==================== design 1
**Design 1: cells by drive strength**

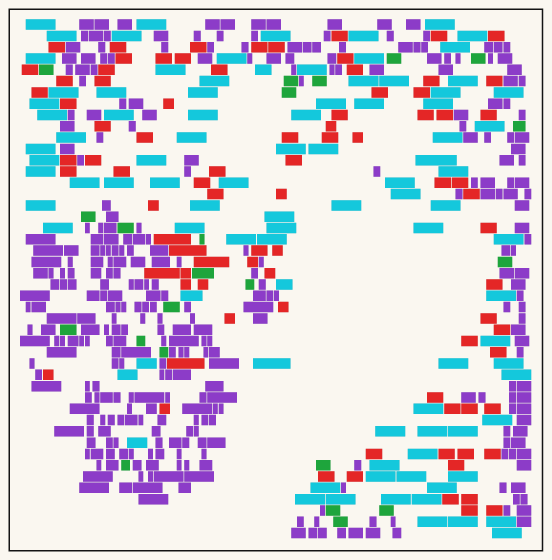

===== src/rtl/tx_turn_arbiter.sv =====
// rtl/tx_turn_arbiter.sv - round-robin turn arbiter sharing one TX TLP interface among N engines
module tx_turn_arbiter #(
   parameter int N_ENG       = 3,
   parameter int TURN_WINDOW = 4,
   parameter int BUSY_LIMIT  = 1024,
   localparam int IDX_W      = (N_ENG > 1) ? $clog2(N_ENG) : 1
) (
   input  logic                  trn_clk,
   input  logic                  reset,
   input  logic [N_ENG-1:0]      eng_enable,
   output logic [N_ENG-1:0]      my_turn,
   input  logic [N_ENG-1:0]      driving_interface,
   input  logic [64*N_ENG-1:0]   eng_trn_td,
   input  logic [8*N_ENG-1:0]    eng_trn_trem_n,
   input  logic [N_ENG-1:0]      eng_trn_tsof_n,
   input  logic [N_ENG-1:0]      eng_trn_teof_n,
   input  logic [N_ENG-1:0]      eng_trn_tsrc_rdy_n,
   input  logic [N_ENG-1:0]      eng_cfg_interrupt_n,
   output logic [63:0]           trn_td,
   output logic [7:0]            trn_trem_n,
   output logic                  trn_tsof_n,
   output logic                  trn_teof_n,
   output logic                  trn_tsrc_rdy_n,
   output logic                  cfg_interrupt_n,
   output logic [IDX_W-1:0]      cur_idx,
   output logic                  busy_timeout,
   output logic [IDX_W-1:0]      timeout_idx,
   output logic                  proto_err
);

   localparam int WIN_W  = $clog2(TURN_WINDOW + 1);
   localparam int BUSY_W = $clog2(BUSY_LIMIT + 1);

   typedef enum logic [1:0] {IDLE, GRANT, GUARD, BUSY} state_t;

   state_t            state_q, state_d;
   logic [IDX_W-1:0]  cur_idx_q, cur_idx_d;
   logic [N_ENG-1:0]  my_turn_q, my_turn_d;
   logic [WIN_W-1:0]  win_cnt_q, win_cnt_d;
   logic [BUSY_W-1:0] busy_cnt_q, busy_cnt_d;
   logic              busy_timeout_q, busy_timeout_d;
   logic [IDX_W-1:0]  timeout_idx_q, timeout_idx_d;
   logic              proto_err_q, proto_err_d;

   logic [N_ENG-1:0]  cur_mask;
   logic [IDX_W-1:0]  first_idx;
   logic [IDX_W-1:0]  idx_inc;
   logic              drive_cur;
   logic              en_cur;
   logic              foreign_drive;
   logic              found;
   int                cand;

   function automatic logic [N_ENG-1:0] onehot(input logic [IDX_W-1:0] idx);
      logic [N_ENG-1:0] v;
      v = '0;
      for (int i = 0; i < N_ENG; i++) begin
         if (IDX_W'(i) == idx) v[i] = 1'b1;
      end
      return v;
   endfunction

   // Search upward from the current index (inclusive) so the turn order stays fair.
   always_comb begin
      first_idx = cur_idx_q;
      found     = 1'b0;
      cand      = 0;
      for (int k = 0; k < N_ENG; k++) begin
         cand = (int'(cur_idx_q) + k) % N_ENG;
         if (!found && eng_enable[cand]) begin
            found     = 1'b1;
            first_idx = IDX_W'(cand);
         end
      end
   end

   always_comb begin
      cur_mask      = onehot(cur_idx_q);
      idx_inc       = (cur_idx_q == IDX_W'(N_ENG - 1)) ? '0 : cur_idx_q + 1'b1;
      drive_cur     = |(driving_interface & cur_mask);
      en_cur        = |(eng_enable & cur_mask);
      foreign_drive = (state_q == IDLE) ? |driving_interface
                                        : |(driving_interface & ~cur_mask);
   end

   always_comb begin
      state_d        = state_q;
      cur_idx_d      = cur_idx_q;
      my_turn_d      = my_turn_q;
      win_cnt_d      = win_cnt_q;
      busy_cnt_d     = busy_cnt_q;
      busy_timeout_d = busy_timeout_q;
      timeout_idx_d  = timeout_idx_q;
      proto_err_d    = proto_err_q | foreign_drive;
      case (state_q)
         IDLE: begin
            my_turn_d = '0;
            if (|eng_enable) begin
               state_d   = GRANT;
               cur_idx_d = first_idx;
               my_turn_d = onehot(first_idx);
               win_cnt_d = WIN_W'(1);
            end
         end
         GRANT: begin
            // Drive is checked first so it wins over a window expiring in the same cycle.
            if (drive_cur) begin
               state_d    = BUSY;
               my_turn_d  = '0;
               busy_cnt_d = '0;
            end else if (win_cnt_q == WIN_W'(TURN_WINDOW) || !en_cur) begin
               state_d   = GUARD;
               my_turn_d = '0;
            end else begin
               win_cnt_d = win_cnt_q + 1'b1;
            end
         end
         GUARD: begin
            my_turn_d = '0;
            if (drive_cur) begin
               state_d    = BUSY;
               busy_cnt_d = '0;
            end else begin
               state_d   = IDLE;
               cur_idx_d = idx_inc;
            end
         end
         BUSY: begin
            my_turn_d = '0;
            if (!drive_cur) begin
               state_d   = IDLE;
               cur_idx_d = idx_inc;
            end
            if (busy_cnt_q != BUSY_W'(BUSY_LIMIT)) begin
               busy_cnt_d = busy_cnt_q + 1'b1;
               if (busy_cnt_q == BUSY_W'(BUSY_LIMIT - 1) && !busy_timeout_q) begin
                  busy_timeout_d = 1'b1;
                  timeout_idx_d  = cur_idx_q;
               end
            end
         end
         default: state_d = IDLE;
      endcase
   end

   always_ff @(posedge trn_clk) begin
      if (reset) begin
         state_q        <= IDLE;
         cur_idx_q      <= '0;
         my_turn_q      <= '0;
         win_cnt_q      <= '0;
         busy_cnt_q     <= '0;
         busy_timeout_q <= 1'b0;
         timeout_idx_q  <= '0;
         proto_err_q    <= 1'b0;
      end else begin
         state_q        <= state_d;
         cur_idx_q      <= cur_idx_d;
         my_turn_q      <= my_turn_d;
         win_cnt_q      <= win_cnt_d;
         busy_cnt_q     <= busy_cnt_d;
         busy_timeout_q <= busy_timeout_d;
         timeout_idx_q  <= timeout_idx_d;
         proto_err_q    <= proto_err_d;
      end
   end

   // The mux follows only cur_idx, so a foreign driver can never steer the interface.
   always_comb begin
      trn_td          = '0;
      trn_trem_n      = 8'hFF;
      trn_tsof_n      = 1'b1;
      trn_teof_n      = 1'b1;
      trn_tsrc_rdy_n  = 1'b1;
      cfg_interrupt_n = 1'b1;
      if (state_q != IDLE) begin
         for (int i = 0; i < N_ENG; i++) begin
            if (IDX_W'(i) == cur_idx_q) begin
               trn_td          = eng_trn_td[64*i +: 64];
               trn_trem_n      = eng_trn_trem_n[8*i +: 8];
               trn_tsof_n      = eng_trn_tsof_n[i];
               trn_teof_n      = eng_trn_teof_n[i];
               trn_tsrc_rdy_n  = eng_trn_tsrc_rdy_n[i];
               cfg_interrupt_n = eng_cfg_interrupt_n[i];
            end
         end
      end
   end

   assign my_turn      = my_turn_q;
   assign cur_idx      = cur_idx_q;
   assign busy_timeout = busy_timeout_q;
   assign timeout_idx  = timeout_idx_q;
   assign proto_err    = proto_err_q;

endmodule


===== config.mk =====
export PLATFORM = sky130hd
export DESIGN_NAME = tx_turn_arbiter
export DESIGN_NICKNAME = d
export VERILOG_FILES = /design/src/rtl/tx_turn_arbiter.sv
export SDC_FILE = /design/constraint.sdc
export NUM_CORES = 1
export LEC_CHECK = 0
export CAP_MARGIN = 20
export CORE_AREA = 2 2 126 128
export CTS_BUF_LIST = sky130_fd_sc_hd__clkbuf_8
export DETAILED_ROUTE_END_ITERATION = 10
export DIE_AREA = 0 0 128 130
export DONT_BUFFER_PORTS = 1
export PLACE_DENSITY = 0.45
export SLEW_MARGIN = 20
export SYNTH_ARGS = -nofsm -noshare
export SYNTH_HDL_FRONTEND = slang
export SYNTH_SLANG_ARGS = --single-unit

===== constraint.sdc =====
create_clock -name trn_clk -period 3.21 [get_ports trn_clk]
set_clock_uncertainty 0.15 [all_clocks]
set_input_delay 0.8025 -clock trn_clk [delete_from_list [all_inputs] [get_ports trn_clk]]
set_output_delay 0.8025 -clock trn_clk [all_outputs]
set_load 0.1 [all_outputs]

==================== design 2
<file path="config.mk">
export PLATFORM = sky130hd
export DESIGN_NAME = i2c_init_seq
export DESIGN_NICKNAME = d
export VERILOG_FILES = /design/src/rtl/i2c_init_seq.sv
export SDC_FILE = /design/constraint.sdc
export NUM_CORES = 1
export LEC_CHECK = 0
export CAP_MARGIN = 30
export CORE_ASPECT_RATIO = 1.4
export CORE_MARGIN = 2
export CORE_UTILIZATION = 58
export CTS_BUF_LIST = sky130_fd_sc_hd__clkbuf_8
export DETAILED_ROUTE_END_ITERATION = 8
export HOLD_SLACK_MARGIN = 0.15
export PLACE_DENSITY = 0.86
export SLEW_MARGIN = 40
export SYNTH_ARGS = -nofsm -noshare
export SYNTH_HDL_FRONTEND = slang
export SYNTH_SLANG_ARGS = --single-unit
</file>
<file path="constraint.sdc">
create_clock -name clk -period 2.7 [get_ports clk]
set_clock_uncertainty 0.2 [all_clocks]
set_input_delay 0.27 -clock clk [delete_from_list [all_inputs] [get_ports clk]]
set_output_delay 0.27 -clock clk [all_outputs]
set_load 0.02 [all_outputs]
</file>
<file path="src/rtl/i2c_init_seq.sv">
// Walks a register-init table and issues one I2C write per entry, with retries,
// per-transaction timeouts, inter-transaction gaps, delay entries and an end marker.
module i2c_init_seq #(
  parameter int unsigned NUM_REGS       = 16,
  parameter int unsigned MAX_RETRY      = 3,
  parameter int unsigned GAP_CYCLES     = 1000,
  parameter int unsigned TIMEOUT_CYCLES = 2000000,
  parameter int unsigned DELAY_UNIT     = 100000
) (
  input  logic        clk,
  input  logic        reset_n,
  input  logic        init_start,
  output logic [7:0]  tbl_addr,
  input  logic [23:0] tbl_data,
  output logic [23:0] i2c_data,
  output logic        i2c_start,
  output logic        i2c_wr,
  input  logic        i2c_busy,
  input  logic        i2c_done,
  input  logic        i2c_error,
  output logic        init_busy,
  output logic        init_done,
  output logic        init_fail,
  output logic [7:0]  fail_index
);

  localparam int unsigned TmoW   = $clog2(TIMEOUT_CYCLES + 1);
  localparam int unsigned GapW   = $clog2(GAP_CYCLES);
  localparam int unsigned UnitW  = (DELAY_UNIT > 1) ? $clog2(DELAY_UNIT) : 1;
  localparam int unsigned RetryW = $clog2(MAX_RETRY + 2);

  typedef enum logic [3:0] {
    StIdle, StFetch, StLoad, StReq, StWaitResp, StRelease, StGap, StDelay, StDone, StFail
  } state_e;

  state_e            state_q, state_d;
  logic              init_start_q;
  logic [8:0]        index_q, index_d;
  logic [RetryW-1:0] retry_q, retry_d;
  logic [TmoW-1:0]   tmo_q, tmo_d;
  logic [GapW-1:0]   gap_q, gap_d;
  logic [UnitW-1:0]  unit_q, unit_d;
  logic [15:0]       units_q, units_d;
  logic              err_q, err_d;
  logic [7:0]        tbl_addr_q, tbl_addr_d;
  logic [23:0]       i2c_data_q, i2c_data_d;
  logic              i2c_start_q, i2c_start_d;
  logic              busy_q, busy_d;
  logic              done_q, done_d;
  logic              fail_q, fail_d;
  logic [7:0]        fail_index_q, fail_index_d;

  logic              start_edge;
  logic [8:0]        index_inc;
  logic [RetryW-1:0] retry_inc;

  assign start_edge = init_start & ~init_start_q;
  assign index_inc  = index_q + 9'd1;
  assign retry_inc  = retry_q + RetryW'(1);

  always_comb begin
    state_d      = state_q;
    index_d      = index_q;
    retry_d      = retry_q;
    tmo_d        = tmo_q;
    gap_d        = gap_q;
    unit_d       = unit_q;
    units_d      = units_q;
    err_d        = err_q;
    i2c_data_d   = i2c_data_q;
    i2c_start_d  = i2c_start_q;
    busy_d       = busy_q;
    done_d       = done_q;
    fail_d       = fail_q;
    fail_index_d = fail_index_q;

    case (state_q)
      StIdle, StDone, StFail: begin
        i2c_start_d = 1'b0;
        if (start_edge) begin
          index_d      = '0;
          retry_d      = '0;
          done_d       = 1'b0;
          fail_d       = 1'b0;
          fail_index_d = '0;
          busy_d       = 1'b1;
          state_d      = StFetch;
        end
      end
      StFetch: state_d = StLoad;
      StLoad: begin
        if (tbl_data == 24'hFFFFFF) begin
          busy_d  = 1'b0;
          done_d  = 1'b1;
          state_d = StDone;
        end else if (tbl_data[23:16] == 8'hFE) begin
          units_d = tbl_data[15:0];
          unit_d  = '0;
          state_d = StDelay;
        end else begin
          // Data is registered a cycle ahead of the request so it is stable when start rises.
          i2c_data_d = tbl_data;
          state_d    = StReq;
        end
      end
      StReq: begin
        i2c_start_d = 1'b1;
        tmo_d       = '0;
        state_d     = StWaitResp;
      end
      StWaitResp: begin
        if (i2c_done || i2c_error) begin
          err_d       = i2c_error;
          i2c_start_d = 1'b0;
          tmo_d       = '0;
          state_d     = StRelease;
        end else if (tmo_q == TmoW'(TIMEOUT_CYCLES)) begin
          err_d       = 1'b1;
          i2c_start_d = 1'b0;
          tmo_d       = '0;
          state_d     = StRelease;
        end else begin
          tmo_d = tmo_q + TmoW'(1);
        end
      end
      StRelease: begin
        if (!(i2c_done || i2c_error || i2c_busy)) begin
          gap_d = '0;
          if (!err_q) begin
            retry_d = '0;
            index_d = index_inc;
            state_d = StGap;
          end else if (retry_inc > RetryW'(MAX_RETRY)) begin
            retry_d      = retry_inc;
            busy_d       = 1'b0;
            fail_d       = 1'b1;
            fail_index_d = index_q[7:0];
            state_d      = StFail;
          end else begin
            retry_d = retry_inc;
            state_d = StGap;
          end
        end else if (tmo_q == TmoW'(TIMEOUT_CYCLES)) begin
          // Master never went idle: treat as a hard failure of this entry.
          busy_d       = 1'b0;
          fail_d       = 1'b1;
          fail_index_d = index_q[7:0];
          state_d      = StFail;
        end else begin
          tmo_d = tmo_q + TmoW'(1);
        end
      end
      StGap: begin
        if (gap_q == GapW'(GAP_CYCLES - 1)) begin
          gap_d = '0;
          if (index_q == 9'(NUM_REGS)) begin
            busy_d  = 1'b0;
            done_d  = 1'b1;
            state_d = StDone;
          end else begin
            state_d = StFetch;
          end
        end else begin
          gap_d = gap_q + GapW'(1);
        end
      end
      StDelay: begin
        if (units_q == '0) begin
          index_d = index_inc;
          if (index_inc == 9'(NUM_REGS)) begin
            busy_d  = 1'b0;
            done_d  = 1'b1;
            state_d = StDone;
          end else begin
            state_d = StFetch;
          end
        end else if (unit_q == UnitW'(DELAY_UNIT - 1)) begin
          unit_d  = '0;
          units_d = units_q - 16'd1;
        end else begin
          unit_d = unit_q + UnitW'(1);
        end
      end
      default: state_d = StIdle;
    endcase

    // Address tracks the index so table data is already valid by the LOAD cycle.
    tbl_addr_d = index_d[7:0];
  end

  always_ff @(posedge clk or negedge reset_n) begin
    if (!reset_n) begin
      state_q      <= StIdle;
      init_start_q <= 1'b0;
      index_q      <= '0;
      retry_q      <= '0;
      tmo_q        <= '0;
      gap_q        <= '0;
      unit_q       <= '0;
      units_q      <= '0;
      err_q        <= 1'b0;
      tbl_addr_q   <= '0;
      i2c_data_q   <= '0;
      i2c_start_q  <= 1'b0;
      busy_q       <= 1'b0;
      done_q       <= 1'b0;
      fail_q       <= 1'b0;
      fail_index_q <= '0;
    end else begin
      state_q      <= state_d;
      init_start_q <= init_start;
      index_q      <= index_d;
      retry_q      <= retry_d;
      tmo_q        <= tmo_d;
      gap_q        <= gap_d;
      unit_q       <= unit_d;
      units_q      <= units_d;
      err_q        <= err_d;
      tbl_addr_q   <= tbl_addr_d;
      i2c_data_q   <= i2c_data_d;
      i2c_start_q  <= i2c_start_d;
      busy_q       <= busy_d;
      done_q       <= done_d;
      fail_q       <= fail_d;
      fail_index_q <= fail_index_d;
    end
  end

  assign tbl_addr   = tbl_addr_q;
  assign i2c_data   = i2c_data_q;
  assign i2c_start  = i2c_start_q;
  assign i2c_wr     = 1'b1;
  assign init_busy  = busy_q;
  assign init_done  = done_q;
  assign init_fail  = fail_q;
  assign fail_index = fail_index_q;

endmodule

</file>
==================== design 3
<file path="src/rtl/wishbone_slave_mem_if.sv">
// Wishbone classic (B3) bus bundle between a master and the memory slave.
// wait_cycles is carried with the bus so the master can set the response delay per transfer.
interface wishbone_slave_mem_if #(
    parameter int adr_width = 8,
    parameter int dat_width = 32,
    parameter int sel_width = dat_width / 8
);
    logic                 cyc;
    logic                 stb;
    logic                 we;
    logic [adr_width-1:0] adr;
    logic [sel_width-1:0] sel;
    logic [dat_width-1:0] datwr;
    logic [3:0]           wait_cycles;
    logic [dat_width-1:0] datrd;
    logic                 ack;
    logic                 err;

    modport master (
        output cyc, stb, we, adr, sel, datwr, wait_cycles,
        input  datrd, ack, err
    );

    modport slave (
        input  cyc, stb, we, adr, sel, datwr, wait_cycles,
        output datrd, ack, err
    );
endinterface

</file>
<file path="src/rtl/wishbone_slave_mem.sv">
// Wishbone classic slave over a byte-lane-writable word memory, with err for out-of-range words.
// Latency: ack/err is a one-cycle pulse N+1 cycles after the accepting edge (N = latched wait_cycles).
// Backpressure: one transfer at a time; requests are sampled only in IDLE with no termination pulse high.
module wishbone_slave_mem #(
    parameter int adr_width = 8,
    parameter int dat_width = 32,
    parameter int sel_width = dat_width / 8,
    parameter int depth     = 64
) (
    input  logic                 clk,
    input  logic                 rst,
    wishbone_slave_mem_if.slave  bus
);
    localparam int off_width = $clog2(sel_width);
    localparam int idx_width = adr_width - off_width;
    localparam int mem_aw    = (depth > 1) ? $clog2(depth) : 1;
    localparam logic [idx_width:0] depth_v = (idx_width + 1)'(depth);

    typedef enum logic [1:0] {IDLE, WAIT, TERM} state_t;

    state_t               state;
    state_t               state_nxt;
    logic                 accept;
    logic                 req;
    logic [idx_width-1:0] idx;
    logic                 unused_adr;

    logic [3:0]           cnt;
    logic                 lat_we;
    logic                 lat_ok;
    logic [mem_aw-1:0]    lat_idx;
    logic [sel_width-1:0] lat_sel;
    logic [dat_width-1:0] lat_dat;

    logic                 ack_q;
    logic                 err_q;
    logic [dat_width-1:0] datrd_q;

    logic [dat_width-1:0] mem [depth];

    assign req        = bus.cyc & bus.stb;
    assign idx        = bus.adr[adr_width-1:off_width];
    assign unused_adr = ^bus.adr;

    assign bus.ack    = ack_q;
    assign bus.err    = err_q;
    assign bus.datrd  = datrd_q;

    // The pulse of the previous transfer blocks IDLE so a held request waits one extra cycle.
    always_comb begin
        state_nxt = state;
        accept    = 1'b0;
        case (state)
            IDLE: begin
                if (req && !ack_q && !err_q) begin
                    accept    = 1'b1;
                    state_nxt = (bus.wait_cycles == 4'd0) ? TERM : WAIT;
                end
            end
            WAIT: begin
                if (!req) begin
                    state_nxt = IDLE;
                end else if (cnt == 4'd1) begin
                    state_nxt = TERM;
                end
            end
            TERM:    state_nxt = IDLE;
            default: state_nxt = IDLE;
        endcase
    end

    always_ff @(posedge clk) begin
        if (rst) begin
            state <= IDLE;
        end else begin
            state <= state_nxt;
        end
    end

    always_ff @(posedge clk) begin
        if (rst) begin
            cnt     <= 4'd0;
            lat_we  <= 1'b0;
            lat_ok  <= 1'b0;
            lat_idx <= '0;
            lat_sel <= '0;
            lat_dat <= '0;
            ack_q   <= 1'b0;
            err_q   <= 1'b0;
            datrd_q <= '0;
        end else begin
            ack_q   <= (state == TERM) && lat_ok;
            err_q   <= (state == TERM) && !lat_ok;
            datrd_q <= ((state == TERM) && lat_ok && !lat_we) ? mem[lat_idx] : '0;
            if (accept) begin
                cnt     <= bus.wait_cycles;
                lat_we  <= bus.we;
                lat_ok  <= ({1'b0, idx} < depth_v);
                lat_idx <= bus.adr[off_width +: mem_aw];
                lat_sel <= bus.sel;
                lat_dat <= bus.datwr;
            end else if (state == WAIT) begin
                cnt <= cnt - 4'd1;
            end
        end
    end

    // Memory has no reset so it can map onto block RAM; the write lands with the ack edge.
    always_ff @(posedge clk) begin
        if (!rst && (state == TERM) && lat_ok && lat_we) begin
            for (int i = 0; i < sel_width; i++) begin
                if (lat_sel[i]) begin
                    mem[lat_idx][8*i +: 8] <= lat_dat[8*i +: 8];
                end
            end
        end
    end
endmodule

</file>
<file path="src/flat_wrapper.sv">
// flat-port wrapper written by rule: the top's interface ports become plain ports
module wishbone_slave_mem_flat 
#(
    parameter int adr_width = 8,
    parameter int dat_width = 32,
    parameter int sel_width = dat_width / 8,
    parameter int depth     = 64
)
  (clk, rst, bus_cyc, bus_stb, bus_we, bus_adr, bus_sel, bus_datwr, bus_wait_cycles, bus_datrd, bus_ack, bus_err);
  wishbone_slave_mem_if #(.adr_width(adr_width), .dat_width(dat_width), .sel_width(sel_width)) bus_i ();
  input  logic clk;
  input  logic rst;
  input wire logic [$bits(bus_i.cyc)-1:0] bus_cyc;
  input wire logic [$bits(bus_i.stb)-1:0] bus_stb;
  input wire logic [$bits(bus_i.we)-1:0] bus_we;
  input wire logic [$bits(bus_i.adr)-1:0] bus_adr;
  input wire logic [$bits(bus_i.sel)-1:0] bus_sel;
  input wire logic [$bits(bus_i.datwr)-1:0] bus_datwr;
  input wire logic [$bits(bus_i.wait_cycles)-1:0] bus_wait_cycles;
  output wire logic [$bits(bus_i.datrd)-1:0] bus_datrd;
  output wire logic [$bits(bus_i.ack)-1:0] bus_ack;
  output wire logic [$bits(bus_i.err)-1:0] bus_err;
  assign bus_i.cyc = bus_cyc;
  assign bus_i.stb = bus_stb;
  assign bus_i.we = bus_we;
  assign bus_i.adr = bus_adr;
  assign bus_i.sel = bus_sel;
  assign bus_i.datwr = bus_datwr;
  assign bus_i.wait_cycles = bus_wait_cycles;
  assign bus_datrd = bus_i.datrd;
  assign bus_ack = bus_i.ack;
  assign bus_err = bus_i.err;
  wishbone_slave_mem #(.adr_width(adr_width), .dat_width(dat_width), .sel_width(sel_width), .depth(depth)) u_core (.clk(clk), .rst(rst), .bus(bus_i));
endmodule
</file>
<file path="config.mk">
export PLATFORM = sky130hd
export DESIGN_NAME = wishbone_slave_mem_flat
export DESIGN_NICKNAME = d
export VERILOG_FILES = /design/src/rtl/wishbone_slave_mem_if.sv /design/src/rtl/wishbone_slave_mem.sv /design/src/flat_wrapper.sv
export SDC_FILE = /design/constraint.sdc
export NUM_CORES = 2
export LEC_CHECK = 0
export CORE_MARGIN = 2
export CORE_UTILIZATION = 50
export DETAILED_ROUTE_END_ITERATION = 8
export PLACE_DENSITY_LB_ADDON = 0.1
export RECOVER_POWER = 100
export SLEW_MARGIN = 20
export SYNTH_ARGS = -nofsm -noshare
export SYNTH_HDL_FRONTEND = slang
export SYNTH_SLANG_ARGS = --single-unit
</file>
<file path="constraint.sdc">
create_clock -name clk -period 7.22 [get_ports clk]
set_clock_uncertainty 0.1 [all_clocks]
set_input_delay 1.444 -clock clk [delete_from_list [all_inputs] [get_ports clk]]
set_output_delay 1.444 -clock clk [all_outputs]
set_load 0.1 [all_outputs]
</file>

==> layout pictures side by side <==
I/O nets highlighted.
image #1
Scale bar: 50 um.
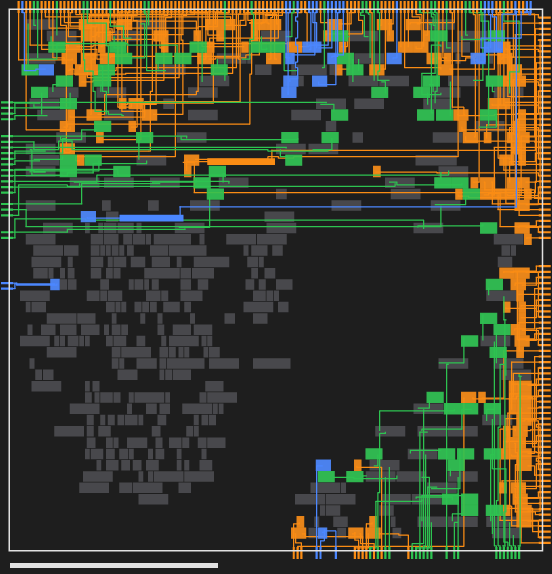
image #2
Scale bar: 100 um.
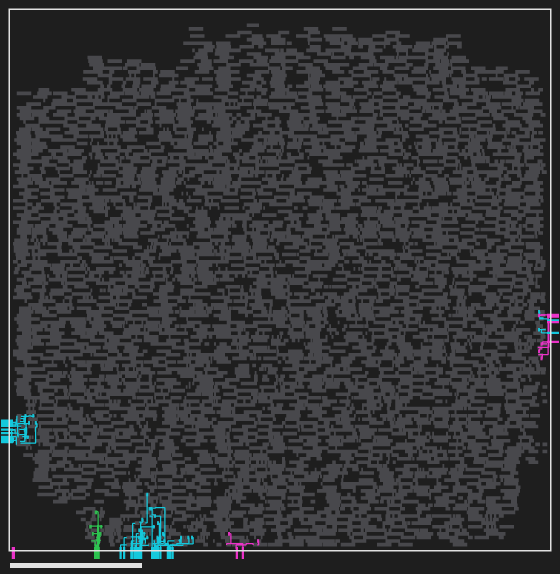
image #3
Scale bar: 20 um.
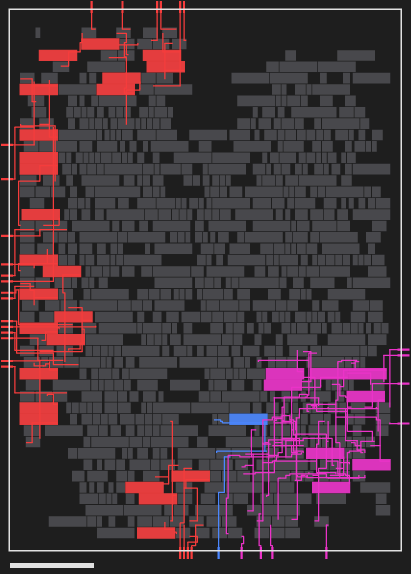
Image #1 comes from design 1.
Image #3 comes from design 2.
Image #2 comes from design 3.

**Design 3: cells by drive strength**

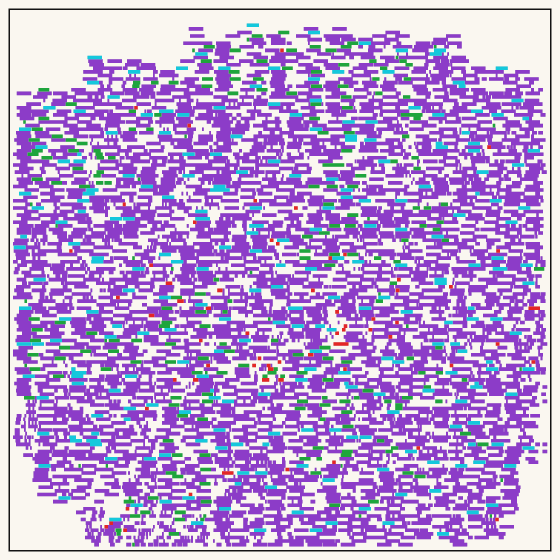
legend:
  cyan:
    size: x6 and larger
    cells: 254
    share: 5.2%
  green:
    size: x2
    cells: 248
    share: 5.1%
  purple:
    size: x1 and smaller
    cells: 4328
    share: 88%
  red:
    size: x3 and x4
    cells: 65
    share: 1.3%
Layout Cell Area excl Fill: 0.0916 sq mm
non-clock buffer count in the final layout: 178

==> CHANGELOG.md, design 3 <==
### Physical design

- Status: finished with violations
- Violated checks: max-capacitance violations, max-slew violations
- Fmax: 172 MHz
- Total GRT Usage: 0.261
- Final Hold Vio Count: 0
- P&R area growth vs syn: 11.1%
- Core Area: 0.164 sq mm
- Post-synth EDFFs: 2048
- RSZ-0062 raised after global routing: false
- Initial antenna violation count: 11
- Die height: 410 um
- Syn Area/Cell: 17.8 sq um
- Reg clk slew, reported paths: 0.06 ns
- Most frequent CP cell: buf_4
- Yosys top cell by instances: edfxtp_1
- Cell at the slowest stage of the critical path: or2_1
- Tool Warnings: 36
- Slew headroom: -1.65
- Hpwl dp: 137000 um
- Setup TNS: 0 ns
- Met3 WL: 16700 um
- Antenna-violating nets left: 0
- Final Slew Violations: 2266
- Die X: 410 um
- First drt pass iteration count: 5
- Via Count: 43.4k
- Post-CTS Resized: 0
- Yosys cell count: 4636
- Synth Net Count: 4691
- Worst slew pin tran: 3.98 ns
- Xor+xnor area frac: 0.000106
- Area share, top type: 0.746
- Hold/Removal Path Class: reg -> reg
- # Max-Cap Violations: 41
- WHS Endpoint: u_core.bus.err
- Top cells excl fill/tap: edfxtp_1 (2048), mux2i_1 (504), nor2_1 (398), clkbuf_16 (216), a22oi_1 (206)
- CP endpoint: u_core.bus.datrd[2]
- Grt total ovfl: 0
- FP Util: 0.502
- Root Driver: clkbuf_16
==> design 3: through the flow <==
step                      worst slack (ns)   util  cells  cell area [sq um]
after CTS                             2.55  0.558   7084              91800
after global routing                  1.26  0.557   7084              91600
final                                 1.40  0.557   7086              91600
after global placement                2.37  0.518   6691              85300
after detailed placement              2.28  0.518   6691              85300
after floorplan                       3.81      -   4636              82500
==> design 3: final cells by class <==
type,count,area [sq um]
flip-flops and latches,2132,63200
clock buffers,293,5790
clock inverters,100,756
diodes,2,5.00
multi-input cells,2187,17600
well taps,2189,2740
inverters,5,32.5
fillers,12904,72800
repair buffers,178,1480
==> design 3: registers in the layout (all words and copies together) (netlist names) <==
name and flops:
u_core.mem 2048, u_core.bus.datrd 32, u_core.lat_dat 32, u_core.lat_idx 6
u_core.cnt 4, u_core.lat_sel 4, u_core.state 2, u_core.bus.ack 1
u_core.bus.err 1, u_core.lat_ok 1, u_core.lat_we 1
==> design 3: routing by layer <==
layer  vias up  track usage
met3       334       0.0478
li1      18795            -
met4         0       0.0844
met2      1712        0.410
met1     22545        0.372
met5         -            0
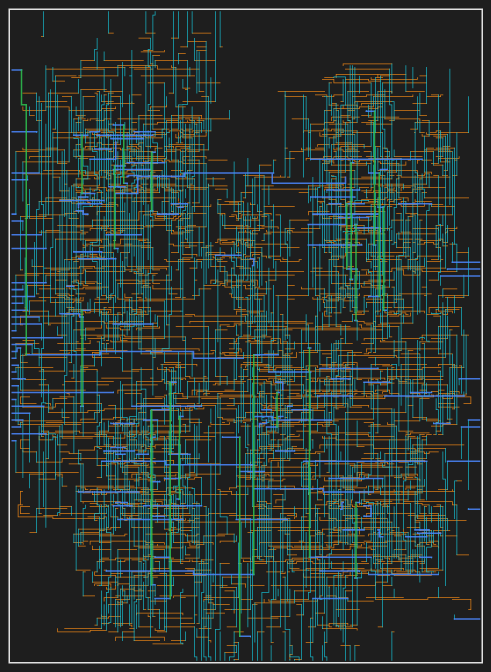
**Above:** design 2 (routed metal, one colour a layer).
legend:
  cyan:
    layer: M2
    wire_length: 8620 um
  orange:
    layer: M1
    wire_length: 6560 um
  green:
    layer: M4
    wire_length: 494 um
  blue:
    layer: M3
    wire_length: 915 um
drt wl/cell: 17.6 um
Total GRT Usage: 0.285

==> CHANGELOG.md, design 2 <==
### Physical design

- Buffer share of cell area: 0.136
- Worst setup SP type: flip-flop
- Non-CTS inverters: 23
- Yosys top cell by instances: dfrtp_1
- GPL Wtd Cong: 0.916
- Adders+Majority by Area: 0.0212
- Synth Net Count: 743
- Multiplexer share: 0.0466
- CTS Buf Count: 17
- CP Launch Point: state_q[3]
- Die height: 129 um
- Synth area leader: dfrtp_1
- CP cell instances: nand3b_4 -> or3_4 -> a21oi_2 -> o21ai_1 -> or4_1 -> a21oi_1
- Largest cells by area: dfrtp_1 (45%), o21ai_0 (5.6%), mux2_2 (4.5%)
- Tool Warnings: 31
- Number of hold buffers added after CTS: 2
- Slowest Stage Delay on Critical Path: 0.52 ns
- Post-synth EDFFs: 0
- Syn Area/Cell: 9.25 sq um
- Cell row count: 45
- GR peak layer: met2
- Mapped Area: 0.00649 sq mm
- Clock buffer count: 18
- Final wirelength: 16600 um
- FP Util: 0.597
- WP data required: 2.86 ns
- Hpwl dp: 11600 um
- Vias per cell: 6.33
- Share of layout cells above drive strength 1: 0.146
- # port buffers: 73
- Logic share of the area: 0.410
- Setup bufs post-CTS: 0
- Reg2reg start: state_q[3]
- Layout Nets: 831
- CP arrival: 2.75 ns
- Status: completed
- Via Count: 5978
- Synth Area in Simple Gates: 0.214
- Fmax: 386 MHz
- Met2 global-route usage: 0.499
- Largest area class, layout: combinational gates
- Cell at the slowest stage of the critical path: dfrtp_1
- Syn Inst Count: 702
- Critical path class: reg -> reg
- P&R area growth vs syn: 22.6%
design 2: per-stage QoR:
step	instances	hold slack, ns
after floorplan	702	-0.226
after global placement	909	0.0247
after detailed placement	909	0.0299
after CTS	943	0.158
after global routing	944	0.163
final	944	0.166
design 2: registers in the layout, summed over array words and instances (netlist names):
name and count:
err_q 1, fail_index 8, gap_q 10, i2c_data 24
i2c_start 1, index_q 9, init_busy 1, init_done 1
init_fail 1, init_start_q 1, retry_q 3, state_q 4
tmo_q 21, unit_q 17, units_q 16
design 2: final timing paths:
kind | cells past startpoint | to | slack (ns)
min in group clk | 1 | init_start_q | 0.18
max reg2reg | 6 | tmo_q[16] | 0.11
min | 3 | index_q[6] | 0.17
max | 6 | tmo_q[16] | 0.11
min reg2reg | 1 | init_fail | 0.30
max in group asynchronous | 3 | state_q[2] | 1.76
design 2: critical path: cells and delay by family, from the launching register on:
| family | cells | cell delay [ns] |
|---|---|---|
| and+or+nand+nor | 3 | 1.24 |
| DFF | 1 | 0.52 |
| AOI/OAI and AO/OA | 3 | 0.54 |
**Design 1: cell outlines without signal wires**

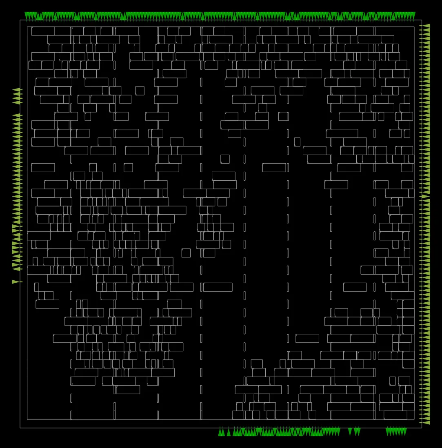
tap cells: 192
Final Util: 0.370
Seq/total area: 0.0890

Notes on 'cells by drive strength' of design 1 above:
legend:
  cyan:
    size: x6 and larger
    cells: 93
    share: 18%
  red:
    size: x3 and x4
    cells: 85
    share: 16%
  purple:
    size: x1 and smaller
    cells: 330
    share: 62%
  green:
    size: x2
    cells: 22
    share: 4.2%
P&R area growth vs syn: 81.4%
fin worst setup slack: 0.0966 ns
non-clock buffer count in the final layout: 104
Layout Cell Area excl Fill: 0.00571 sq mm

==> CHANGELOG.md, design 1 <==
### Physical design

- Hold path cells: 2
- Ys async rst share: 0
- Root Driver: clkbuf_8
- Most frequent logic cell in the layout: buf_12
- Fmax: 321 MHz
- Post-synth top cells: nor2_1 (99), o21ai_0 (74), a221o_1 (65), clkbuf_1 (45), dfxtp_1 (25)
- Reg area: 508 sq um
- Grt total ovfl: 0
- Met1 GRT Util: 0.263
- Largest cells by area: a221o_1 (21%), dfxtp_1 (16%), nor2_1 (12%)
- Logic share of the area: 0.515
- Slew headroom: 0.351
- Reg2reg start: cur_idx[0]
- Non-CTS inverters: 19
- Mapped Area: 0.00315 sq mm
- Minimum clock period: 3.11 ns
- Final Instance Count excl. Fillers: 723
- Critical path class: reg -> out
- Reg clk slew, reported paths: 0.09 ns
- Die X: 128 um
- First drt pass iteration count: 7
- Vias per cell: 5.73
- Status: completed
- Synth area leader: a221o_1
- Hold/Removal Path Class: reg -> reg
- Post-synth EDFFs: 0
- Yosys top cell by instances: nor2_1
- Buffer share of cell area: 0.332
- Slowest Stage Delay on Critical Path: 0.38 ns
- Met2 global-route usage: 0.275
- Worst-path maximum fanout: 33
- Setup TNS: 0 ns
- Crit path depth: 10
- Clock buffer count: 3
- Die height: 130 um
- Post-CTS Resized: 8
- Met3 WL: 1950 um
- # Max-Cap Violations: 0
- Share of layout cells above drive strength 1: 0.377
- Synth flops: 25
- Top Layer Used: met5
- Multi-In Gates: 378
[design 1: worst min path at each step]
| stage | from | end | slack (ns) |
|---|---|---|---|
| final | busy_cnt_q[10] | busy_cnt_q[10] | 0.33 |
| after global placement | win_cnt_q[2] | win_cnt_q[2] | 0.31 |
| after CTS | busy_cnt_q[10] | busy_cnt_q[10] | 0.33 |
| after floorplan | busy_cnt_q[10] | busy_cnt_q[10] | 0.30 |
| after detailed placement | busy_cnt_q[10] | busy_cnt_q[10] | 0.31 |
| after global routing | busy_cnt_q[1] | busy_cnt_q[1] | 0.38 |
[design 1: logic make-up after synthesis]
family | synth area share
AOI/OAI and AO/OA | 0.454
xor gates and xnor gates | 0.0195
adders and majority gates | 0.0517
buffers and inverters | 0.0815
DFF | 0.159
muxes | 0.0203
and+or+nand+nor | 0.214
[design 1: flip-flops by register name (all words and copies together), names as in the netlist]
name / cells
busy_cnt_q: 11
my_turn: 3
win_cnt_q: 3
cur_idx: 2
state_q: 2
timeout_idx: 2
busy_timeout: 1
proto_err: 1

==================== design 4
`src/rtl/ecliptic_pkg.sv`:
```
`default_nettype none
// ============================================================================
// Module      : ecliptic_pkg
// Description : Shared ecliptic FPU types and constants. Holds the rounding
//               mode, FP32 layout and integer saturation values.
// Revision    : 1.0 - initial release
// ============================================================================
package ecliptic_pkg;

    typedef enum logic [1:0] {
        RM_RNE = 2'd0,
        RM_RTZ = 2'd1,
        RM_RDN = 2'd2,
        RM_RUP = 2'd3
    } ecliptic_rm_e;

    typedef struct packed {
        logic        sign;
        logic [7:0]  exp;
        logic [22:0] frac;
    } ecliptic_fp32_t;

    localparam logic [31:0] c_INT_SMAX  = 32'h7FFF_FFFF;
    localparam logic [31:0] c_INT_SMIN  = 32'h8000_0000;
    localparam logic [31:0] c_INT_UMAX  = 32'hFFFF_FFFF;
    localparam logic [31:0] c_INT_ZERO  = 32'h0000_0000;
    localparam logic [8:0]  c_FP32_BIAS = 9'd127;

    // Saturation value for an invalid conversion, chosen by direction and target type.
    function automatic logic [31:0] f2i_sat(input logic i_neg, input logic i_uns);
        logic [31:0] w_val;
        if (i_uns) begin
            w_val = i_neg ? c_INT_ZERO : c_INT_UMAX;
        end else begin
            w_val = i_neg ? c_INT_SMIN : c_INT_SMAX;
        end
        return w_val;
    endfunction

endpackage : ecliptic_pkg
`default_nettype wire

```
`src/rtl/ecliptic_f2i_align.sv`:
```
`default_nettype none
// ============================================================================
// Module      : ecliptic_f2i_align
// Description : Combinational significand aligner for FP32-to-integer
//               conversion. Produces the 33-bit integer part plus guard,
//               sticky and overflow indications.
// Revision    : 1.0 - initial release
// ============================================================================
module ecliptic_f2i_align
    import ecliptic_pkg::*;
(
    input  logic [23:0] i_m,
    input  logic [8:0]  i_e,
    output logic [32:0] o_int,
    output logic        o_guard,
    output logic        o_sticky,
    output logic        o_ovf
);

    logic signed [8:0] w_e_s;
    logic        [8:0] w_shamt;
    logic       [56:0] w_shifted;

    assign w_e_s   = $signed(i_e);
    assign w_shamt = i_e + 9'd1;

    // The value is m * 2^(e-23). Shifting left by e+1 puts the binary point
    // at bit 24, so the top 33 bits are the integer part and bit 23 the guard.
    assign w_shifted = {33'd0, i_m} << w_shamt[5:0];

    always_comb begin
        o_int    = '0;
        o_guard  = 1'b0;
        o_sticky = 1'b0;
        o_ovf    = 1'b0;
        if (w_e_s > 9'sd31) begin
            o_ovf = 1'b1;
        end else if (w_e_s >= -9'sd1) begin
            o_int    = w_shifted[56:24];
            o_guard  = w_shifted[23];
            o_sticky = |w_shifted[22:0];
        end else begin
            o_sticky = |i_m;
        end
    end

endmodule : ecliptic_f2i_align
`default_nettype wire

```
`src/rtl/ecliptic_converter_to_int.sv`:
```
`default_nettype none
// ============================================================================
// Module      : ecliptic_converter_to_int
// Description : Pipelined FP32 to signed/unsigned 32-bit integer converter
//               with rounding, saturation and invalid/inexact flags.
//               ECLIPTIC_F2I_LOW_LATENCY_EN merges align and round (latency 2).
// Revision    : 1.0 - initial release
// ============================================================================
module ecliptic_converter_to_int
    import ecliptic_pkg::*;
(
    input  logic        clk,
    input  logic        nrst,
    input  logic        req,
    input  logic [31:0] src,
    input  logic [1:0]  rm,
    input  logic        dst_unsigned,
    output logic        ack,
    output logic [31:0] res,
    output logic        invalid,
    output logic        inexact
);

    // ---------------- operand capture ----------------
    logic           r_s0_vld;
    ecliptic_fp32_t r_s0_src;
    ecliptic_rm_e   r_s0_rm;
    logic           r_s0_uns;

    always_ff @(posedge clk or negedge nrst) begin
        if (!nrst) begin
            r_s0_vld <= 1'b0;
            r_s0_src <= '0;
            r_s0_rm  <= RM_RNE;
            r_s0_uns <= 1'b0;
        end else begin
            r_s0_vld <= req;
            if (req) begin
                r_s0_src <= src;
                r_s0_rm  <= ecliptic_rm_e'(rm);
                r_s0_uns <= dst_unsigned;
            end
        end
    end

    // ---------------- stage 1: decode ----------------
    logic [8:0]  w_d_e;
    logic [23:0] w_d_m;
    logic        w_d_nan;
    logic        w_d_inf;

    assign w_d_e   = {1'b0, r_s0_src.exp} - c_FP32_BIAS;
    assign w_d_m   = {(r_s0_src.exp != 8'd0), r_s0_src.frac};
    assign w_d_nan = (r_s0_src.exp == 8'hFF) && (r_s0_src.frac != 23'd0);
    assign w_d_inf = (r_s0_src.exp == 8'hFF) && (r_s0_src.frac == 23'd0);

    logic         r_s1_vld;
    logic         r_s1_sign;
    logic [8:0]   r_s1_e;
    logic [23:0]  r_s1_m;
    logic         r_s1_nan;
    logic         r_s1_inf;
    ecliptic_rm_e r_s1_rm;
    logic         r_s1_uns;

    always_ff @(posedge clk or negedge nrst) begin
        if (!nrst) begin
            r_s1_vld  <= 1'b0;
            r_s1_sign <= 1'b0;
            r_s1_e    <= '0;
            r_s1_m    <= '0;
            r_s1_nan  <= 1'b0;
            r_s1_inf  <= 1'b0;
            r_s1_rm   <= RM_RNE;
            r_s1_uns  <= 1'b0;
        end else begin
            r_s1_vld <= r_s0_vld;
            if (r_s0_vld) begin
                r_s1_sign <= r_s0_src.sign;
                r_s1_e    <= w_d_e;
                r_s1_m    <= w_d_m;
                r_s1_nan  <= w_d_nan;
                r_s1_inf  <= w_d_inf;
                r_s1_rm   <= r_s0_rm;
                r_s1_uns  <= r_s0_uns;
            end
        end
    end

    // ---------------- stage 2: align ----------------
    logic [32:0] w_a_int;
    logic        w_a_guard;
    logic        w_a_sticky;
    logic        w_a_ovf;

    ecliptic_f2i_align u_align (
        .i_m      (r_s1_m),
        .i_e      (r_s1_e),
        .o_int    (w_a_int),
        .o_guard  (w_a_guard),
        .o_sticky (w_a_sticky),
        .o_ovf    (w_a_ovf)
    );

    logic         w_r_vld;
    logic         w_r_sign;
    logic [32:0]  w_r_int;
    logic         w_r_guard;
    logic         w_r_sticky;
    logic         w_r_ovf;
    logic         w_r_nan;
    logic         w_r_inf;
    ecliptic_rm_e w_r_rm;
    logic         w_r_uns;

`ifdef ECLIPTIC_F2I_LOW_LATENCY_EN
    // Align feeds rounding directly in the same cycle.
    assign w_r_vld    = r_s1_vld;
    assign w_r_sign   = r_s1_sign;
    assign w_r_int    = w_a_int;
    assign w_r_guard  = w_a_guard;
    assign w_r_sticky = w_a_sticky;
    assign w_r_ovf    = w_a_ovf;
    assign w_r_nan    = r_s1_nan;
    assign w_r_inf    = r_s1_inf;
    assign w_r_rm     = r_s1_rm;
    assign w_r_uns    = r_s1_uns;
`else
    logic         r_s2_vld;
    logic         r_s2_sign;
    logic [32:0]  r_s2_int;
    logic         r_s2_guard;
    logic         r_s2_sticky;
    logic         r_s2_ovf;
    logic         r_s2_nan;
    logic         r_s2_inf;
    ecliptic_rm_e r_s2_rm;
    logic         r_s2_uns;

    always_ff @(posedge clk or negedge nrst) begin
        if (!nrst) begin
            r_s2_vld    <= 1'b0;
            r_s2_sign   <= 1'b0;
            r_s2_int    <= '0;
            r_s2_guard  <= 1'b0;
            r_s2_sticky <= 1'b0;
            r_s2_ovf    <= 1'b0;
            r_s2_nan    <= 1'b0;
            r_s2_inf    <= 1'b0;
            r_s2_rm     <= RM_RNE;
            r_s2_uns    <= 1'b0;
        end else begin
            r_s2_vld <= r_s1_vld;
            if (r_s1_vld) begin
                r_s2_sign   <= r_s1_sign;
                r_s2_int    <= w_a_int;
                r_s2_guard  <= w_a_guard;
                r_s2_sticky <= w_a_sticky;
                r_s2_ovf    <= w_a_ovf;
                r_s2_nan    <= r_s1_nan;
                r_s2_inf    <= r_s1_inf;
                r_s2_rm     <= r_s1_rm;
                r_s2_uns    <= r_s1_uns;
            end
        end
    end

    assign w_r_vld    = r_s2_vld;
    assign w_r_sign   = r_s2_sign;
    assign w_r_int    = r_s2_int;
    assign w_r_guard  = r_s2_guard;
    assign w_r_sticky = r_s2_sticky;
    assign w_r_ovf    = r_s2_ovf;
    assign w_r_nan    = r_s2_nan;
    assign w_r_inf    = r_s2_inf;
    assign w_r_rm     = r_s2_rm;
    assign w_r_uns    = r_s2_uns;
`endif

    // ---------------- stage 3: round / saturate ----------------
    logic        w_rnd_up;
    logic [32:0] w_mag;
    logic        w_range_fail;
    logic        w_inv;
    logic        w_inx;
    logic [31:0] w_res;

    always_comb begin
        w_rnd_up = 1'b0;
        case (w_r_rm)
            RM_RNE:  w_rnd_up = w_r_guard & (w_r_sticky | w_r_int[0]);
            RM_RTZ:  w_rnd_up = 1'b0;
            RM_RDN:  w_rnd_up = w_r_sign & (w_r_guard | w_r_sticky);
            RM_RUP:  w_rnd_up = ~w_r_sign & (w_r_guard | w_r_sticky);
            default: w_rnd_up = 1'b0;
        endcase
    end

    assign w_mag = w_r_int + {32'd0, w_rnd_up};

    always_comb begin
        w_range_fail = w_r_ovf;
        if (w_r_uns) begin
            // Negative inputs are only legal if they round to zero.
            w_range_fail = w_range_fail | w_mag[32] | (w_r_sign & (w_mag != 33'd0));
        end else if (w_r_sign) begin
            w_range_fail = w_range_fail | (w_mag > 33'h0_8000_0000);
        end else begin
            w_range_fail = w_range_fail | (w_mag > 33'h0_7FFF_FFFF);
        end
    end

    assign w_inv = w_r_nan | w_r_inf | w_range_fail;
    assign w_inx = ~w_inv & (w_r_guard | w_r_sticky);

    always_comb begin
        w_res = w_mag[31:0];
        if (w_r_nan) begin
            w_res = f2i_sat(1'b0, w_r_uns);
        end else if (w_inv) begin
            w_res = f2i_sat(w_r_sign, w_r_uns);
        end else if (!w_r_uns && w_r_sign) begin
            w_res = -w_mag[31:0];
        end
    end

    always_ff @(posedge clk or negedge nrst) begin
        if (!nrst) begin
            ack     <= 1'b0;
            res     <= '0;
            invalid <= 1'b0;
            inexact <= 1'b0;
        end else begin
            ack     <= w_r_vld;
            res     <= w_r_vld ? w_res : '0;
            invalid <= w_r_vld & w_inv;
            inexact <= w_r_vld & w_inx;
        end
    end

endmodule : ecliptic_converter_to_int
`default_nettype wire

```
`config.mk`:
```
export PLATFORM = sky130hd
export DESIGN_NAME = ecliptic_converter_to_int
export DESIGN_NICKNAME = d
export VERILOG_FILES = /design/src/rtl/ecliptic_pkg.sv /design/src/rtl/ecliptic_f2i_align.sv /design/src/rtl/ecliptic_converter_to_int.sv
export SDC_FILE = /design/constraint.sdc
export NUM_CORES = 1
export LEC_CHECK = 0
export CAP_MARGIN = 20
export CORE_MARGIN = 3
export CORE_UTILIZATION = 60
export DETAILED_ROUTE_END_ITERATION = 6
export PLACE_DENSITY = 0.79
export SYNTH_ARGS = -nofsm -noshare
export SYNTH_HDL_FRONTEND = slang
export SYNTH_SLANG_ARGS = --single-unit
```
`constraint.sdc`:
```
create_clock -name clk -period 5.4 [get_ports clk]
set_clock_uncertainty 0.2 [all_clocks]
set_input_delay 1.08 -clock clk [delete_from_list [all_inputs] [get_ports clk]]
set_output_delay 1.08 -clock clk [all_outputs]
set_load 0.05 [all_outputs]
```
==================== design 5
===== src/rtl/id_exe_stage_reg.sv =====
// id_exe_stage_reg: ID/EXE pipeline register with freeze, flush, bubble and operand forwarding
module id_exe_stage_reg #(
    parameter int WORD_LEN        = 32,
    parameter int REG_ADDRESS_LEN = 4
) (
    input  logic                       clk,
    input  logic                       rst,
    input  logic                       freeze,
    input  logic                       flush,
    input  logic                       insert_bubble,
    input  logic                       ID_wb_en,
    input  logic                       ID_mem_r_en,
    input  logic                       ID_mem_w_en,
    input  logic                       ID_b,
    input  logic                       ID_s,
    input  logic                       ID_imm,
    input  logic [3:0]                 ID_exe_cmd,
    input  logic [WORD_LEN-1:0]        ID_pc,
    input  logic [WORD_LEN-1:0]        ID_val_rn,
    input  logic [WORD_LEN-1:0]        ID_val_rm,
    input  logic [11:0]                ID_shift_operand,
    input  logic [23:0]                ID_signed_imm_24,
    input  logic [REG_ADDRESS_LEN-1:0] ID_dst,
    input  logic [REG_ADDRESS_LEN-1:0] ID_src1,
    input  logic [REG_ADDRESS_LEN-1:0] ID_src2,
    input  logic [3:0]                 ID_sr,
    input  logic [1:0]                 sel_src1,
    input  logic [1:0]                 sel_src2,
    input  logic [WORD_LEN-1:0]        MEM_alu_result,
    input  logic [WORD_LEN-1:0]        WB_value,
    output logic                       EXE_wb_en,
    output logic                       EXE_mem_r_en,
    output logic                       EXE_mem_w_en,
    output logic                       EXE_b,
    output logic                       EXE_s,
    output logic                       EXE_imm,
    output logic [3:0]                 EXE_exe_cmd,
    output logic [WORD_LEN-1:0]        EXE_pc,
    output logic [WORD_LEN-1:0]        EXE_val_rn,
    output logic [WORD_LEN-1:0]        EXE_val_rm,
    output logic [11:0]                EXE_shift_operand,
    output logic [23:0]                EXE_signed_imm_24,
    output logic [REG_ADDRESS_LEN-1:0] EXE_dst,
    output logic [REG_ADDRESS_LEN-1:0] EXE_src1,
    output logic [REG_ADDRESS_LEN-1:0] EXE_src2,
    output logic [3:0]                 EXE_sr,
    output logic                       EXE_valid,
    output logic [WORD_LEN-1:0]        fwd_val_rn,
    output logic [WORD_LEN-1:0]        fwd_val_rm
);
    // valid bit + six control bits + cmd + three words + shifter + offset + three addresses + flags
    localparam int BUS_W = 51 + 3 * WORD_LEN + 3 * REG_ADDRESS_LEN;
    logic [BUS_W-1:0] id_bus, exe_bus;
    // all-zero slot is a NOP, so flush/bubble/reset just clear the whole bundle
    assign id_bus = {1'b1, ID_wb_en, ID_mem_r_en, ID_mem_w_en, ID_b, ID_s, ID_imm, ID_exe_cmd,
                     ID_pc, ID_val_rn, ID_val_rm, ID_shift_operand, ID_signed_imm_24,
                     ID_dst, ID_src1, ID_src2, ID_sr};
    assign {EXE_valid, EXE_wb_en, EXE_mem_r_en, EXE_mem_w_en, EXE_b, EXE_s, EXE_imm, EXE_exe_cmd,
            EXE_pc, EXE_val_rn, EXE_val_rm, EXE_shift_operand, EXE_signed_imm_24,
            EXE_dst, EXE_src1, EXE_src2, EXE_sr} = exe_bus;
    // stage register: freeze holds, flush or bubble loads a NOP, otherwise capture ID
    always_ff @(posedge clk or posedge rst) begin
        if (rst) exe_bus <= '0;
        else if (!freeze) exe_bus <= (flush || insert_bubble) ? '0 : id_bus;
    end
    // forwarding mux: 01 = MEM, 10 = WB, 00/11 = registered operand
    always_comb begin
        fwd_val_rn = (sel_src1 == 2'b01) ? MEM_alu_result : (sel_src1 == 2'b10) ? WB_value : EXE_val_rn;
        fwd_val_rm = (sel_src2 == 2'b01) ? MEM_alu_result : (sel_src2 == 2'b10) ? WB_value : EXE_val_rm;
    end
endmodule


===== config.mk =====
export PLATFORM = sky130hd
export DESIGN_NAME = id_exe_stage_reg
export DESIGN_NICKNAME = d
export VERILOG_FILES = /design/src/rtl/id_exe_stage_reg.sv
export SDC_FILE = /design/constraint.sdc
export NUM_CORES = 1
export LEC_CHECK = 0
export ABC_AREA = 1
export CAP_MARGIN = 30
export CORE_AREA = 2 2 178 180
export DETAILED_ROUTE_END_ITERATION = 7
export DIE_AREA = 0 0 180 182
export PLACE_DENSITY_LB_ADDON = 0.1
export SLEW_MARGIN = 20
export SYNTH_ARGS = -nofsm -noshare
export SYNTH_HDL_FRONTEND = slang
export SYNTH_SLANG_ARGS = --single-unit

===== constraint.sdc =====
create_clock -name clk -period 12 [get_ports clk]
set_input_delay 3 -clock clk [delete_from_list [all_inputs] [get_ports clk]]
set_output_delay 3 -clock clk [all_outputs]
set_load 0.02 [all_outputs]


==> gallery <==
I/O nets highlighted.
Scale bar: 50 um.
shot_01.png
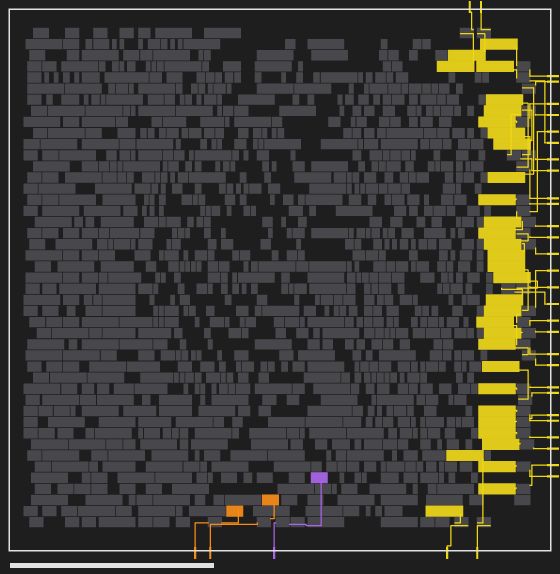
shot_02.png
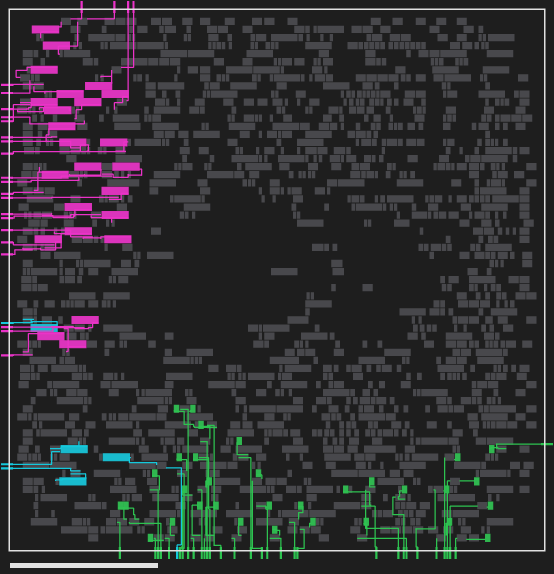
| from | picture |
|---|---|
| design 5 | shot_02.png |
| design 4 | shot_01.png |

Key to shot_02.png:
legend:
  cyan:
    port: EXE_src2
    bits: 4
    direction: output
    end_cells: 4
    wire: 145 um
  magenta:
    port: EXE_signed_imm_24
    bits: 24
    direction: output
    end_cells: 24
    wire: 844 um
  green:
    port: ID_pc
    bits: 32
    direction: input
    end_cells: 32
    wire: 838 um

**Design 4: routed metal, one colour a layer**

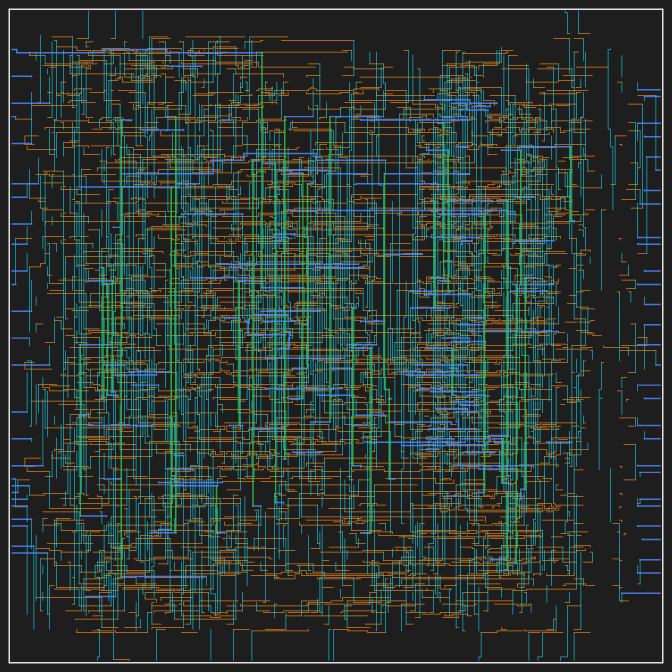
legend:
  green:
    layer: M4
    wire_length: 1290 um
  blue:
    layer: M3
    wire_length: 1280 um
  cyan:
    layer: M2
    wire_length: 11900 um
  orange:
    layer: M1
    wire_length: 9940 um
Total GRT Usage: 0.285
drt wl/cell: 19.4 um
final wirelength: 24500 um
Via Count: 7934

==> CHANGELOG.md, design 4 <==
### Physical design

- Largest area class, layout: combinational gates
- Xor+xnor area frac: 0.0633
- Tap cells: 211
- Final setup viols: 0
- Met3 WL: 1280 um
- Number of hold buffers added after CTS: 0
- Flop Count: 154
- Synth Net Count: 1040
- Ys async rst share: 1.00
- Yosys chip area: 0.00954 sq mm
- Largest cells by area: dfrtp_1 (40%), mux2_2 (8.5%), mux4_2 (4.5%)
- Die height: 132 um
- Critical path class: reg -> reg
- Met2 WL: 11900 um
- Buffer share of cell area: 0.0821
- Antenna-violating nets left: 0
- Hpwl dp: 18000 um
- Synth Seq Share: 0.404
- Fmax: 205 MHz
- Most frequent logic cell in the layout: dfrtp_1
- Seq/total area: 0.349
- Met2 global-route usage: 0.483
- Fill count: 1160
- Final Slew Violations: 0
- Tool Warnings: 30
- GPL Wtd Cong: 1.03
- Reg clk slew, reported paths: 0.07 ns
- Yosys cell count: 991
- Minimum clock period: 4.88 ns
- Status: completed
- Cell row count: 45
- Late-Pin Clk Latency: 0.43 ns
## design 4: final timing paths
check                           from         end  depth (start not counted)  slack [ns]
max in group asynchronous       nrst  r_s1_m[22]                          2        3.55
max                        r_s2_sign      res[2]                         16        0.52
max reg2reg                r_s2_sign      res[2]                         16        0.52
min in group asynchronous       nrst      res[1]                          1        0.41
min reg2reg                 r_s2_vld         ack                          0        0.26
min                         r_s2_vld         ack                          0        0.26
## design 4: sequential cells by signal, indices dropped and copies added (netlist names), 2 cells and up
signal,count
r_s1_rm,2
r_s0_src,32
r_s1_m,24
r_s1_e,9
r_s0_rm,2
r_s2_rm,2
res,32
r_s2_int,33
## design 4: critical path, stage by stage (launching register included)
cell and delay [ns]:
dfrtp_1 0.40, inv_1 0.11, nand2_1 0.10, o22ai_1 0.08, a211oi_1 0.22, ha_1 0.35, ha_1 0.48, and4_1 0.43
nand2_1 0.20, nor3_1 0.35, xnor2_1 0.15, or4_4 0.54, nor4b_2 0.44, o211ai_2 0.18, o311ai_2 0.10, buf_4 0.30
o21ai_0 0.12
## design 4: power by group
part	switching [mW]	internal (mW)	leakage, nW
sequential	0.207	1.33	1.93
combinational	1.26	0.821	2.15
clock	0.505	0.703	0.286
total	1.97	2.86	4.37
**Design 5: placed cells, one colour a class**

Fill, decap, tap and diode cells in grey.
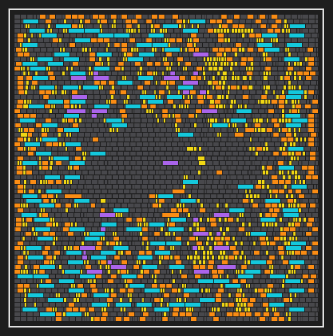
legend:
  purple:
    class: clock drivers and dummy loads
    cells: 32
  orange:
    class: remaining buffers and delay cells
    cells: 467
  cyan:
    class: registers
    cells: 159
  yellow:
    class: remaining logic cells
    cells: 777
Core Area: 0.0310 sq mm
Layout Cell Area excl Fill: 0.0133 sq mm
cell row count: 65
Final Util: 0.429
Seq/total area: 0.300

==> CHANGELOG.md, design 5 <==
### Physical design

- Combinational Area: 0.00338 sq mm
- Die footprint: 0.0328 sq mm
- Minimum clock period: 8.70 ns
- Post-synth EDFFs: 0
- WP data required: 9.00 ns
- Top cells excl fill/tap: clkdlybuf4s50_1 (452), nand3_1 (366), nand2_1 (337), dfrtp_1 (159), nor2_1 (32)
- Final wirelength: 36400 um
- Commonest flop: dfrtp_1
- FP Util: 0.256
- GPL Wtd Cong: 0.908
- Final Instance Count excl. Fillers: 1842
- Largest area class, layout: non-clock buffers
- Via Count: 8722
- Yosys cell count: 1025
- First-pass GRT wire length: 54500 um
- Synth Seq Share: 0.501
- Hold/Removal Path Class: reg -> reg
- CTS Buf Count: 17
- Hpwl dp: 26000 um
- Top Family by Delay on Critical Path: buffers and inverters
- Synth Net Count: 1256
- Int Power: 1.06 mW
- Crit Reg-Reg Endpoint: exe_bus[71]
- Critical path class: in -> out
- P&R area growth vs syn: 67.4%
- R2r worst-path depth: 2
- Area share, top type: 0.501
- Bufs and invs on worst path: 5
- Worst-path maximum fanout: 34
- Biggest register: exe_bus
- R2r setup slk: 11.30 ns
- Distinct cells, synth: 15
- Yosys top cell by instances: nand3_1
- Layout Nets: 1653
- Adders+Majority by Area: 0
- Reg area: 0.00398 sq mm
- Ys async rst share: 1.00
- Die height: 182 um
- Status: completed
## design 5: tightest hold or removal path: cells and delay by family, from the launching register on
family,cells,cell delay (ns)
AND/OR/NAND/NOR,2,0.11
flip-flops,1,0.34
## design 5: metrics by stage
stage	hold WS (ns)	power (mW)	area, sq um
2_1_floorplan	0.589	0.763	7930
3_5_place_dp	0.464	0.985	12600
6_report	0.481	1.55	13300
5_1_grt	0.502	1.62	13300
3_3_place_gp	0.461	0.982	12600
4_1_cts	0.483	1.57	13200
## design 5: power groups by stage
stage,logic (mW),clock network (mW),registers [mW]
2_1_floorplan,0.133,0,0.630
3_3_place_gp,0.386,0,0.597
3_5_place_dp,0.389,0,0.597
4_1_cts,0.390,0.592,0.587
5_1_grt,0.413,0.614,0.591
6_report,0.387,0.577,0.587
## design 5: worst min path at each step
stage,endpoint,slack (ns)
final,exe_bus[41],0.48
after floorplan,exe_bus[158],0.59
after global routing,exe_bus[148],0.50
after global placement,exe_bus[21],0.46
after CTS,exe_bus[44],0.48
after detailed placement,exe_bus[147],0.46
## design 5: layer usage
layer	wire length, um	track usage	vias to the layer above
li1	-	-	4196
met1	15000	0.268	4080
met2	17400	0.358	378
met3	2610	0.0588	68
met4	1330	0.0950	0
met5	0	0	-

==================== design 6
**Design 6: routed metal, one colour a layer**

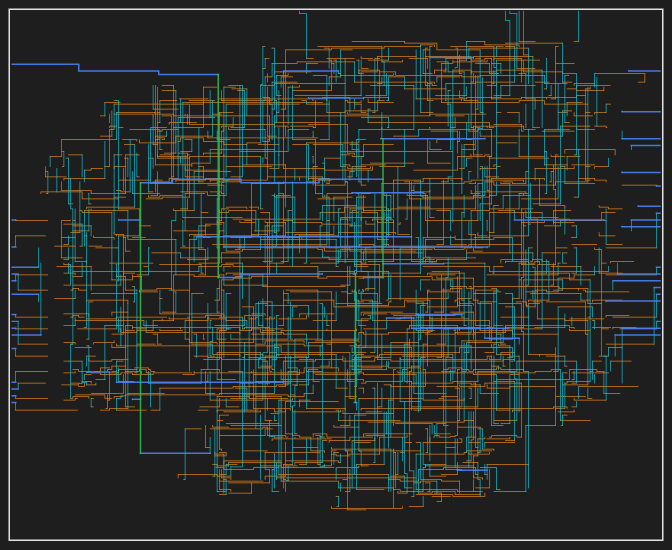

**src/rtl/uart_rx_ext.sv**
```systemverilog
`default_nettype none
// ============================================================================
// Module   : uart_rx_ext
// Purpose  : Runtime-configurable UART receiver. Supports 5..DATA_W data bits,
//            optional even/odd parity and 1 or 2 stop bits. The line passes
//            through a 2-flop synchronizer, and each bit is decided by a
//            3-sample majority vote. Every frame carries parity-error,
//            framing-error and break flags and is delivered over a
//            valid/ready handshake with overrun signalling.
// Revision : 1.0 - initial release
// ----------------------------------------------------------------------------
// Ports
//   clk           system clock
//   rst           synchronous active-high reset
//   rx            asynchronous serial input, idle high
//   bit_duration  clocks per bit (>= 4)
//   data_bits     data bits per frame, clamped to 5..DATA_W
//   parity_mode   00/11 none, 01 even, 10 odd
//   stop2         0 = one stop bit, 1 = two stop bits
//   m_data        received word, right-aligned, unused upper bits 0
//   m_valid       m_data and flags valid
//   m_ready       consumer accept
//   parity_err    parity mismatch (valid with m_valid)
//   frame_err     a stop bit sampled low (valid with m_valid)
//   break_det     break frame (valid with m_valid)
//   overrun       1-clk pulse: a frame was dropped because the last one is unaccepted
// ============================================================================
module uart_rx_ext #(
  parameter int DATA_W = 9,
  parameter int CTR_W  = 16
) (
  input  logic              clk,
  input  logic              rst,
  input  logic              rx,
  input  logic [CTR_W-1:0]  bit_duration,
  input  logic [3:0]        data_bits,
  input  logic [1:0]        parity_mode,
  input  logic              stop2,
  output logic [DATA_W-1:0] m_data,
  output logic              m_valid,
  input  logic              m_ready,
  output logic              parity_err,
  output logic              frame_err,
  output logic              break_det,
  output logic              overrun
);

  localparam logic [3:0] c_max_bits = 4'(DATA_W);
  localparam logic [3:0] c_min_bits = 4'd5;

  typedef enum logic [2:0] {
    S_IDLE    = 3'd0,
    S_START   = 3'd1,
    S_DATA    = 3'd2,
    S_PARITY  = 3'd3,
    S_STOP    = 3'd4,
    S_BRKWAIT = 3'd5
  } state_t;

  state_t              state_q, state_d;
  logic                sync1_q, sync2_q;
  logic [2:0]          hist_q;
  logic [CTR_W-1:0]    ctr_q, ctr_d;
  logic [CTR_W-1:0]    bd_q, bd_d;
  logic [3:0]          nbits_q, nbits_d;
  logic [1:0]          par_q, par_d;
  logic                stop2_q, stop2_d;
  logic [3:0]          bitidx_q, bitidx_d;
  logic                stopidx_q, stopidx_d;
  logic [DATA_W-1:0]   shift_q, shift_d;
  logic                perr_q, perr_d;
  logic                pzero_q, pzero_d;
  logic                ferr_q, ferr_d;
  logic [DATA_W-1:0]   data_q, data_d;
  logic                valid_q, valid_d;
  logic                operr_q, operr_d;
  logic                oferr_q, oferr_d;
  logic                obrk_q, obrk_d;
  logic                ovr_q, ovr_d;

  logic                maj;
  logic                fall;
  logic                par_en;
  logic                tick;
  logic                half;
  logic [3:0]          nbits_clamped;
  logic                complete;
  logic                frame_perr;
  logic                frame_ferr;
  logic                frame_brk;

  assign maj    = (hist_q[0] & hist_q[1]) | (hist_q[0] & hist_q[2]) | (hist_q[1] & hist_q[2]);
  // hist_q[0] holds the previous synchronized sample, sync2_q the current one
  assign fall   = hist_q[0] & ~sync2_q;
  assign par_en = (par_q == 2'b01) || (par_q == 2'b10);
  assign tick   = (ctr_q == (bd_q - CTR_W'(1)));
  assign half   = (ctr_q == (bd_q >> 1));

  always_comb begin
    nbits_clamped = data_bits;
    if (data_bits < c_min_bits)      nbits_clamped = c_min_bits;
    else if (data_bits > c_max_bits) nbits_clamped = c_max_bits;
  end

  // Frame result as seen on the final stop sample (current maj included)
  assign frame_perr = par_en & perr_q;
  assign frame_ferr = ferr_q | ~maj;
  assign frame_brk  = ~maj & (shift_q == '0) & (~par_en | pzero_q);

  always_ff @(posedge clk) begin
    if (rst) begin
      state_q   <= S_IDLE;
      sync1_q   <= 1'b1;
      sync2_q   <= 1'b1;
      hist_q    <= 3'b111;
      ctr_q     <= '0;
      bd_q      <= '0;
      nbits_q   <= '0;
      par_q     <= '0;
      stop2_q   <= 1'b0;
      bitidx_q  <= '0;
      stopidx_q <= 1'b0;
      shift_q   <= '0;
      perr_q    <= 1'b0;
      pzero_q   <= 1'b0;
      ferr_q    <= 1'b0;
      data_q    <= '0;
      valid_q   <= 1'b0;
      operr_q   <= 1'b0;
      oferr_q   <= 1'b0;
      obrk_q    <= 1'b0;
      ovr_q     <= 1'b0;
    end else begin
      state_q   <= state_d;
      sync1_q   <= rx;
      sync2_q   <= sync1_q;
      hist_q    <= {hist_q[1:0], sync2_q};
      ctr_q     <= ctr_d;
      bd_q      <= bd_d;
      nbits_q   <= nbits_d;
      par_q     <= par_d;
      stop2_q   <= stop2_d;
      bitidx_q  <= bitidx_d;
      stopidx_q <= stopidx_d;
      shift_q   <= shift_d;
      perr_q    <= perr_d;
      pzero_q   <= pzero_d;
      ferr_q    <= ferr_d;
      data_q    <= data_d;
      valid_q   <= valid_d;
      operr_q   <= operr_d;
      oferr_q   <= oferr_d;
      obrk_q    <= obrk_d;
      ovr_q     <= ovr_d;
    end
  end

  always_comb begin
    state_d   = state_q;
    ctr_d     = ctr_q;
    bd_d      = bd_q;
    nbits_d   = nbits_q;
    par_d     = par_q;
    stop2_d   = stop2_q;
    bitidx_d  = bitidx_q;
    stopidx_d = stopidx_q;
    shift_d   = shift_q;
    perr_d    = perr_q;
    pzero_d   = pzero_q;
    ferr_d    = ferr_q;
    complete  = 1'b0;

    case (state_q)
      S_IDLE: begin
        if (fall) begin
          state_d   = S_START;
          ctr_d     = '0;
          // Configuration is frozen here for the whole frame
          bd_d      = bit_duration;
          nbits_d   = nbits_clamped;
          par_d     = parity_mode;
          stop2_d   = stop2;
          bitidx_d  = '0;
          stopidx_d = 1'b0;
          shift_d   = '0;
          perr_d    = 1'b0;
          pzero_d   = 1'b0;
          ferr_d    = 1'b0;
        end
      end
      S_START: begin
        ctr_d = ctr_q + CTR_W'(1);
        if (half) begin
          ctr_d = '0;
          if (!maj) state_d = S_DATA;
          else      state_d = S_IDLE;
        end
      end
      S_DATA: begin
        ctr_d = ctr_q + CTR_W'(1);
        if (tick) begin
          ctr_d = '0;
          for (int i = 0; i < DATA_W; i++) begin
            if (bitidx_q == 4'(i)) shift_d[i] = maj;
          end
          if (bitidx_q == (nbits_q - 4'd1)) begin
            state_d = par_en ? S_PARITY : S_STOP;
          end else begin
            bitidx_d = bitidx_q + 4'd1;
          end
        end
      end
      S_PARITY: begin
        ctr_d = ctr_q + CTR_W'(1);
        if (tick) begin
          ctr_d   = '0;
          // Odd parity expects an overall XOR of 1, even parity of 0
          perr_d  = ((^shift_q) ^ maj) != (par_q == 2'b10);
          pzero_d = ~maj;
          state_d = S_STOP;
        end
      end
      S_STOP: begin
        ctr_d = ctr_q + CTR_W'(1);
        if (tick) begin
          ctr_d = '0;
          if (stop2_q && !stopidx_q) begin
            stopidx_d = 1'b1;
            if (!maj) ferr_d = 1'b1;
          end else begin
            complete = 1'b1;
            state_d  = frame_brk ? S_BRKWAIT : S_IDLE;
          end
        end
      end
      S_BRKWAIT: begin
        if (sync2_q) state_d = S_IDLE;
      end
      default: state_d = S_IDLE;
    endcase
  end

  // Output holding register and handshake
  always_comb begin
    data_d  = data_q;
    valid_d = valid_q;
    operr_d = operr_q;
    oferr_d = oferr_q;
    obrk_d  = obrk_q;
    ovr_d   = 1'b0;
    if (valid_q && m_ready) valid_d = 1'b0;
    if (complete) begin
      if (!valid_q || m_ready) begin
        data_d  = shift_q;
        operr_d = frame_perr;
        oferr_d = frame_ferr;
        obrk_d  = frame_brk;
        valid_d = 1'b1;
      end else begin
        ovr_d = 1'b1;
      end
    end
  end

  assign m_data     = data_q;
  assign m_valid    = valid_q;
  assign parity_err = operr_q;
  assign frame_err  = oferr_q;
  assign break_det  = obrk_q;
  assign overrun    = ovr_q;

endmodule
`default_nettype wire

```
**config.mk**
```make
export PLATFORM = sky130hd
export DESIGN_NAME = uart_rx_ext
export DESIGN_NICKNAME = d
export VERILOG_FILES = /design/src/rtl/uart_rx_ext.sv
export SDC_FILE = /design/constraint.sdc
export NUM_CORES = 1
export LEC_CHECK = 0
export ABC_CLOCK_PERIOD_IN_PS = 6920
export CELL_PAD_IN_SITES_DETAIL_PLACEMENT = 1
export CELL_PAD_IN_SITES_GLOBAL_PLACEMENT = 2
export CORE_ASPECT_RATIO = 0.8
export CORE_MARGIN = 4
export CORE_UTILIZATION = 38
export CTS_CLUSTER_DIAMETER = 50
export DETAILED_ROUTE_END_ITERATION = 7
export PLACE_DENSITY = 0.89
export SYNTH_ARGS = -nofsm -noshare
export SYNTH_HDL_FRONTEND = slang
export SYNTH_SLANG_ARGS = --single-unit
```
**constraint.sdc**
```tcl
create_clock -name clk -period 6.92 [get_ports clk]
set_input_delay 1.384 -clock clk [delete_from_list [all_inputs] [get_ports clk]]
set_output_delay 1.384 -clock clk [all_outputs]
set_load 0.05 [all_outputs]
```
==================== design 7
File: src/rtl/microgreen_pkg.sv
// Shared constants and types for the microgreen feature averager.
// Feature indices match the classifier's packed input order, height in the low nibble.
package microgreen_pkg;

    localparam int FEAT_W = 4;
    localparam int NFEAT  = 4;

    localparam logic [1:0] FEAT_HEIGHT = 2'd0;
    localparam logic [1:0] FEAT_COLOR  = 2'd1;
    localparam logic [1:0] FEAT_WIDTH  = 2'd2;
    localparam logic [1:0] FEAT_STEM   = 2'd3;

    typedef enum logic [0:0] {
        COLLECT = 1'b0,
        EMIT    = 1'b1
    } state_e;

endpackage

File: src/rtl/microgreen_feature_averager_if.sv
// Sample-in / feature-word-out bus of the microgreen feature averager.
// Both sides are valid/ready: a transfer happens on a rising clk edge where valid && ready.
interface microgreen_feature_averager_if;
    import microgreen_pkg::*;

    logic                      in_valid;
    logic                      in_ready;
    logic [1:0]                in_id;
    logic [FEAT_W-1:0]         in_data;
    logic                      out_valid;
    logic                      out_ready;
    logic [NFEAT*FEAT_W-1:0]   out_feat;
    logic                      err;
    logic [0:0]                dbg_state;

    modport master (
        output in_valid, in_id, in_data, out_ready,
        input  in_ready, out_valid, out_feat, err, dbg_state
    );

    modport slave (
        input  in_valid, in_id, in_data, out_ready,
        output in_ready, out_valid, out_feat, err, dbg_state
    );

endinterface

File: src/rtl/microgreen_feat_acc.sv
// Per-feature accumulator; avg_next is the floor average of the sum including
// the sample being added this cycle, so the top can load it on the final stem sample.
module microgreen_feat_acc
    import microgreen_pkg::*;
#(
    parameter int LOG2_AVG = 2
) (
    input  logic              clk,
    input  logic              rst_n,
    input  logic              add_en,
    input  logic              clr,
    input  logic [FEAT_W-1:0] din,
    output logic [FEAT_W-1:0] avg_next
);

    localparam int ACC_W = FEAT_W + LOG2_AVG;

    logic [ACC_W-1:0] acc;
    logic [ACC_W-1:0] sum_next;

    assign sum_next = acc + (add_en ? ACC_W'(din) : '0);
    // Dropping the low LOG2_AVG bits is the divide; width is exactly FEAT_W.
    assign avg_next = sum_next[ACC_W-1:LOG2_AVG];

    always_ff @(posedge clk) begin
        if (!rst_n || clr) begin
            acc <= '0;
        end else if (add_en) begin
            acc <= sum_next;
        end
    end

endmodule

File: src/rtl/microgreen_feature_averager.sv
// Frames serial feature samples into groups of four and averages 2^LOG2_AVG frames.
// Optional in-order id checking is built with MICROGREEN_ORDER_CHECK_EN defined.
module microgreen_feature_averager
    import microgreen_pkg::*;
#(
    parameter int LOG2_AVG = 2
) (
    input  logic                          clk,
    input  logic                          rst_n,
    microgreen_feature_averager_if.slave  bus
);

    localparam int FC_W = (LOG2_AVG == 0) ? 1 : LOG2_AVG;
    localparam logic [FC_W-1:0] FC_MAX = FC_W'((1 << LOG2_AVG) - 1);

    localparam logic [0:0] ST_COLLECT = COLLECT;
    localparam logic [0:0] ST_EMIT    = EMIT;

    logic [0:0]                         state;
    logic [FC_W-1:0]                    frame_cnt;
    logic                               out_valid_q;
    logic [NFEAT*FEAT_W-1:0]            out_feat_q;
    logic [NFEAT-1:0][FEAT_W-1:0]       avg_all;
    logic [NFEAT-1:0]                   add_en;

    logic accept;
    logic id_ok;
    logic good;
    logic bad;
    logic frame_done;
    logic handshake;
    logic clr;

    assign bus.in_ready  = (state == ST_COLLECT);
    assign bus.out_valid = out_valid_q;
    assign bus.out_feat  = out_feat_q;
    assign bus.dbg_state = state;

    assign accept     = bus.in_valid && (state == ST_COLLECT);
    assign good       = accept && id_ok;
    assign bad        = accept && !id_ok;
    assign frame_done = good && (bus.in_id == FEAT_STEM);
    assign handshake  = out_valid_q && bus.out_ready;
    assign clr        = handshake || bad;

    for (genvar g = 0; g < NFEAT; g++) begin : g_acc
        assign add_en[g] = good && (bus.in_id == 2'(g));

        microgreen_feat_acc #(
            .LOG2_AVG (LOG2_AVG)
        ) u_acc (
            .clk      (clk),
            .rst_n    (rst_n),
            .add_en   (add_en[g]),
            .clr      (clr),
            .din      (bus.in_data),
            .avg_next (avg_all[g])
        );
    end

    always_ff @(posedge clk) begin
        if (!rst_n) begin
            state       <= ST_COLLECT;
            out_valid_q <= 1'b0;
            out_feat_q  <= '0;
            frame_cnt   <= '0;
        end else if (state == ST_COLLECT) begin
            if (bad) begin
                frame_cnt <= '0;
            end else if (frame_done) begin
                if (frame_cnt == FC_MAX) begin
                    out_feat_q  <= avg_all;
                    out_valid_q <= 1'b1;
                    state       <= ST_EMIT;
                end else begin
                    frame_cnt <= frame_cnt + FC_W'(1);
                end
            end
        end else if (handshake) begin
            // out_feat_q intentionally keeps the last word until the next load.
            out_valid_q <= 1'b0;
            frame_cnt   <= '0;
            state       <= ST_COLLECT;
        end
    end

`ifdef MICROGREEN_ORDER_CHECK_EN
    logic [1:0] exp_id;
    logic       err_q;

    assign id_ok   = (bus.in_id == exp_id);
    assign bus.err = err_q;

    // A misordered sample poisons the whole window, so it restarts at height.
    always_ff @(posedge clk) begin
        if (!rst_n) begin
            exp_id <= 2'd0;
            err_q  <= 1'b0;
        end else if (accept) begin
            if (!id_ok) begin
                err_q  <= 1'b1;
                exp_id <= 2'd0;
            end else begin
                exp_id <= exp_id + 2'd1;
            end
        end
    end
`else
    assign id_ok   = 1'b1;
    assign bus.err = 1'b0;
`endif

endmodule

File: src/flat_wrapper.sv
// flat-port wrapper written by rule: the top's interface ports become plain ports
module microgreen_feature_averager_flat import microgreen_pkg::*;
#(
    parameter int LOG2_AVG = 2
)
  (clk, rst_n, bus_in_valid, bus_in_id, bus_in_data, bus_out_ready, bus_in_ready, bus_out_valid, bus_out_feat, bus_err, bus_dbg_state);
  microgreen_feature_averager_if bus_i ();
  input  logic clk;
  input  logic rst_n;
  input wire logic [$bits(bus_i.in_valid)-1:0] bus_in_valid;
  input wire logic [$bits(bus_i.in_id)-1:0] bus_in_id;
  input wire logic [$bits(bus_i.in_data)-1:0] bus_in_data;
  input wire logic [$bits(bus_i.out_ready)-1:0] bus_out_ready;
  output wire logic [$bits(bus_i.in_ready)-1:0] bus_in_ready;
  output wire logic [$bits(bus_i.out_valid)-1:0] bus_out_valid;
  output wire logic [$bits(bus_i.out_feat)-1:0] bus_out_feat;
  output wire logic [$bits(bus_i.err)-1:0] bus_err;
  output wire logic [$bits(bus_i.dbg_state)-1:0] bus_dbg_state;
  assign bus_i.in_valid = bus_in_valid;
  assign bus_i.in_id = bus_in_id;
  assign bus_i.in_data = bus_in_data;
  assign bus_i.out_ready = bus_out_ready;
  assign bus_in_ready = bus_i.in_ready;
  assign bus_out_valid = bus_i.out_valid;
  assign bus_out_feat = bus_i.out_feat;
  assign bus_err = bus_i.err;
  assign bus_dbg_state = bus_i.dbg_state;
  microgreen_feature_averager #(.LOG2_AVG(LOG2_AVG)) u_core (.clk(clk), .rst_n(rst_n), .bus(bus_i));
endmodule
File: config.mk
export PLATFORM = sky130hd
export DESIGN_NAME = microgreen_feature_averager_flat
export DESIGN_NICKNAME = d
export VERILOG_FILES = /design/src/rtl/microgreen_pkg.sv /design/src/rtl/microgreen_feature_averager_if.sv /design/src/rtl/microgreen_feat_acc.sv /design/src/rtl/microgreen_feature_averager.sv /design/src/flat_wrapper.sv
export SDC_FILE = /design/constraint.sdc
export NUM_CORES = 1
export LEC_CHECK = 0
export CAP_MARGIN = 20
export CORE_ASPECT_RATIO = 0.5
export CORE_MARGIN = 10
export CORE_UTILIZATION = 60
export DETAILED_ROUTE_END_ITERATION = 12
export GPL_TIMING_DRIVEN = 0
export PLACE_DENSITY = 0.85
export SLEW_MARGIN = 20
export SYNTH_ARGS = -nofsm -noshare
export SYNTH_HDL_FRONTEND = slang
export SYNTH_SLANG_ARGS = --single-unit
File: constraint.sdc
create_clock -name clk -period 7.6 [get_ports clk]
set_clock_uncertainty 0.05 [all_clocks]
set_input_delay 1.14 -clock clk [delete_from_list [all_inputs] [get_ports clk]]
set_output_delay 1.14 -clock clk [all_outputs]
set_load 0.05 [all_outputs]
==================== design 8
### src/rtl/lau_pkg.sv
// rtl/lau_pkg.sv - shared types for the modulo (2^n - 1) arithmetic units
package lau_pkg;

  typedef enum logic {FAST, SMALL} speed_e;

  typedef enum logic [1:0] {ACC_IDLE, ACC_RUN, ACC_DONE} acc_state_e;

endpackage

### src/rtl/add_mod_2nm1_s0.sv
// rtl/add_mod_2nm1_s0.sv - combinational adder modulo (2^n - 1), single zero representation
module AddMod2Nm1s0
  import lau_pkg::*;
#(
  parameter int     Width = 8,
  parameter speed_e Speed = FAST
) (
  input  logic [Width-1:0] a,
  input  logic [Width-1:0] b,
  output logic [Width-1:0] s
);

  generate
    if (Speed == FAST) begin : g_fast
      // a+b+1 carries out exactly when a+b >= 2^n-1, so both sums run in parallel.
      logic [Width-1:0] sum0;
      logic [Width:0]   sum1;
      assign sum0 = a + b;
      assign sum1 = {1'b0, a} + {1'b0, b} + {{Width{1'b0}}, 1'b1};
      assign s    = sum1[Width] ? sum1[Width-1:0] : sum0;
    end else begin : g_small
      localparam logic [Width:0] Mod = {1'b0, {Width{1'b1}}};
      logic [Width:0] sum0;
      logic           wrap;
      assign sum0 = {1'b0, a} + {1'b0, b};
      assign wrap = (sum0 >= Mod);
      assign s    = wrap ? (sum0[Width-1:0] + {{(Width-1){1'b0}}, 1'b1}) : sum0[Width-1:0];
    end
  endgenerate

endmodule

### src/rtl/add_mod_2nm1_acc_ctrl.sv
// rtl/add_mod_2nm1_acc_ctrl.sv - streaming per-packet accumulator modulo (2^Width - 1)
module add_mod_2nm1_acc_ctrl
  import lau_pkg::*;
#(
  parameter int     Width    = 8,
  parameter speed_e Speed    = FAST,
  parameter int     CntWidth = 8
) (
  input  logic                clk_i,
  input  logic                rst_ni,
  input  logic                clear_i,
  input  logic [Width-1:0]    in_data_i,
  input  logic                in_valid_i,
  input  logic                in_last_i,
  output logic                in_ready_o,
  output logic [Width-1:0]    out_sum_o,
  output logic [CntWidth-1:0] out_count_o,
  output logic                out_sat_o,
  output logic                out_valid_o,
  input  logic                out_ready_i,
  output logic                busy_o
);

  localparam logic [CntWidth-1:0] CntMax = '1;
  localparam logic [CntWidth-1:0] CntOne = {{(CntWidth-1){1'b0}}, 1'b1};

  acc_state_e          state_q, state_d;
  logic [Width-1:0]    acc_q, acc_d;
  logic [CntWidth-1:0] cnt_q, cnt_d;
  logic                sat_q, sat_d;
  logic [Width-1:0]    operand;
  logic [Width-1:0]    sum;
  logic                accept;

  // All-ones is the second encoding of zero; folding it keeps the adder output below 2^n-1.
  assign operand = (in_data_i == {Width{1'b1}}) ? {Width{1'b0}} : in_data_i;

  AddMod2Nm1s0 #(
    .Width(Width),
    .Speed(Speed)
  ) u_add (
    .a(acc_q),
    .b(operand),
    .s(sum)
  );

  assign in_ready_o  = (state_q != ACC_DONE) && !clear_i;
  assign accept      = in_valid_i && in_ready_o;
  assign out_valid_o = (state_q == ACC_DONE);
  assign out_sum_o   = acc_q;
  assign out_count_o = cnt_q;
  assign out_sat_o   = sat_q;
  assign busy_o      = (state_q != ACC_IDLE);

  always_comb begin
    state_d = state_q;
    acc_d   = acc_q;
    cnt_d   = cnt_q;
    sat_d   = sat_q;
    if (clear_i) begin
      state_d = ACC_IDLE;
      acc_d   = '0;
      cnt_d   = '0;
      sat_d   = 1'b0;
    end else begin
      case (state_q)
        ACC_IDLE: begin
          if (accept) begin
            acc_d   = sum;
            cnt_d   = CntOne;
            state_d = in_last_i ? ACC_DONE : ACC_RUN;
          end
        end
        ACC_RUN: begin
          if (accept) begin
            acc_d = sum;
            if (cnt_q == CntMax) sat_d = 1'b1;
            else                 cnt_d = cnt_q + CntOne;
            state_d = in_last_i ? ACC_DONE : ACC_RUN;
          end
        end
        ACC_DONE: begin
          if (out_ready_i) begin
            state_d = ACC_IDLE;
            acc_d   = '0;
            cnt_d   = '0;
            sat_d   = 1'b0;
          end
        end
        default: state_d = ACC_IDLE;
      endcase
    end
  end

  always_ff @(posedge clk_i or negedge rst_ni) begin
    if (!rst_ni) begin
      state_q <= ACC_IDLE;
      acc_q   <= '0;
      cnt_q   <= '0;
      sat_q   <= 1'b0;
    end else begin
      state_q <= state_d;
      acc_q   <= acc_d;
      cnt_q   <= cnt_d;
      sat_q   <= sat_d;
    end
  end

endmodule

### config.mk
export PLATFORM = sky130hd
export DESIGN_NAME = add_mod_2nm1_acc_ctrl
export DESIGN_NICKNAME = d
export VERILOG_FILES = /design/src/rtl/lau_pkg.sv /design/src/rtl/add_mod_2nm1_s0.sv /design/src/rtl/add_mod_2nm1_acc_ctrl.sv
export SDC_FILE = /design/constraint.sdc
export NUM_CORES = 1
export LEC_CHECK = 0
export CORE_MARGIN = 1
export CORE_UTILIZATION = 51
export CTS_CLUSTER_SIZE = 16
export DETAILED_ROUTE_END_ITERATION = 8
export GPL_ROUTABILITY_DRIVEN = 0
export PLACE_DENSITY = 0.8
export SLEW_MARGIN = 40
export SYNTH_ARGS = -nofsm -noshare
export SYNTH_HDL_FRONTEND = slang
export SYNTH_SLANG_ARGS = --single-unit
export TNS_END_PERCENT = 10
### constraint.sdc
create_clock -name clk_i -period 3 [get_ports clk_i]
set_input_delay 0.6 -clock clk_i [delete_from_list [all_inputs] [get_ports clk_i]]
set_output_delay 0.6 -clock clk_i [all_outputs]
set_load 0.005 [all_outputs]
==================== design 9
$ cat src/rtl/eco32_core_fpu_seq.sv
// Sequencer for the shared iterative div/sqrt unit: one pending request per thread, round-robin grant,
// held write-back port, per-thread kill. Optional watchdog abort with ECO32_FPU_SEQ_WDOG_EN.
module eco32_core_fpu_seq #(
  parameter int WDOG_CYC = 64,
  parameter int WDOG_W   = 7
) (
  input  logic        clk,
  input  logic        rst,
  input  logic        req_stb,
  input  logic        req_tid,
  input  logic [1:0]  req_op,
  input  logic [4:0]  req_ry_addr,
  input  logic [1:0]  req_ry_tag,
  input  logic [31:0] req_a,
  input  logic [31:0] req_b,
  output logic [1:0]  req_rdy,
  output logic        req_drop,
  input  logic [1:0]  kill,
  output logic        u_start,
  output logic [1:0]  u_op,
  output logic [31:0] u_a,
  output logic [31:0] u_b,
  input  logic        u_done,
  input  logic [31:0] u_res,
  output logic        wb_stb,
  output logic        wb_tid,
  output logic [4:0]  wb_addr,
  output logic [1:0]  wb_tag,
  output logic [31:0] wb_data,
  output logic        wb_err,
  input  logic        wb_ack
);

`ifdef ECO32_FPU_SEQ_WDOG_EN
  localparam bit WDOG_EN = 1'b1;
`else
  localparam bit WDOG_EN = 1'b0;
`endif
  localparam logic [31:0] QNAN = 32'h7FC0_0000;

  typedef enum logic [1:0] {IDLE, START, WAIT, WB} state_t;
  state_t state, state_nx;

  logic [1:0]       slot_vld;
  logic [1:0][1:0]  slot_op, slot_tag;
  logic [1:0][4:0]  slot_addr;
  logic [1:0][31:0] slot_a, slot_b;

  logic [1:0]       acc, cand;
  logic [1:0][1:0]  eff_op, eff_tag;
  logic [1:0][4:0]  eff_addr;
  logic [1:0][31:0] eff_a, eff_b;

  logic             last_grant, cur_tid, aborted, drain, kill_cur;
  logic [4:0]       cur_addr;
  logic [1:0]       cur_tag;
  logic [WDOG_W-1:0] wdog_cnt;
  logic             wdog_hit;
  logic             grant, gnt_tid, wb_load, wb_release, wdog_exp;

  assign req_rdy  = ~slot_vld;
  assign kill_cur = kill[cur_tid];
  assign wdog_hit = WDOG_EN && (state == WAIT) && (wdog_cnt == WDOG_W'(WDOG_CYC - 1));

  // A request arriving while idle is granted straight from the port so u_start follows next cycle.
  always_comb begin
    acc = '0;
    for (int t = 0; t < 2; t++) begin
      acc[t]      = req_stb && (req_tid == 1'(t)) && !slot_vld[t] && !kill[t];
      eff_op[t]   = acc[t] ? req_op      : slot_op[t];
      eff_tag[t]  = acc[t] ? req_ry_tag  : slot_tag[t];
      eff_addr[t] = acc[t] ? req_ry_addr : slot_addr[t];
      eff_a[t]    = acc[t] ? req_a       : slot_a[t];
      eff_b[t]    = acc[t] ? req_b       : slot_b[t];
    end
    cand = (slot_vld | acc) & ~kill;
  end

  always_comb begin
    state_nx   = state;
    grant      = 1'b0;
    gnt_tid    = 1'b0;
    wb_load    = 1'b0;
    wb_release = 1'b0;
    wdog_exp   = 1'b0;
    case (state)
      IDLE: if (!drain && |cand) begin
        grant    = 1'b1;
        gnt_tid  = (&cand) ? ~last_grant : cand[1];
        state_nx = START;
      end
      START: state_nx = WAIT;
      WAIT: if (u_done || wdog_hit) begin
        wdog_exp = !u_done;
        if (aborted || kill_cur) state_nx = IDLE;
        else begin
          wb_load  = 1'b1;
          state_nx = WB;
        end
      end
      WB: if (wb_ack || kill_cur) begin
        wb_release = 1'b1;
        state_nx   = IDLE;
      end
      default: state_nx = IDLE;
    endcase
  end

  always_ff @(posedge clk or posedge rst) begin
    if (rst) state <= IDLE;
    else     state <= state_nx;
  end

  always_ff @(posedge clk or posedge rst) begin
    if (rst) begin
      slot_vld   <= '0;
      slot_op    <= '0;
      slot_tag   <= '0;
      slot_addr  <= '0;
      slot_a     <= '0;
      slot_b     <= '0;
      req_drop   <= 1'b0;
      u_start    <= 1'b0;
      u_op       <= '0;
      u_a        <= '0;
      u_b        <= '0;
      cur_tid    <= 1'b0;
      cur_addr   <= '0;
      cur_tag    <= '0;
      aborted    <= 1'b0;
      drain      <= 1'b0;
      last_grant <= 1'b1;
      wdog_cnt   <= '0;
      wb_stb     <= 1'b0;
      wb_tid     <= 1'b0;
      wb_addr    <= '0;
      wb_tag     <= '0;
      wb_data    <= '0;
    end else begin
      for (int t = 0; t < 2; t++) begin
        if (kill[t]) slot_vld[t] <= 1'b0;
        else if (acc[t]) begin
          slot_vld[t]  <= 1'b1;
          slot_op[t]   <= req_op;
          slot_tag[t]  <= req_ry_tag;
          slot_addr[t] <= req_ry_addr;
          slot_a[t]    <= req_a;
          slot_b[t]    <= req_b;
        end else if (wb_release && cur_tid == 1'(t)) slot_vld[t] <= 1'b0;
      end
      req_drop <= req_stb && !(|acc);
      u_start  <= grant;
      if (grant) begin
        u_op     <= eff_op[gnt_tid];
        u_a      <= eff_a[gnt_tid];
        u_b      <= eff_b[gnt_tid];
        cur_tid  <= gnt_tid;
        cur_addr <= eff_addr[gnt_tid];
        cur_tag  <= eff_tag[gnt_tid];
      end
      // Killed in flight: slot is freed now, the unit's late result is dropped when it lands.
      if (grant) aborted <= 1'b0;
      else if ((state == START || state == WAIT) && kill_cur) aborted <= 1'b1;
      // After a watchdog abort the unit still owes one u_done; hold off new grants until it drains.
      if (wdog_exp) drain <= 1'b1;
      else if (u_done) drain <= 1'b0;
      if (WDOG_EN && state == WAIT && !u_done) wdog_cnt <= wdog_cnt + 1'b1;
      else wdog_cnt <= '0;
      if (wb_load) begin
        wb_stb  <= 1'b1;
        wb_tid  <= cur_tid;
        wb_addr <= cur_addr;
        wb_tag  <= cur_tag;
        wb_data <= u_done ? u_res : QNAN;
      end else if (wb_release) wb_stb <= 1'b0;
      if (state == WB && state_nx == IDLE) last_grant <= cur_tid;
    end
  end

`ifdef ECO32_FPU_SEQ_WDOG_EN
  always_ff @(posedge clk or posedge rst) begin
    if (rst)          wb_err <= 1'b0;
    else if (wb_load) wb_err <= wdog_exp;
  end
`else
  assign wb_err = 1'b0;
`endif

endmodule
$ cat config.mk
export PLATFORM = sky130hd
export DESIGN_NAME = eco32_core_fpu_seq
export DESIGN_NICKNAME = d
export VERILOG_FILES = /design/src/rtl/eco32_core_fpu_seq.sv
export SDC_FILE = /design/constraint.sdc
export NUM_CORES = 1
export LEC_CHECK = 0
export CORE_MARGIN = 2
export CORE_UTILIZATION = 40
export CTS_CLUSTER_DIAMETER = 40
export DETAILED_ROUTE_END_ITERATION = 10
export PLACE_DENSITY_LB_ADDON = 0.12
export SLEW_MARGIN = 20
export SYNTH_ARGS = -nofsm -noshare
export SYNTH_HDL_FRONTEND = slang
export SYNTH_SLANG_ARGS = --single-unit
$ cat constraint.sdc
create_clock -name clk -period 16.43 [get_ports clk]
set_input_delay 2.4645 -clock clk [delete_from_list [all_inputs] [get_ports clk]]
set_output_delay 2.4645 -clock clk [all_outputs]
set_load 0.005 [all_outputs]
**Design 8: I/O nets highlighted**

Scale bar: 20 um.
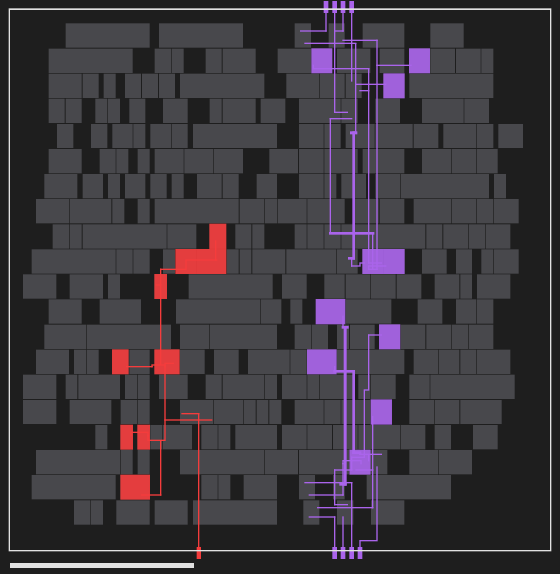
legend:
  purple:
    port: in_data_i
    bits: 8
    direction: input
    end_cells: 10
    wire: 268 um
  red:
    port: clear_i
    bits: 1
    direction: input
    end_cells: 9
    wire: 67.9 um
I/O pins: 34
# port buffers: 33

**Design 8: cells by drive strength**

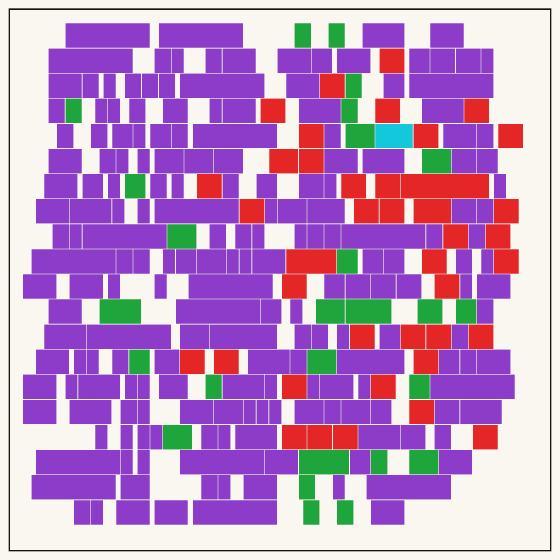
legend:
  green:
    size: x2
    cells: 26
    share: 10%
  red:
    size: x3 and x4
    cells: 40
    share: 15%
  purple:
    size: x1 and smaller
    cells: 194
    share: 74%
  cyan:
    size: x6 and larger
    cells: 1
    share: 0.38%
fin worst setup slack: 0.0939 ns
P&R area growth vs syn: 38.0%
Layout Cell Area excl Fill: 0.00225 sq mm

==> CHANGELOG.md, design 8 <==
### Physical design

- Power Sequential: 0.370 mW
- RSZ-0062 raised after global routing: false
- Int Power: 0.920 mW
- Grt total ovfl: 0
- Multi-In Gates: 160
- Share of layout cells above drive strength 1: 0.257
- Xor+xnor area frac: 0.0161
- Final Slew Violations: 0
- Worst slew pin tran: 0.783 ns
- Buffer share of cell area: 0.242
- Layout clock area frac: 0.0122
- Reg clk slew, reported paths: 0.13 ns
- Final setup viols: 0
- Synth area leader: dfrtp_1
- LEAKAGE: 1.06 nW
- Most frequent logic cell in the layout: buf_4
- Root Driver: clkbuf_4
- Post-synth EDFFs: 0
- P per Cell Area: 694 mW/mm^2
- Bufs and invs on worst path: 2
- Reg area: 475 sq um
- Status: completed
- Mapped Area: 0.00163 sq mm
- Antenna-violating nets left: 0
- Initial antenna violation count: 0
- Ys async rst share: 1.00
- Worst slack at placement: -0.596 ns
- CP endpoint: out_sum_o[7]
- Adders+Majority by Area: 0.132
- Area share, top type: 0.292
- Seq/total area: 0.211
- Critical path class: in -> reg
- Number of hold buffers added after CTS: 0
- Synth Seq Share: 0.292
- # Max-Cap Violations: 0
- Drt wl/cell: 15.5 um
- Final wirelength: 4740 um
- Placed insts: 295
- CTS Buf Count: 3
- Syn Area/Cell: 8.40 sq um
- Share of power burned in registers: 0.237
- FP Util: 0.534
- Power in the clock group: 0.142 mW
- Layout Nets: 292
- Largest cells by area: dfrtp_1 (29%), ha_1 (11%), o21ai_0 (7.4%)
- Slowest Stage Delay on Critical Path: 0.32 ns
- Syn Inst Count: 194
- Worst setup SP type: primary input
- Placed inst area: 0.00219 sq mm
- Clock buffer count: 3
==> design 8: state kept, by name, indices dropped and copies added, names as in the netlist <==
register / flops
out_sat_o: 1
state_q: 2
out_sum_o: 8
out_count_o: 8
==> design 8: cells in the mapped netlist, types with 2 or more instances <==
cell type,n
mux2i_1,3
a211oi_1,4
dfrtp_1,19
nand3_1,7
a21o_2,2
a21oi_1,7
nand4_1,2
xnor2_1,2
inv_1,11
ha_1,14
a21o_1,5
a32o_1,2
o21ai_0,24
nand2_1,19
fa_1,2
o41ai_1,3
buf_6,2
and2b_2,2
nor2_1,22
or2_2,4
and3_1,2
nor2b_1,9
nand2b_1,2
nor3_1,4
==> design 8: metal layers <==
metal / share of wire / global-route usage
met5: 0 / 0
met4: 0.033 / 0.122
met3: 0.045 / 0.0396
met2: 0.51 / 0.521
met1: 0.41 / 0.348
==> design 8: stage by stage <==
| stage | total power [mW] | hold slack [ns] |
|---|---|---|
| final | 1.56 | 0.215 |
| after global routing | 1.67 | 0.247 |
| after CTS | 1.52 | 0.234 |
| after detailed placement | 1.37 | 0.508 |
| after global placement | 1.32 | 0.495 |
| after floorplan | 0.919 | 0.304 |
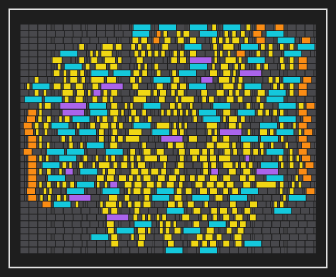
**Above:** design 6 (placed cells, one colour a class).
Fill, decap, tap and diode cells in grey.
legend:
  purple:
    class: clock drivers and dummy loads
    cells: 16
  cyan:
    class: registers
    cells: 78
  orange:
    class: remaining buffers and delay cells
    cells: 41
  yellow:
    class: remaining logic cells
    cells: 435
Layout Cell Area excl Fill: 0.00527 sq mm
Seq/total area: 0.297
Final Util: 0.450
Core Area: 0.0117 sq mm

About 'routed metal, one colour a layer' of design 6:
legend:
  green:
    layer: M4
    wire_length: 149 um
  cyan:
    layer: M2
    wire_length: 5300 um
  orange:
    layer: M1
    wire_length: 6370 um
  blue:
    layer: M3
    wire_length: 546 um
drt wl/cell: 17.2 um
final wirelength: 12400 um
Total GRT Usage: 0.186
Via Count: 4022

==> CHANGELOG.md, design 6 <==
### Physical design

- First drt pass iteration count: 4
- Root Driver: clkbuf_16
- LEAKAGE: 2.03 nW
- Bufs and invs on worst path: 0
- Diode count: 0
- R2r worst-path depth: 7
- Synth Area in Simple Gates: 0.245
- Top flop regs: bd_q: 16 flops, ctr_q: 16 flops
- Top Family by Delay on Critical Path: simple AND/OR/NAND/NOR gates
- Top cells excl fill/tap: dfxtp_1 (78), nand2_1 (52), a21oi_1 (51), clkdlybuf4s50_1 (39), o21ai_0 (29)
- Post-synth top cells: dfxtp_1 (78), nand2_1 (52), a21oi_1 (51), clkbuf_1 (32), o21ai_0 (29)
- Xor+xnor area frac: 0.0962
- Multi-In Gates: 416
- Synth flops: 78
- Buffer share of cell area: 0.0765
- Max rail drop VDD: 132 uV
- Most frequent logic cell in the layout: dfxtp_1
- Reg2reg start: bd_q[0]
- Final Slew Violations: 0
- Die footprint: 0.0140 sq mm
- Yosys cell count: 557
- Yosys top cell by instances: dfxtp_1
- Placed insts: 702
- Status: completed
- Tap cells: 148
- Tool Warnings: 29
- Grt total ovfl: 0
- I/O pins: 41
- Mapped Area: 0.00460 sq mm
- Worst setup SP type: flip-flop
- Clock Skew: 0.0124 ns
- Critical path class: reg -> reg
- Hold path cells: 1
==> design 6: worst max-delay path by stage <==
stage	end	slack (ns)	cells after the start
2_1_floorplan	state_q[0]	4.32	9
3_3_place_gp	ctr_q[15]	3.33	5
3_5_place_dp	ctr_q[8]	3.17	5
4_1_cts	ctr_q[8]	3.46	9
5_1_grt	ctr_q[15]	3.11	9
6_report	ctr_q[8]	3.40	7
==> design 6: metal layers <==
layer / up-vias / GRT usage / part of all wire
met3: 12 / 0.0412 / 0.044
met4: 0 / 0.0529 / 0.012
met1: 1946 / 0.273 / 0.52
met2: 74 / 0.271 / 0.43
met5: - / 0 / 0
li1: 1990 / - / -
==> design 6: cell families (layout without fill, tap and decap cells) <==
logic type,after synthesis,in the layout
AOI/OAI and AO/OA,142,142
xor gates and xnor gates,49,49
adders and majority gates,13,13
buffers and inverters,63,76
DFF,78,78
muxes,5,5
and+or+nand+nor,207,207
==> design 6: power breakdown <==
group          switching (mW)  internal, mW
Sequential             0.0205         0.460
Clock                   0.204         0.292
Combinational           0.103        0.0757
**Design 9: routed metal, one colour a layer**

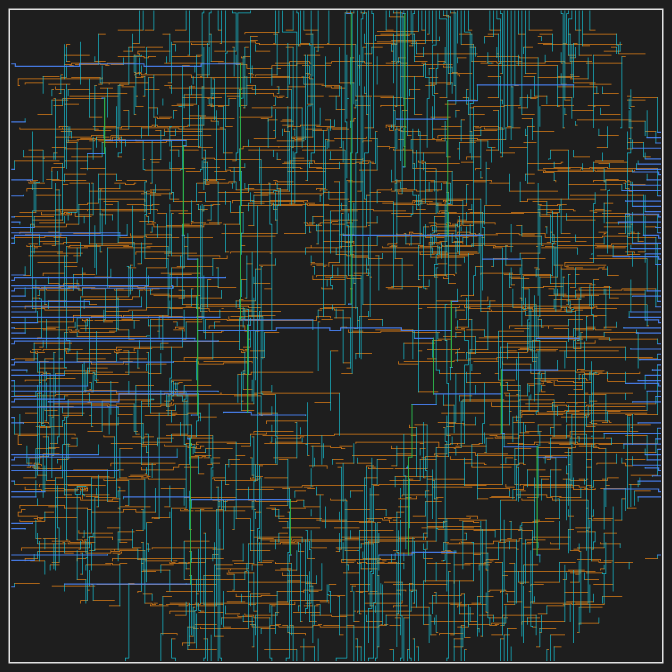
legend:
  orange:
    layer: M1
    wire_length: 10300 um
  green:
    layer: M4
    wire_length: 482 um
  cyan:
    layer: M2
    wire_length: 11000 um
  blue:
    layer: M3
    wire_length: 1610 um
final wirelength: 23400 um
Total GRT Usage: 0.167

==> CHANGELOG.md, design 9 <==
### Physical design

- Multi-In Gates: 445
- Tot Pwr: 2.47 mW
- Minimum clock period: 4.95 ns
- Met2 WL: 11000 um
- Reg2reg start: slot_vld[0]
- Root Driver: clkbuf_16
- Syn Inst Count: 768
- Setup TNS: 0 ns
- Logic share of the area: 0.258
- LEAKAGE: 6.74 nW
- Post-CTS Resized: 0
- Met3 WL: 1610 um
- Top Family by Delay on Critical Path: buffers and inverters
- Area share, top type: 0.624
- Initial antenna violation count: 2
- Vias per cell: 4.84
- Clk pwr share: 0.355
- Comb pwr: 0.636 mW
- First-pass GRT wire length: 37700 um
- Clock buffer count: 52
- Hold/Removal Path Class: reg -> reg
- CP cell instances: clkdlybuf4s50_1 -> nand2b_1 -> a21oi_1 -> nand2_1 -> nand3_4 -> buf_4 -> mux2i_1 -> o21ai_0
- Critical path class: in -> reg
- CP endpoint: u_b[8]
- Share of layout cells above drive strength 1: 0.266
- CP Launch Point: req_tid
- Wire length on met1: 10300 um
- Adders+Majority by Area: 0.00583
- Reg area: 0.00673 sq mm
- Number of hold buffers added after CTS: 0
- GPL Wtd Cong: 0.719
- WP data required: 16.78 ns
- Status: completed
design 9: tightest hold or removal path, cell delays in order (launching register included):
cell and delay, ns:
dfrtp_1 0.34, nand2_1 0.04, o21ai_0 0.06
design 9: cell usage after synthesis:
| cell | count |
|---|---|
| buf_4 | 1 |
| nand3b_1 | 3 |
| or3_1 | 1 |
| buf_2 | 22 |
| nand2_1 | 78 |
| nand4b_1 | 1 |
| ha_1 | 5 |
| mux2_1 | 1 |
| mux2_4 | 1 |
| a32oi_1 | 1 |
| or3b_1 | 1 |
| a21o_1 | 1 |
| nor3b_1 | 1 |
| clkbuf_1 | 22 |
| o21a_1 | 1 |
| mux2i_1 | 74 |
| a21oi_1 | 5 |
| conb_1 | 1 |
| mux2_2 | 186 |
| a31o_2 | 1 |
| nor4b_4 | 1 |
| o21ai_1 | 1 |
| inv_1 | 9 |
| nor3_1 | 2 |
| nand3_1 | 1 |
| nor2_1 | 1 |
| o21ai_0 | 75 |
| dfstp_2 | 1 |
| nand2b_1 | 1 |
| o2111a_1 | 1 |
| dfrtp_1 | 268 |
**Design 7: I/O nets highlighted**

Scale bar: 20 um.
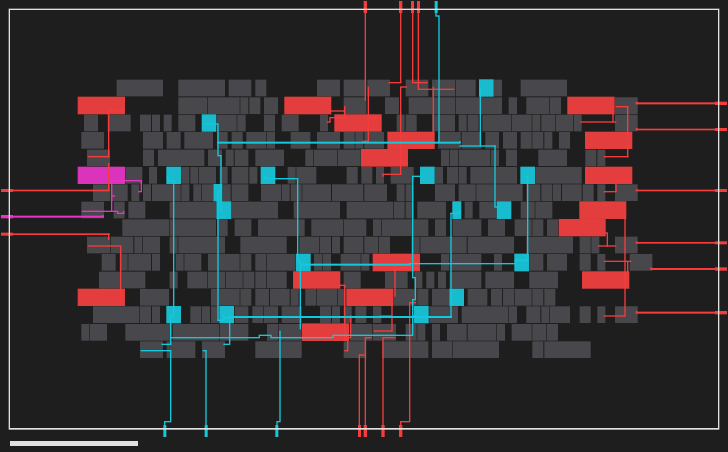
legend:
  red:
    port: bus_out_feat
    bits: 16
    direction: output
    end_cells: 16
    wire: 390 um
  magenta:
    port: bus_out_valid
    bits: 1
    direction: output
    end_cells: 1
    wire: 33.3 um
  cyan:
    port: bus_in_data
    bits: 4
    direction: input
    end_cells: 16
    wire: 399 um
I/O pins: 30
# port buffers: 28

==> CHANGELOG.md, design 7 <==
### Physical design

- Flop Count: 44
- Post-synth EDFFs: 0
- Area share, top type: 0.359
- Grt total ovfl: 0
- # Max-Cap Violations: 0
- Layout Nets: 354
- Synth flops: 44
- Clk pwr share: 0.368
- Root Driver: clkbuf_8
- Post-synth top cells: nand2_1 (46), dfxtp_1 (44), a21oi_1 (28), ha_1 (17), and2_1 (16)
- CP arrival: 4.02 ns
- Placed inst area: 0.00280 sq mm
- Max FFs per register: 24
- Worst setup SP type: primary input
- Core Area: 0.00392 sq mm
- CTS tree: done
- Crit Reg-Reg Endpoint: u_core.bus.out_feat[10]
- Worst slew pin tran: 0.649 ns
- Fin worst setup slack: 3.75 ns
- CP endpoint: u_core.bus.out_feat[10]
- Worst slack at placement: 3.49 ns
- Status: completed
- Via Count: 2145
- Synth area leader: dfxtp_1
- Yosys cell count: 288
- Die height: 65.2 um
- CTS Buffer Depth: 2
- Final wirelength: 5990 um
- DRC viols: 0
- Hold/Removal Path Class: reg -> reg
- Reg area: 881 sq um
- CP cell instances: clkdlybuf4s50_1 -> nor4bb_1 -> clkbuf_1 -> and2_1 -> ha_1 -> inv_1 -> fa_1 -> nor2b_1 -> o21ai_0 -> and3_1 -> o31ai_1
- Bufs and invs on worst path: 3
- Tot Pwr: 0.429 mW
- P per Cell Area: 148 mW/mm^2
- Worst-path maximum fanout: 10
- Final setup viols: 0
- Non-CTS inverters: 13
- Biggest register: u_core.g_acc.u_acc.acc
- Tool Warnings: 26
- Power in the clock group: 0.158 mW
==> design 7: cell families after synthesis <==
group	Yosys count	synth area share
adder cells (fa/ha/maj)	21	0.119
buffers and inverters	25	0.0413
multiplexers	5	0.0204
other	1	0.00153
XOR/XNOR	14	0.0500
flip-flops	44	0.359
AND-OR/OR-AND	73	0.186
AND/OR/NAND/NOR	105	0.223
==> design 7: per-layer routing <==
metal | routed length, um | vias up | track usage
met3 | 488 | 7 | 0.0435
met2 | 2790 | 71 | 0.277
met5 | 0 | - | 0
met1 | 2640 | 996 | 0.202
met4 | 67 | 0 | 0.0613
li1 | - | 1071 | -
==> design 7: layout by cell type, fill, tap and decap left out, types with 5 or more instances in the layout <==
cell | netlist | layout
nor2_1 | 9 | 9
inv_1 | 13 | 13
nand3_1 | 6 | 6
xnor2_1 | 10 | 10
clkbuf_8 | 0 | 6
o21ai_0 | 15 | 15
nand2_1 | 46 | 46
and2_1 | 16 | 16
dfxtp_1 | 44 | 44
a21oi_1 | 28 | 28
a21o_1 | 6 | 6
ha_1 | 17 | 17
mux2i_1 | 5 | 5
and3_1 | 6 | 6
clkbuf_1 | 8 | 8
clkdlybuf4s50_1 | 0 | 28

==================== design 10
**Design 10: placed cells, one colour a class**

Fill, decap, tap and diode cells in grey.
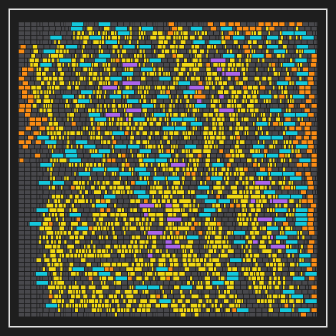
**Design 10: I/O nets highlighted**

Scale bar: 50 um.
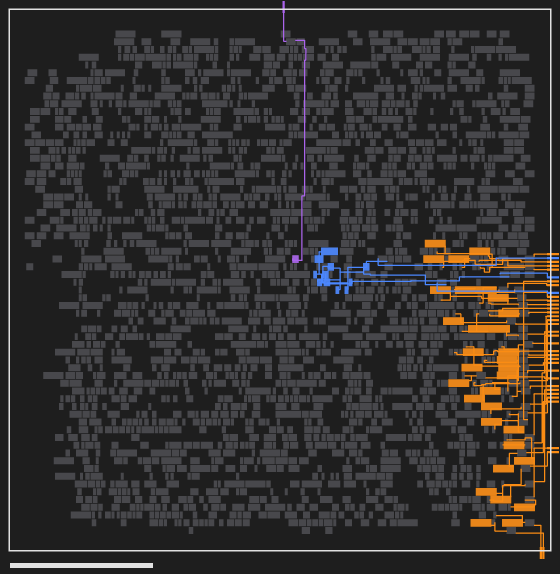
**Design 10: routed metal, one colour a layer**

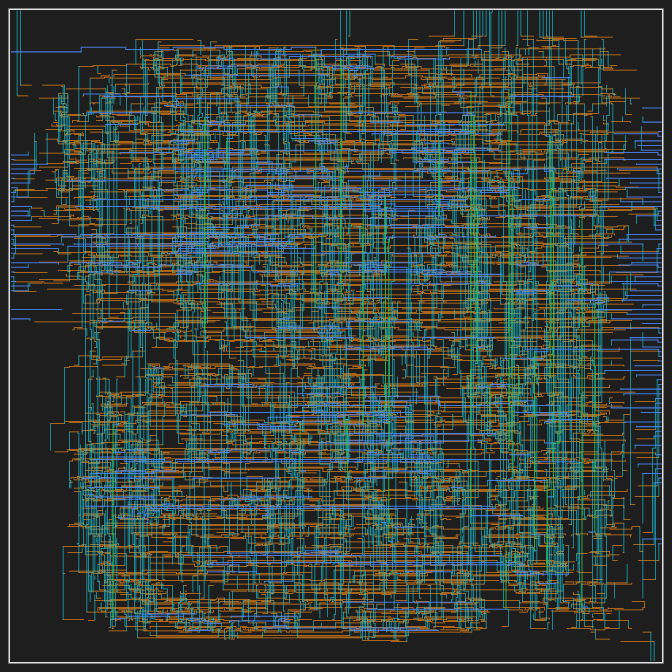
### config.mk
export PLATFORM = sky130hd
export DESIGN_NAME = mdu_ctrl_flat
export DESIGN_NICKNAME = d
export VERILOG_FILES = /design/src/rtl/mdu_if.sv /design/src/rtl/mdu_ctrl.sv /design/src/flat_wrapper.sv
export SDC_FILE = /design/constraint.sdc
export NUM_CORES = 1
export LEC_CHECK = 0
export CAP_MARGIN = 20
export CORE_MARGIN = 5
export CORE_UTILIZATION = 45
export CTS_CLUSTER_DIAMETER = 120
export DETAILED_ROUTE_END_ITERATION = 8
export PLACE_DENSITY = 0.62
export SLEW_MARGIN = 20
export SYNTH_ARGS = -nofsm -noshare
export SYNTH_HDL_FRONTEND = slang
export SYNTH_SLANG_ARGS = --single-unit
### constraint.sdc
create_clock -name clk -period 4.9 [get_ports clk]
set_clock_uncertainty 0.2 [all_clocks]
set_input_delay 0.735 -clock clk [delete_from_list [all_inputs] [get_ports clk]]
set_output_delay 0.735 -clock clk [all_outputs]
set_load 0.005 [all_outputs]
### src/rtl/mdu_if.sv
// Purpose : Handshake/data bundle between the EX stage and the multiply/divide sequencer.
// Ports   : master = EX stage (drives start/op/srcA/srcB/flush, reads busy/stall/done/hi/lo);
//           slave  = mdu_ctrl (the reverse direction).
interface mdu_if #(
  parameter int WIDTH = 32
) ();
  logic             start;
  logic [2:0]       op;
  logic [WIDTH-1:0] srcA;
  logic [WIDTH-1:0] srcB;
  logic             flush;
  logic             busy;
  logic             stall;
  logic             done;
  logic [WIDTH-1:0] hi;
  logic [WIDTH-1:0] lo;

  modport master (
    output start, op, srcA, srcB, flush,
    input  busy, stall, done, hi, lo
  );

  modport slave (
    input  start, op, srcA, srcB, flush,
    output busy, stall, done, hi, lo
  );
endinterface

### src/rtl/mdu_ctrl.sv
// Purpose : Multi-cycle MULT/MULTU/DIV/DIVU sequencer owning HI/LO; MTHI/MTLO write in one edge.
// Latency : op accepted at edge t, HI/LO written and done pulsed after edge t+WIDTH+1.
// Backpressure: stall (= busy) holds the pipeline; starts while busy are ignored, flush aborts.
// Ports   : clk, rst (sync, active-high); bus (mdu_if.slave): start/op/srcA/srcB/flush in,
//           busy/stall/done/hi/lo out.
module mdu_ctrl #(
  parameter int WIDTH = 32
) (
  input logic  clk,
  input logic  rst,
  mdu_if.slave bus
);
  localparam int CW = $clog2(WIDTH);

  localparam logic [2:0] OP_MULT  = 3'b001;
  localparam logic [2:0] OP_MULTU = 3'b010;
  localparam logic [2:0] OP_DIV   = 3'b011;
  localparam logic [2:0] OP_DIVU  = 3'b100;
  localparam logic [2:0] OP_MTHI  = 3'b101;
  localparam logic [2:0] OP_MTLO  = 3'b110;

  typedef enum logic [1:0] {IDLE, CALC, FIX} state_t;

  state_t             state_q, state_d;
  logic [CW-1:0]      cnt_q;
  logic [2*WIDTH-1:0] acc_q;   // mul: {partial product, multiplier}; div: {remainder, quotient}
  logic [WIDTH-1:0]   b_q;     // mul: multiplicand magnitude; div: divisor magnitude
  logic [2:0]         op_q;
  logic               sign_a_q, sign_b_q, bzero_q;
  logic [WIDTH-1:0]   hi_q, lo_q;
  logic               done_q;

  logic               accept, is_muldiv, signed_op;
  logic [WIDTH-1:0]   mag_a, mag_b;
  logic               is_mul_q;
  logic [WIDTH:0]     mul_sum, rem_sh;
  logic [2*WIDTH-1:0] acc_step, prod_fix;
  logic [WIDTH-1:0]   quo_fix, rem_fix;

  assign accept    = bus.start && !bus.flush;
  assign is_muldiv = (bus.op >= OP_MULT) && (bus.op <= OP_DIVU);
  assign signed_op = (bus.op == OP_MULT) || (bus.op == OP_DIV);
  assign mag_a     = (signed_op && bus.srcA[WIDTH-1]) ? -bus.srcA : bus.srcA;
  assign mag_b     = (signed_op && bus.srcB[WIDTH-1]) ? -bus.srcB : bus.srcB;
  assign is_mul_q  = (op_q == OP_MULT) || (op_q == OP_MULTU);

  // One iteration of shift-add multiply or restoring divide.
  always_comb begin
    mul_sum  = {1'b0, acc_q[2*WIDTH-1:WIDTH]} + (acc_q[0] ? {1'b0, b_q} : '0);
    rem_sh   = {acc_q[2*WIDTH-1:WIDTH], acc_q[WIDTH-1]};
    acc_step = '0;
    if (is_mul_q) begin
      acc_step = {mul_sum, acc_q[WIDTH-1:1]};
    end else if (rem_sh >= {1'b0, b_q}) begin
      acc_step = {rem_sh[WIDTH-1:0] - b_q, acc_q[WIDTH-2:0], 1'b1};
    end else begin
      acc_step = {rem_sh[WIDTH-1:0], acc_q[WIDTH-2:0], 1'b0};
    end
  end

  // Sign correction applied in FIX. A zero divisor leaves quotient all-ones and
  // remainder equal to the dividend magnitude, which is returned unmodified.
  always_comb begin
    prod_fix = acc_q;
    quo_fix  = acc_q[WIDTH-1:0];
    rem_fix  = acc_q[2*WIDTH-1:WIDTH];
    if (op_q == OP_MULT && (sign_a_q ^ sign_b_q)) begin
      prod_fix = -acc_q;
    end
    if (op_q == OP_DIV && !bzero_q) begin
      if (sign_a_q ^ sign_b_q) quo_fix = -acc_q[WIDTH-1:0];
      if (sign_a_q)            rem_fix = -acc_q[2*WIDTH-1:WIDTH];
    end
  end

  // FSM: state register
  always_ff @(posedge clk) begin
    if (rst) state_q <= IDLE;
    else     state_q <= state_d;
  end

  // FSM: next state
  always_comb begin
    state_d = state_q;
    case (state_q)
      IDLE:    if (accept && is_muldiv) state_d = CALC;
      CALC:    if (bus.flush) state_d = IDLE;
               else if (cnt_q == CW'(WIDTH-1)) state_d = FIX;
      FIX:     state_d = IDLE;
      default: state_d = IDLE;
    endcase
  end

  // FSM: outputs
  always_comb begin
    bus.busy  = (state_q != IDLE);
    bus.stall = (state_q != IDLE);
    bus.done  = done_q;
    bus.hi    = hi_q;
    bus.lo    = lo_q;
  end

  // Datapath and HI/LO
  always_ff @(posedge clk) begin
    if (rst) begin
      cnt_q    <= '0;
      acc_q    <= '0;
      b_q      <= '0;
      op_q     <= '0;
      sign_a_q <= 1'b0;
      sign_b_q <= 1'b0;
      bzero_q  <= 1'b0;
      hi_q     <= '0;
      lo_q     <= '0;
      done_q   <= 1'b0;
    end else begin
      done_q <= 1'b0;
      case (state_q)
        IDLE: begin
          if (accept && is_muldiv) begin
            op_q     <= bus.op;
            sign_a_q <= signed_op & bus.srcA[WIDTH-1];
            sign_b_q <= signed_op & bus.srcB[WIDTH-1];
            bzero_q  <= (bus.srcB == '0);
            cnt_q    <= '0;
            // Multiplier (srcB) sits in the low half and is shifted out LSB first;
            // the dividend sits there for division and is shifted out MSB first.
            if (bus.op == OP_MULT || bus.op == OP_MULTU) begin
              acc_q <= {{WIDTH{1'b0}}, mag_b};
              b_q   <= mag_a;
            end else begin
              acc_q <= {{WIDTH{1'b0}}, mag_a};
              b_q   <= mag_b;
            end
          end else if (accept && bus.op == OP_MTHI) begin
            hi_q <= bus.srcA;
          end else if (accept && bus.op == OP_MTLO) begin
            lo_q <= bus.srcA;
          end
        end
        CALC: begin
          if (!bus.flush) begin
            acc_q <= acc_step;
            cnt_q <= cnt_q + CW'(1);
          end
        end
        FIX: begin
          if (!bus.flush) begin
            done_q <= 1'b1;
            if (is_mul_q) begin
              hi_q <= prod_fix[2*WIDTH-1:WIDTH];
              lo_q <= prod_fix[WIDTH-1:0];
            end else begin
              hi_q <= rem_fix;
              lo_q <= quo_fix;
            end
          end
        end
        default: ;
      endcase
    end
  end
endmodule

### src/flat_wrapper.sv
// flat-port wrapper written by rule: the top's interface ports become plain ports
module mdu_ctrl_flat 
#(
  parameter int WIDTH = 32
)
  (clk, rst, bus_start, bus_op, bus_srcA, bus_srcB, bus_flush, bus_busy, bus_stall, bus_done, bus_hi, bus_lo);
  mdu_if #(.WIDTH(WIDTH)) bus_i ();
  input logic clk;
  input logic rst;
  input wire logic [$bits(bus_i.start)-1:0] bus_start;
  input wire logic [$bits(bus_i.op)-1:0] bus_op;
  input wire logic [$bits(bus_i.srcA)-1:0] bus_srcA;
  input wire logic [$bits(bus_i.srcB)-1:0] bus_srcB;
  input wire logic [$bits(bus_i.flush)-1:0] bus_flush;
  output wire logic [$bits(bus_i.busy)-1:0] bus_busy;
  output wire logic [$bits(bus_i.stall)-1:0] bus_stall;
  output wire logic [$bits(bus_i.done)-1:0] bus_done;
  output wire logic [$bits(bus_i.hi)-1:0] bus_hi;
  output wire logic [$bits(bus_i.lo)-1:0] bus_lo;
  assign bus_i.start = bus_start;
  assign bus_i.op = bus_op;
  assign bus_i.srcA = bus_srcA;
  assign bus_i.srcB = bus_srcB;
  assign bus_i.flush = bus_flush;
  assign bus_busy = bus_i.busy;
  assign bus_stall = bus_i.stall;
  assign bus_done = bus_i.done;
  assign bus_hi = bus_i.hi;
  assign bus_lo = bus_i.lo;
  mdu_ctrl #(.WIDTH(WIDTH)) u_core (.clk(clk), .rst(rst), .bus(bus_i));
endmodule
==> CHANGELOG.md <==
### Physical design

- Status: completed
- Grt total ovfl: 0
- Hold/Removal Path Class: reg -> reg
- Final Hold Vio Count: 0
- Met2 global-route usage: 0.446
- Synth area leader: dfxtp_1
- Area share, top type: 0.241
- Hpwl dp: 44100 um
- CTS Buf Count: 17
- CP cell instances: inv_1 -> buf_12 -> nor2_1 -> ha_1 -> nor2b_1 -> o31a_1 -> o21ai_0 -> a31oi_1 -> a2111oi_0 -> buf_4 -> o31ai_1 -> a2111o_1 -> nand2_1 -> o31ai_1
- Yosys top cell by instances: nor2_1
- Synth flops: 174
- R2r setup slk: 0.80 ns
- Slowest Stage Delay on Critical Path: 0.60 ns
- Final Slew Violations: 0
- Crit end category: flip-flop
- Met3 Use GR: 0.0701
- Setup TNS: 0 ns
- Yosys cell count: 2037
- Multiplexer share: 0.0161
- LEAKAGE: 6.47 nW
- Cell row count: 65
- CP endpoint: u_core.acc_q[63]
- CTS Buffer Depth: 2
- Die height: 189 um
- Cell at the slowest stage of the critical path: a2111oi_0
- P per Cell Area: 259 mW/mm^2
- Syn Inst Count: 2037
- Minimum clock period: 4.10 ns
- Max H-tree Level: 4
- Number of global-route vias before repair: 14.3k
- R2r worst-path depth: 14
- Critical path class: reg -> reg
- RSZ-0062 raised after global routing: false
- Wire length on met1: 26100 um
- Fin worst setup slack: 0.805 ns
- Crit Reg-Reg Endpoint: u_core.acc_q[63]
- Slew headroom: 0.284
- Worst setup SP type: flip-flop
- Reg area: 0.00348 sq mm
- # Max-Cap Violations: 0
- Root Driver: clkbuf_16
- Most frequent CP cell: o31ai_1
- Placed insts: 2500
- Initial antenna violation count: 0
- P&R area growth vs syn: 16.6%
- Iteration-0 DRC count of the detailed router: 1713
- Late-Pin Clk Latency: 0.45 ns
- Layout Nets: 2260
- Final Instance Count excl. Fillers: 2532
- Die X: 189 um
- Synth Seq Share: 0.241
- GPL Wtd Cong: 0.937
- Reg clk slew, reported paths: 0.07 ns
- Setup bufs post-CTS: 0
- Yosys chip area: 0.0145 sq mm
- Fill count: 3156
- Max rail drop VDD: 260 uV
- Xor+xnor area frac: 0.102
- Max FFs per register: 64
- Final worst path period share: 0.836
- Biggest register: u_core.acc_q
- HP Start: u_core.b_q[16]
- Worst slack at placement: 0.547 ns
- CTS tree: done
- WP data required: 5.04 ns
- CTS sink count: 174
Notes on 'placed cells, one colour a class' of design 10 above:
legend:
  purple:
    class: clock drivers and dummy loads
    cells: 31
  cyan:
    class: registers
    cells: 174
  orange:
    class: remaining buffers and delay cells
    cells: 196
  yellow:
    class: remaining logic cells
    cells: 1728
Layout Cell Area excl Fill: 0.0169 sq mm
Final Util: 0.533
Core Area: 0.0316 sq mm

Notes on 'I/O nets highlighted' of design 10 above:
legend:
  purple:
    port: bus_start
    bits: 1
    direction: input
    end_cells: 1
    wire: 97.8 um
  orange:
    port: bus_hi
    bits: 32
    direction: output
    end_cells: 32
    wire: 1070 um
  blue:
    port: bus_op
    bits: 3
    direction: input
    end_cells: 11
    wire: 317 um
# port buffers: 137
I/O pins: 138

Notes on 'routed metal, one colour a layer' of design 10 above:
legend:
  blue:
    layer: M3
    wire_length: 6070 um
  orange:
    layer: M1
    wire_length: 26.1 mm
  green:
    layer: M4
    wire_length: 1450 um
  cyan:
    layer: M2
    wire_length: 23.7 mm
drt wl/cell: 22.6 um
Via Count: 15.9k
final wirelength: 57300 um

where the power goes:
group          switching [mW]  leakage (nW)  total, mW  internal [mW]
combinational           0.885          4.78       1.45          0.561
clock                   0.671         0.275       1.38          0.710
sequential             0.0770          1.41       1.54           1.47
layout by cell type (no fill, tap or decap), types with 20 or more instances in the layout:
cell	instances
a211oi_1	68
a21o_1	28
a21oi_1	239
a311oi_1	22
a31oi_1	31
buf_4	59
clkdlybuf4s50_1	136
dfxtp_1	174
ha_1	70
inv_1	62
mux2i_1	21
nand2_1	237
nand2b_1	20
nand3_1	35
nor2_1	256
nor3_1	47
nor4_1	20
o211ai_1	31
o21ai_0	104
o31ai_1	27
or3_1	29
xnor2_1	96
xor2_1	72
cell families (layout without fill, tap and decap cells):
logic type	Yosys count	count (layout)
DFF	174	174
xor gates and xnor gates	168	168
other	0	1
adders and majority gates	72	72
buffers and inverters	197	289
muxes	23	23
AOI/OAI and AO/OA	670	670
and+or+nand+nor	733	733
final cells by class:
type	count	area share
multi-input combinational	1666	0.609
sequential	174	0.207
timing repair buffer	196	0.108
tap	402	0.0298
clock buffer	18	0.0254
inverter	62	0.0138
clock inverter	13	0.00757
antenna	1	0.000148


==> gallery <==
Placed cells, one colour a class.
Fill, decap, tap and diode cells in grey.
panel A
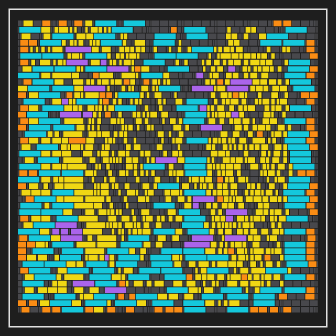
panel B
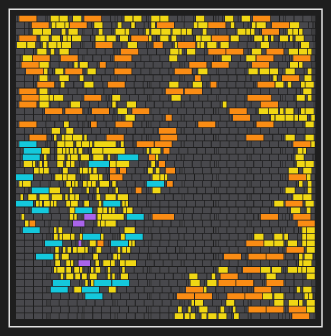
panel C
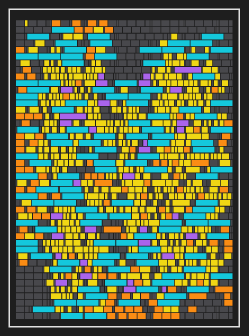
panel D
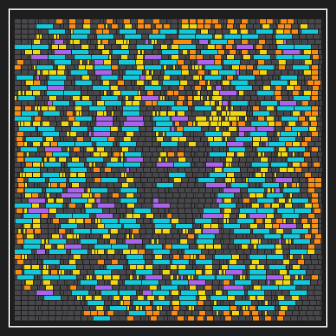
panel E
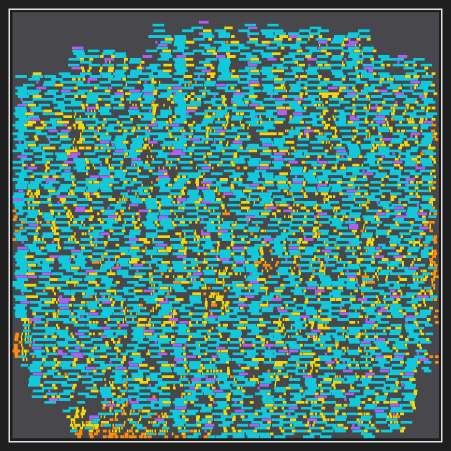
panel F
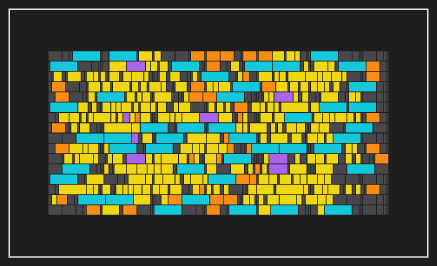
| from | picture |
|---|---|
| design 1 | panel B |
| design 4 | panel A |
| design 3 | panel E |
| design 9 | panel D |
| design 2 | panel C |
| design 7 | panel F |

Key to panel C:
legend:
  cyan:
    class: registers
    cells: 118
  yellow:
    class: remaining logic cells
    cells: 542
  purple:
    class: clock drivers and dummy loads
    cells: 32
  orange:
    class: remaining buffers and delay cells
    cells: 111


==> gallery <==
Cells by drive strength.
(a)
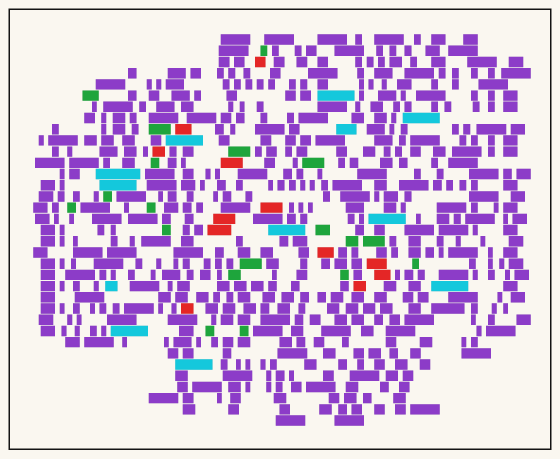
(b)
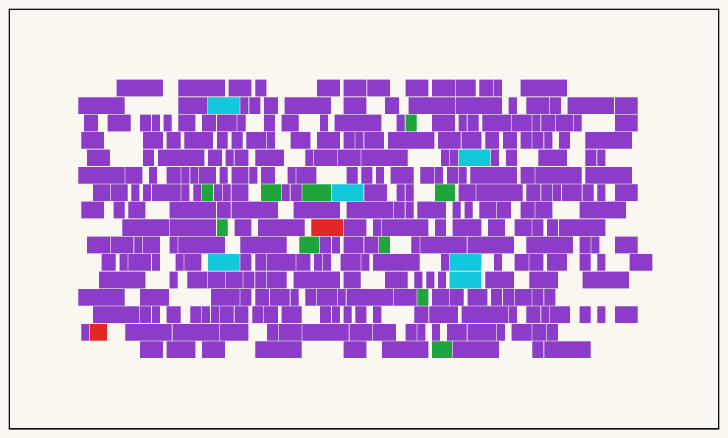
(c)
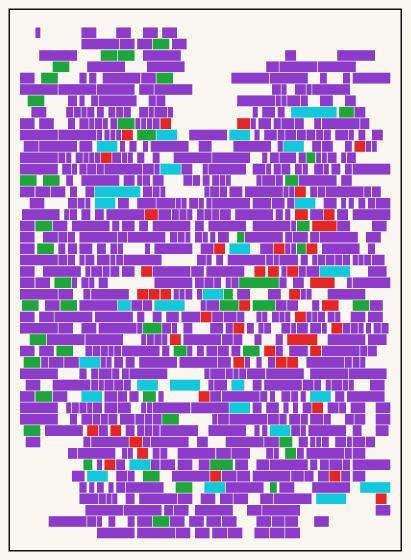
(d)
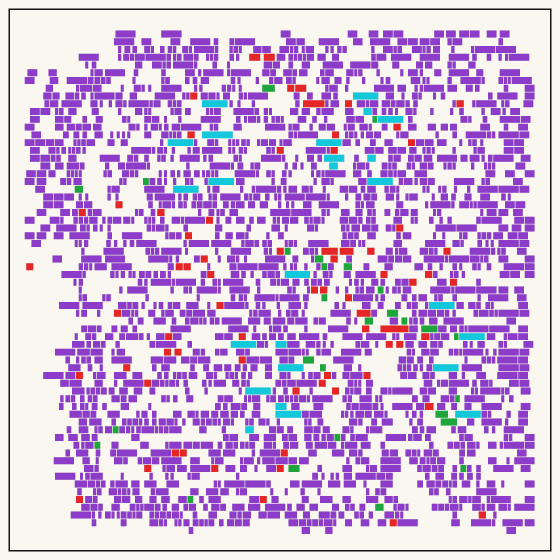
(e)
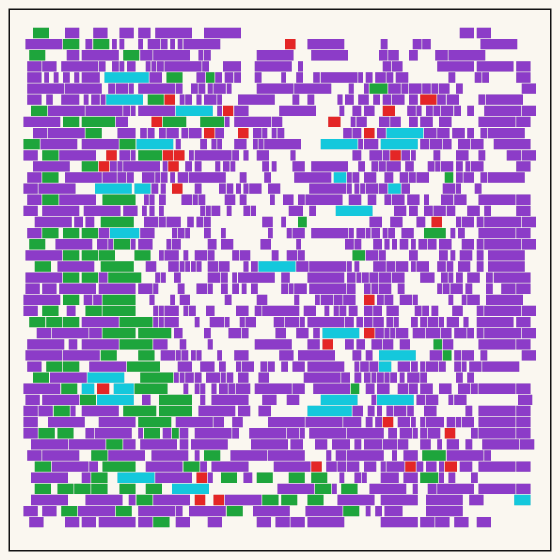
(f)
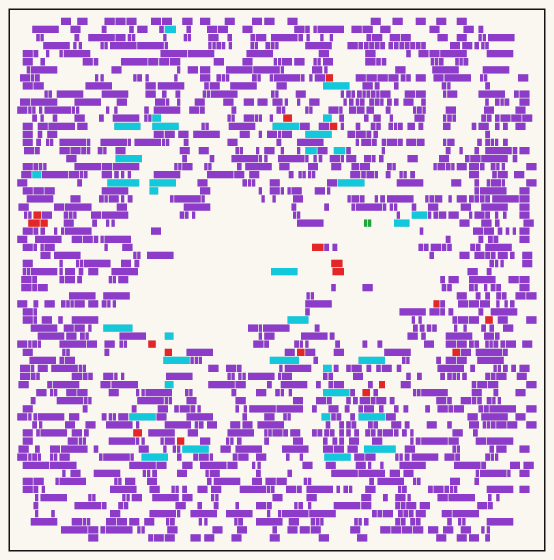
Of these, fewest cells: (b)
For design 4, see (e).
For design 2, see (c).
For design 5, see (f).
For design 7, see (b).
For design 6, see (a).
For design 10, see (d).

Power and IR drop assume default switching activity.
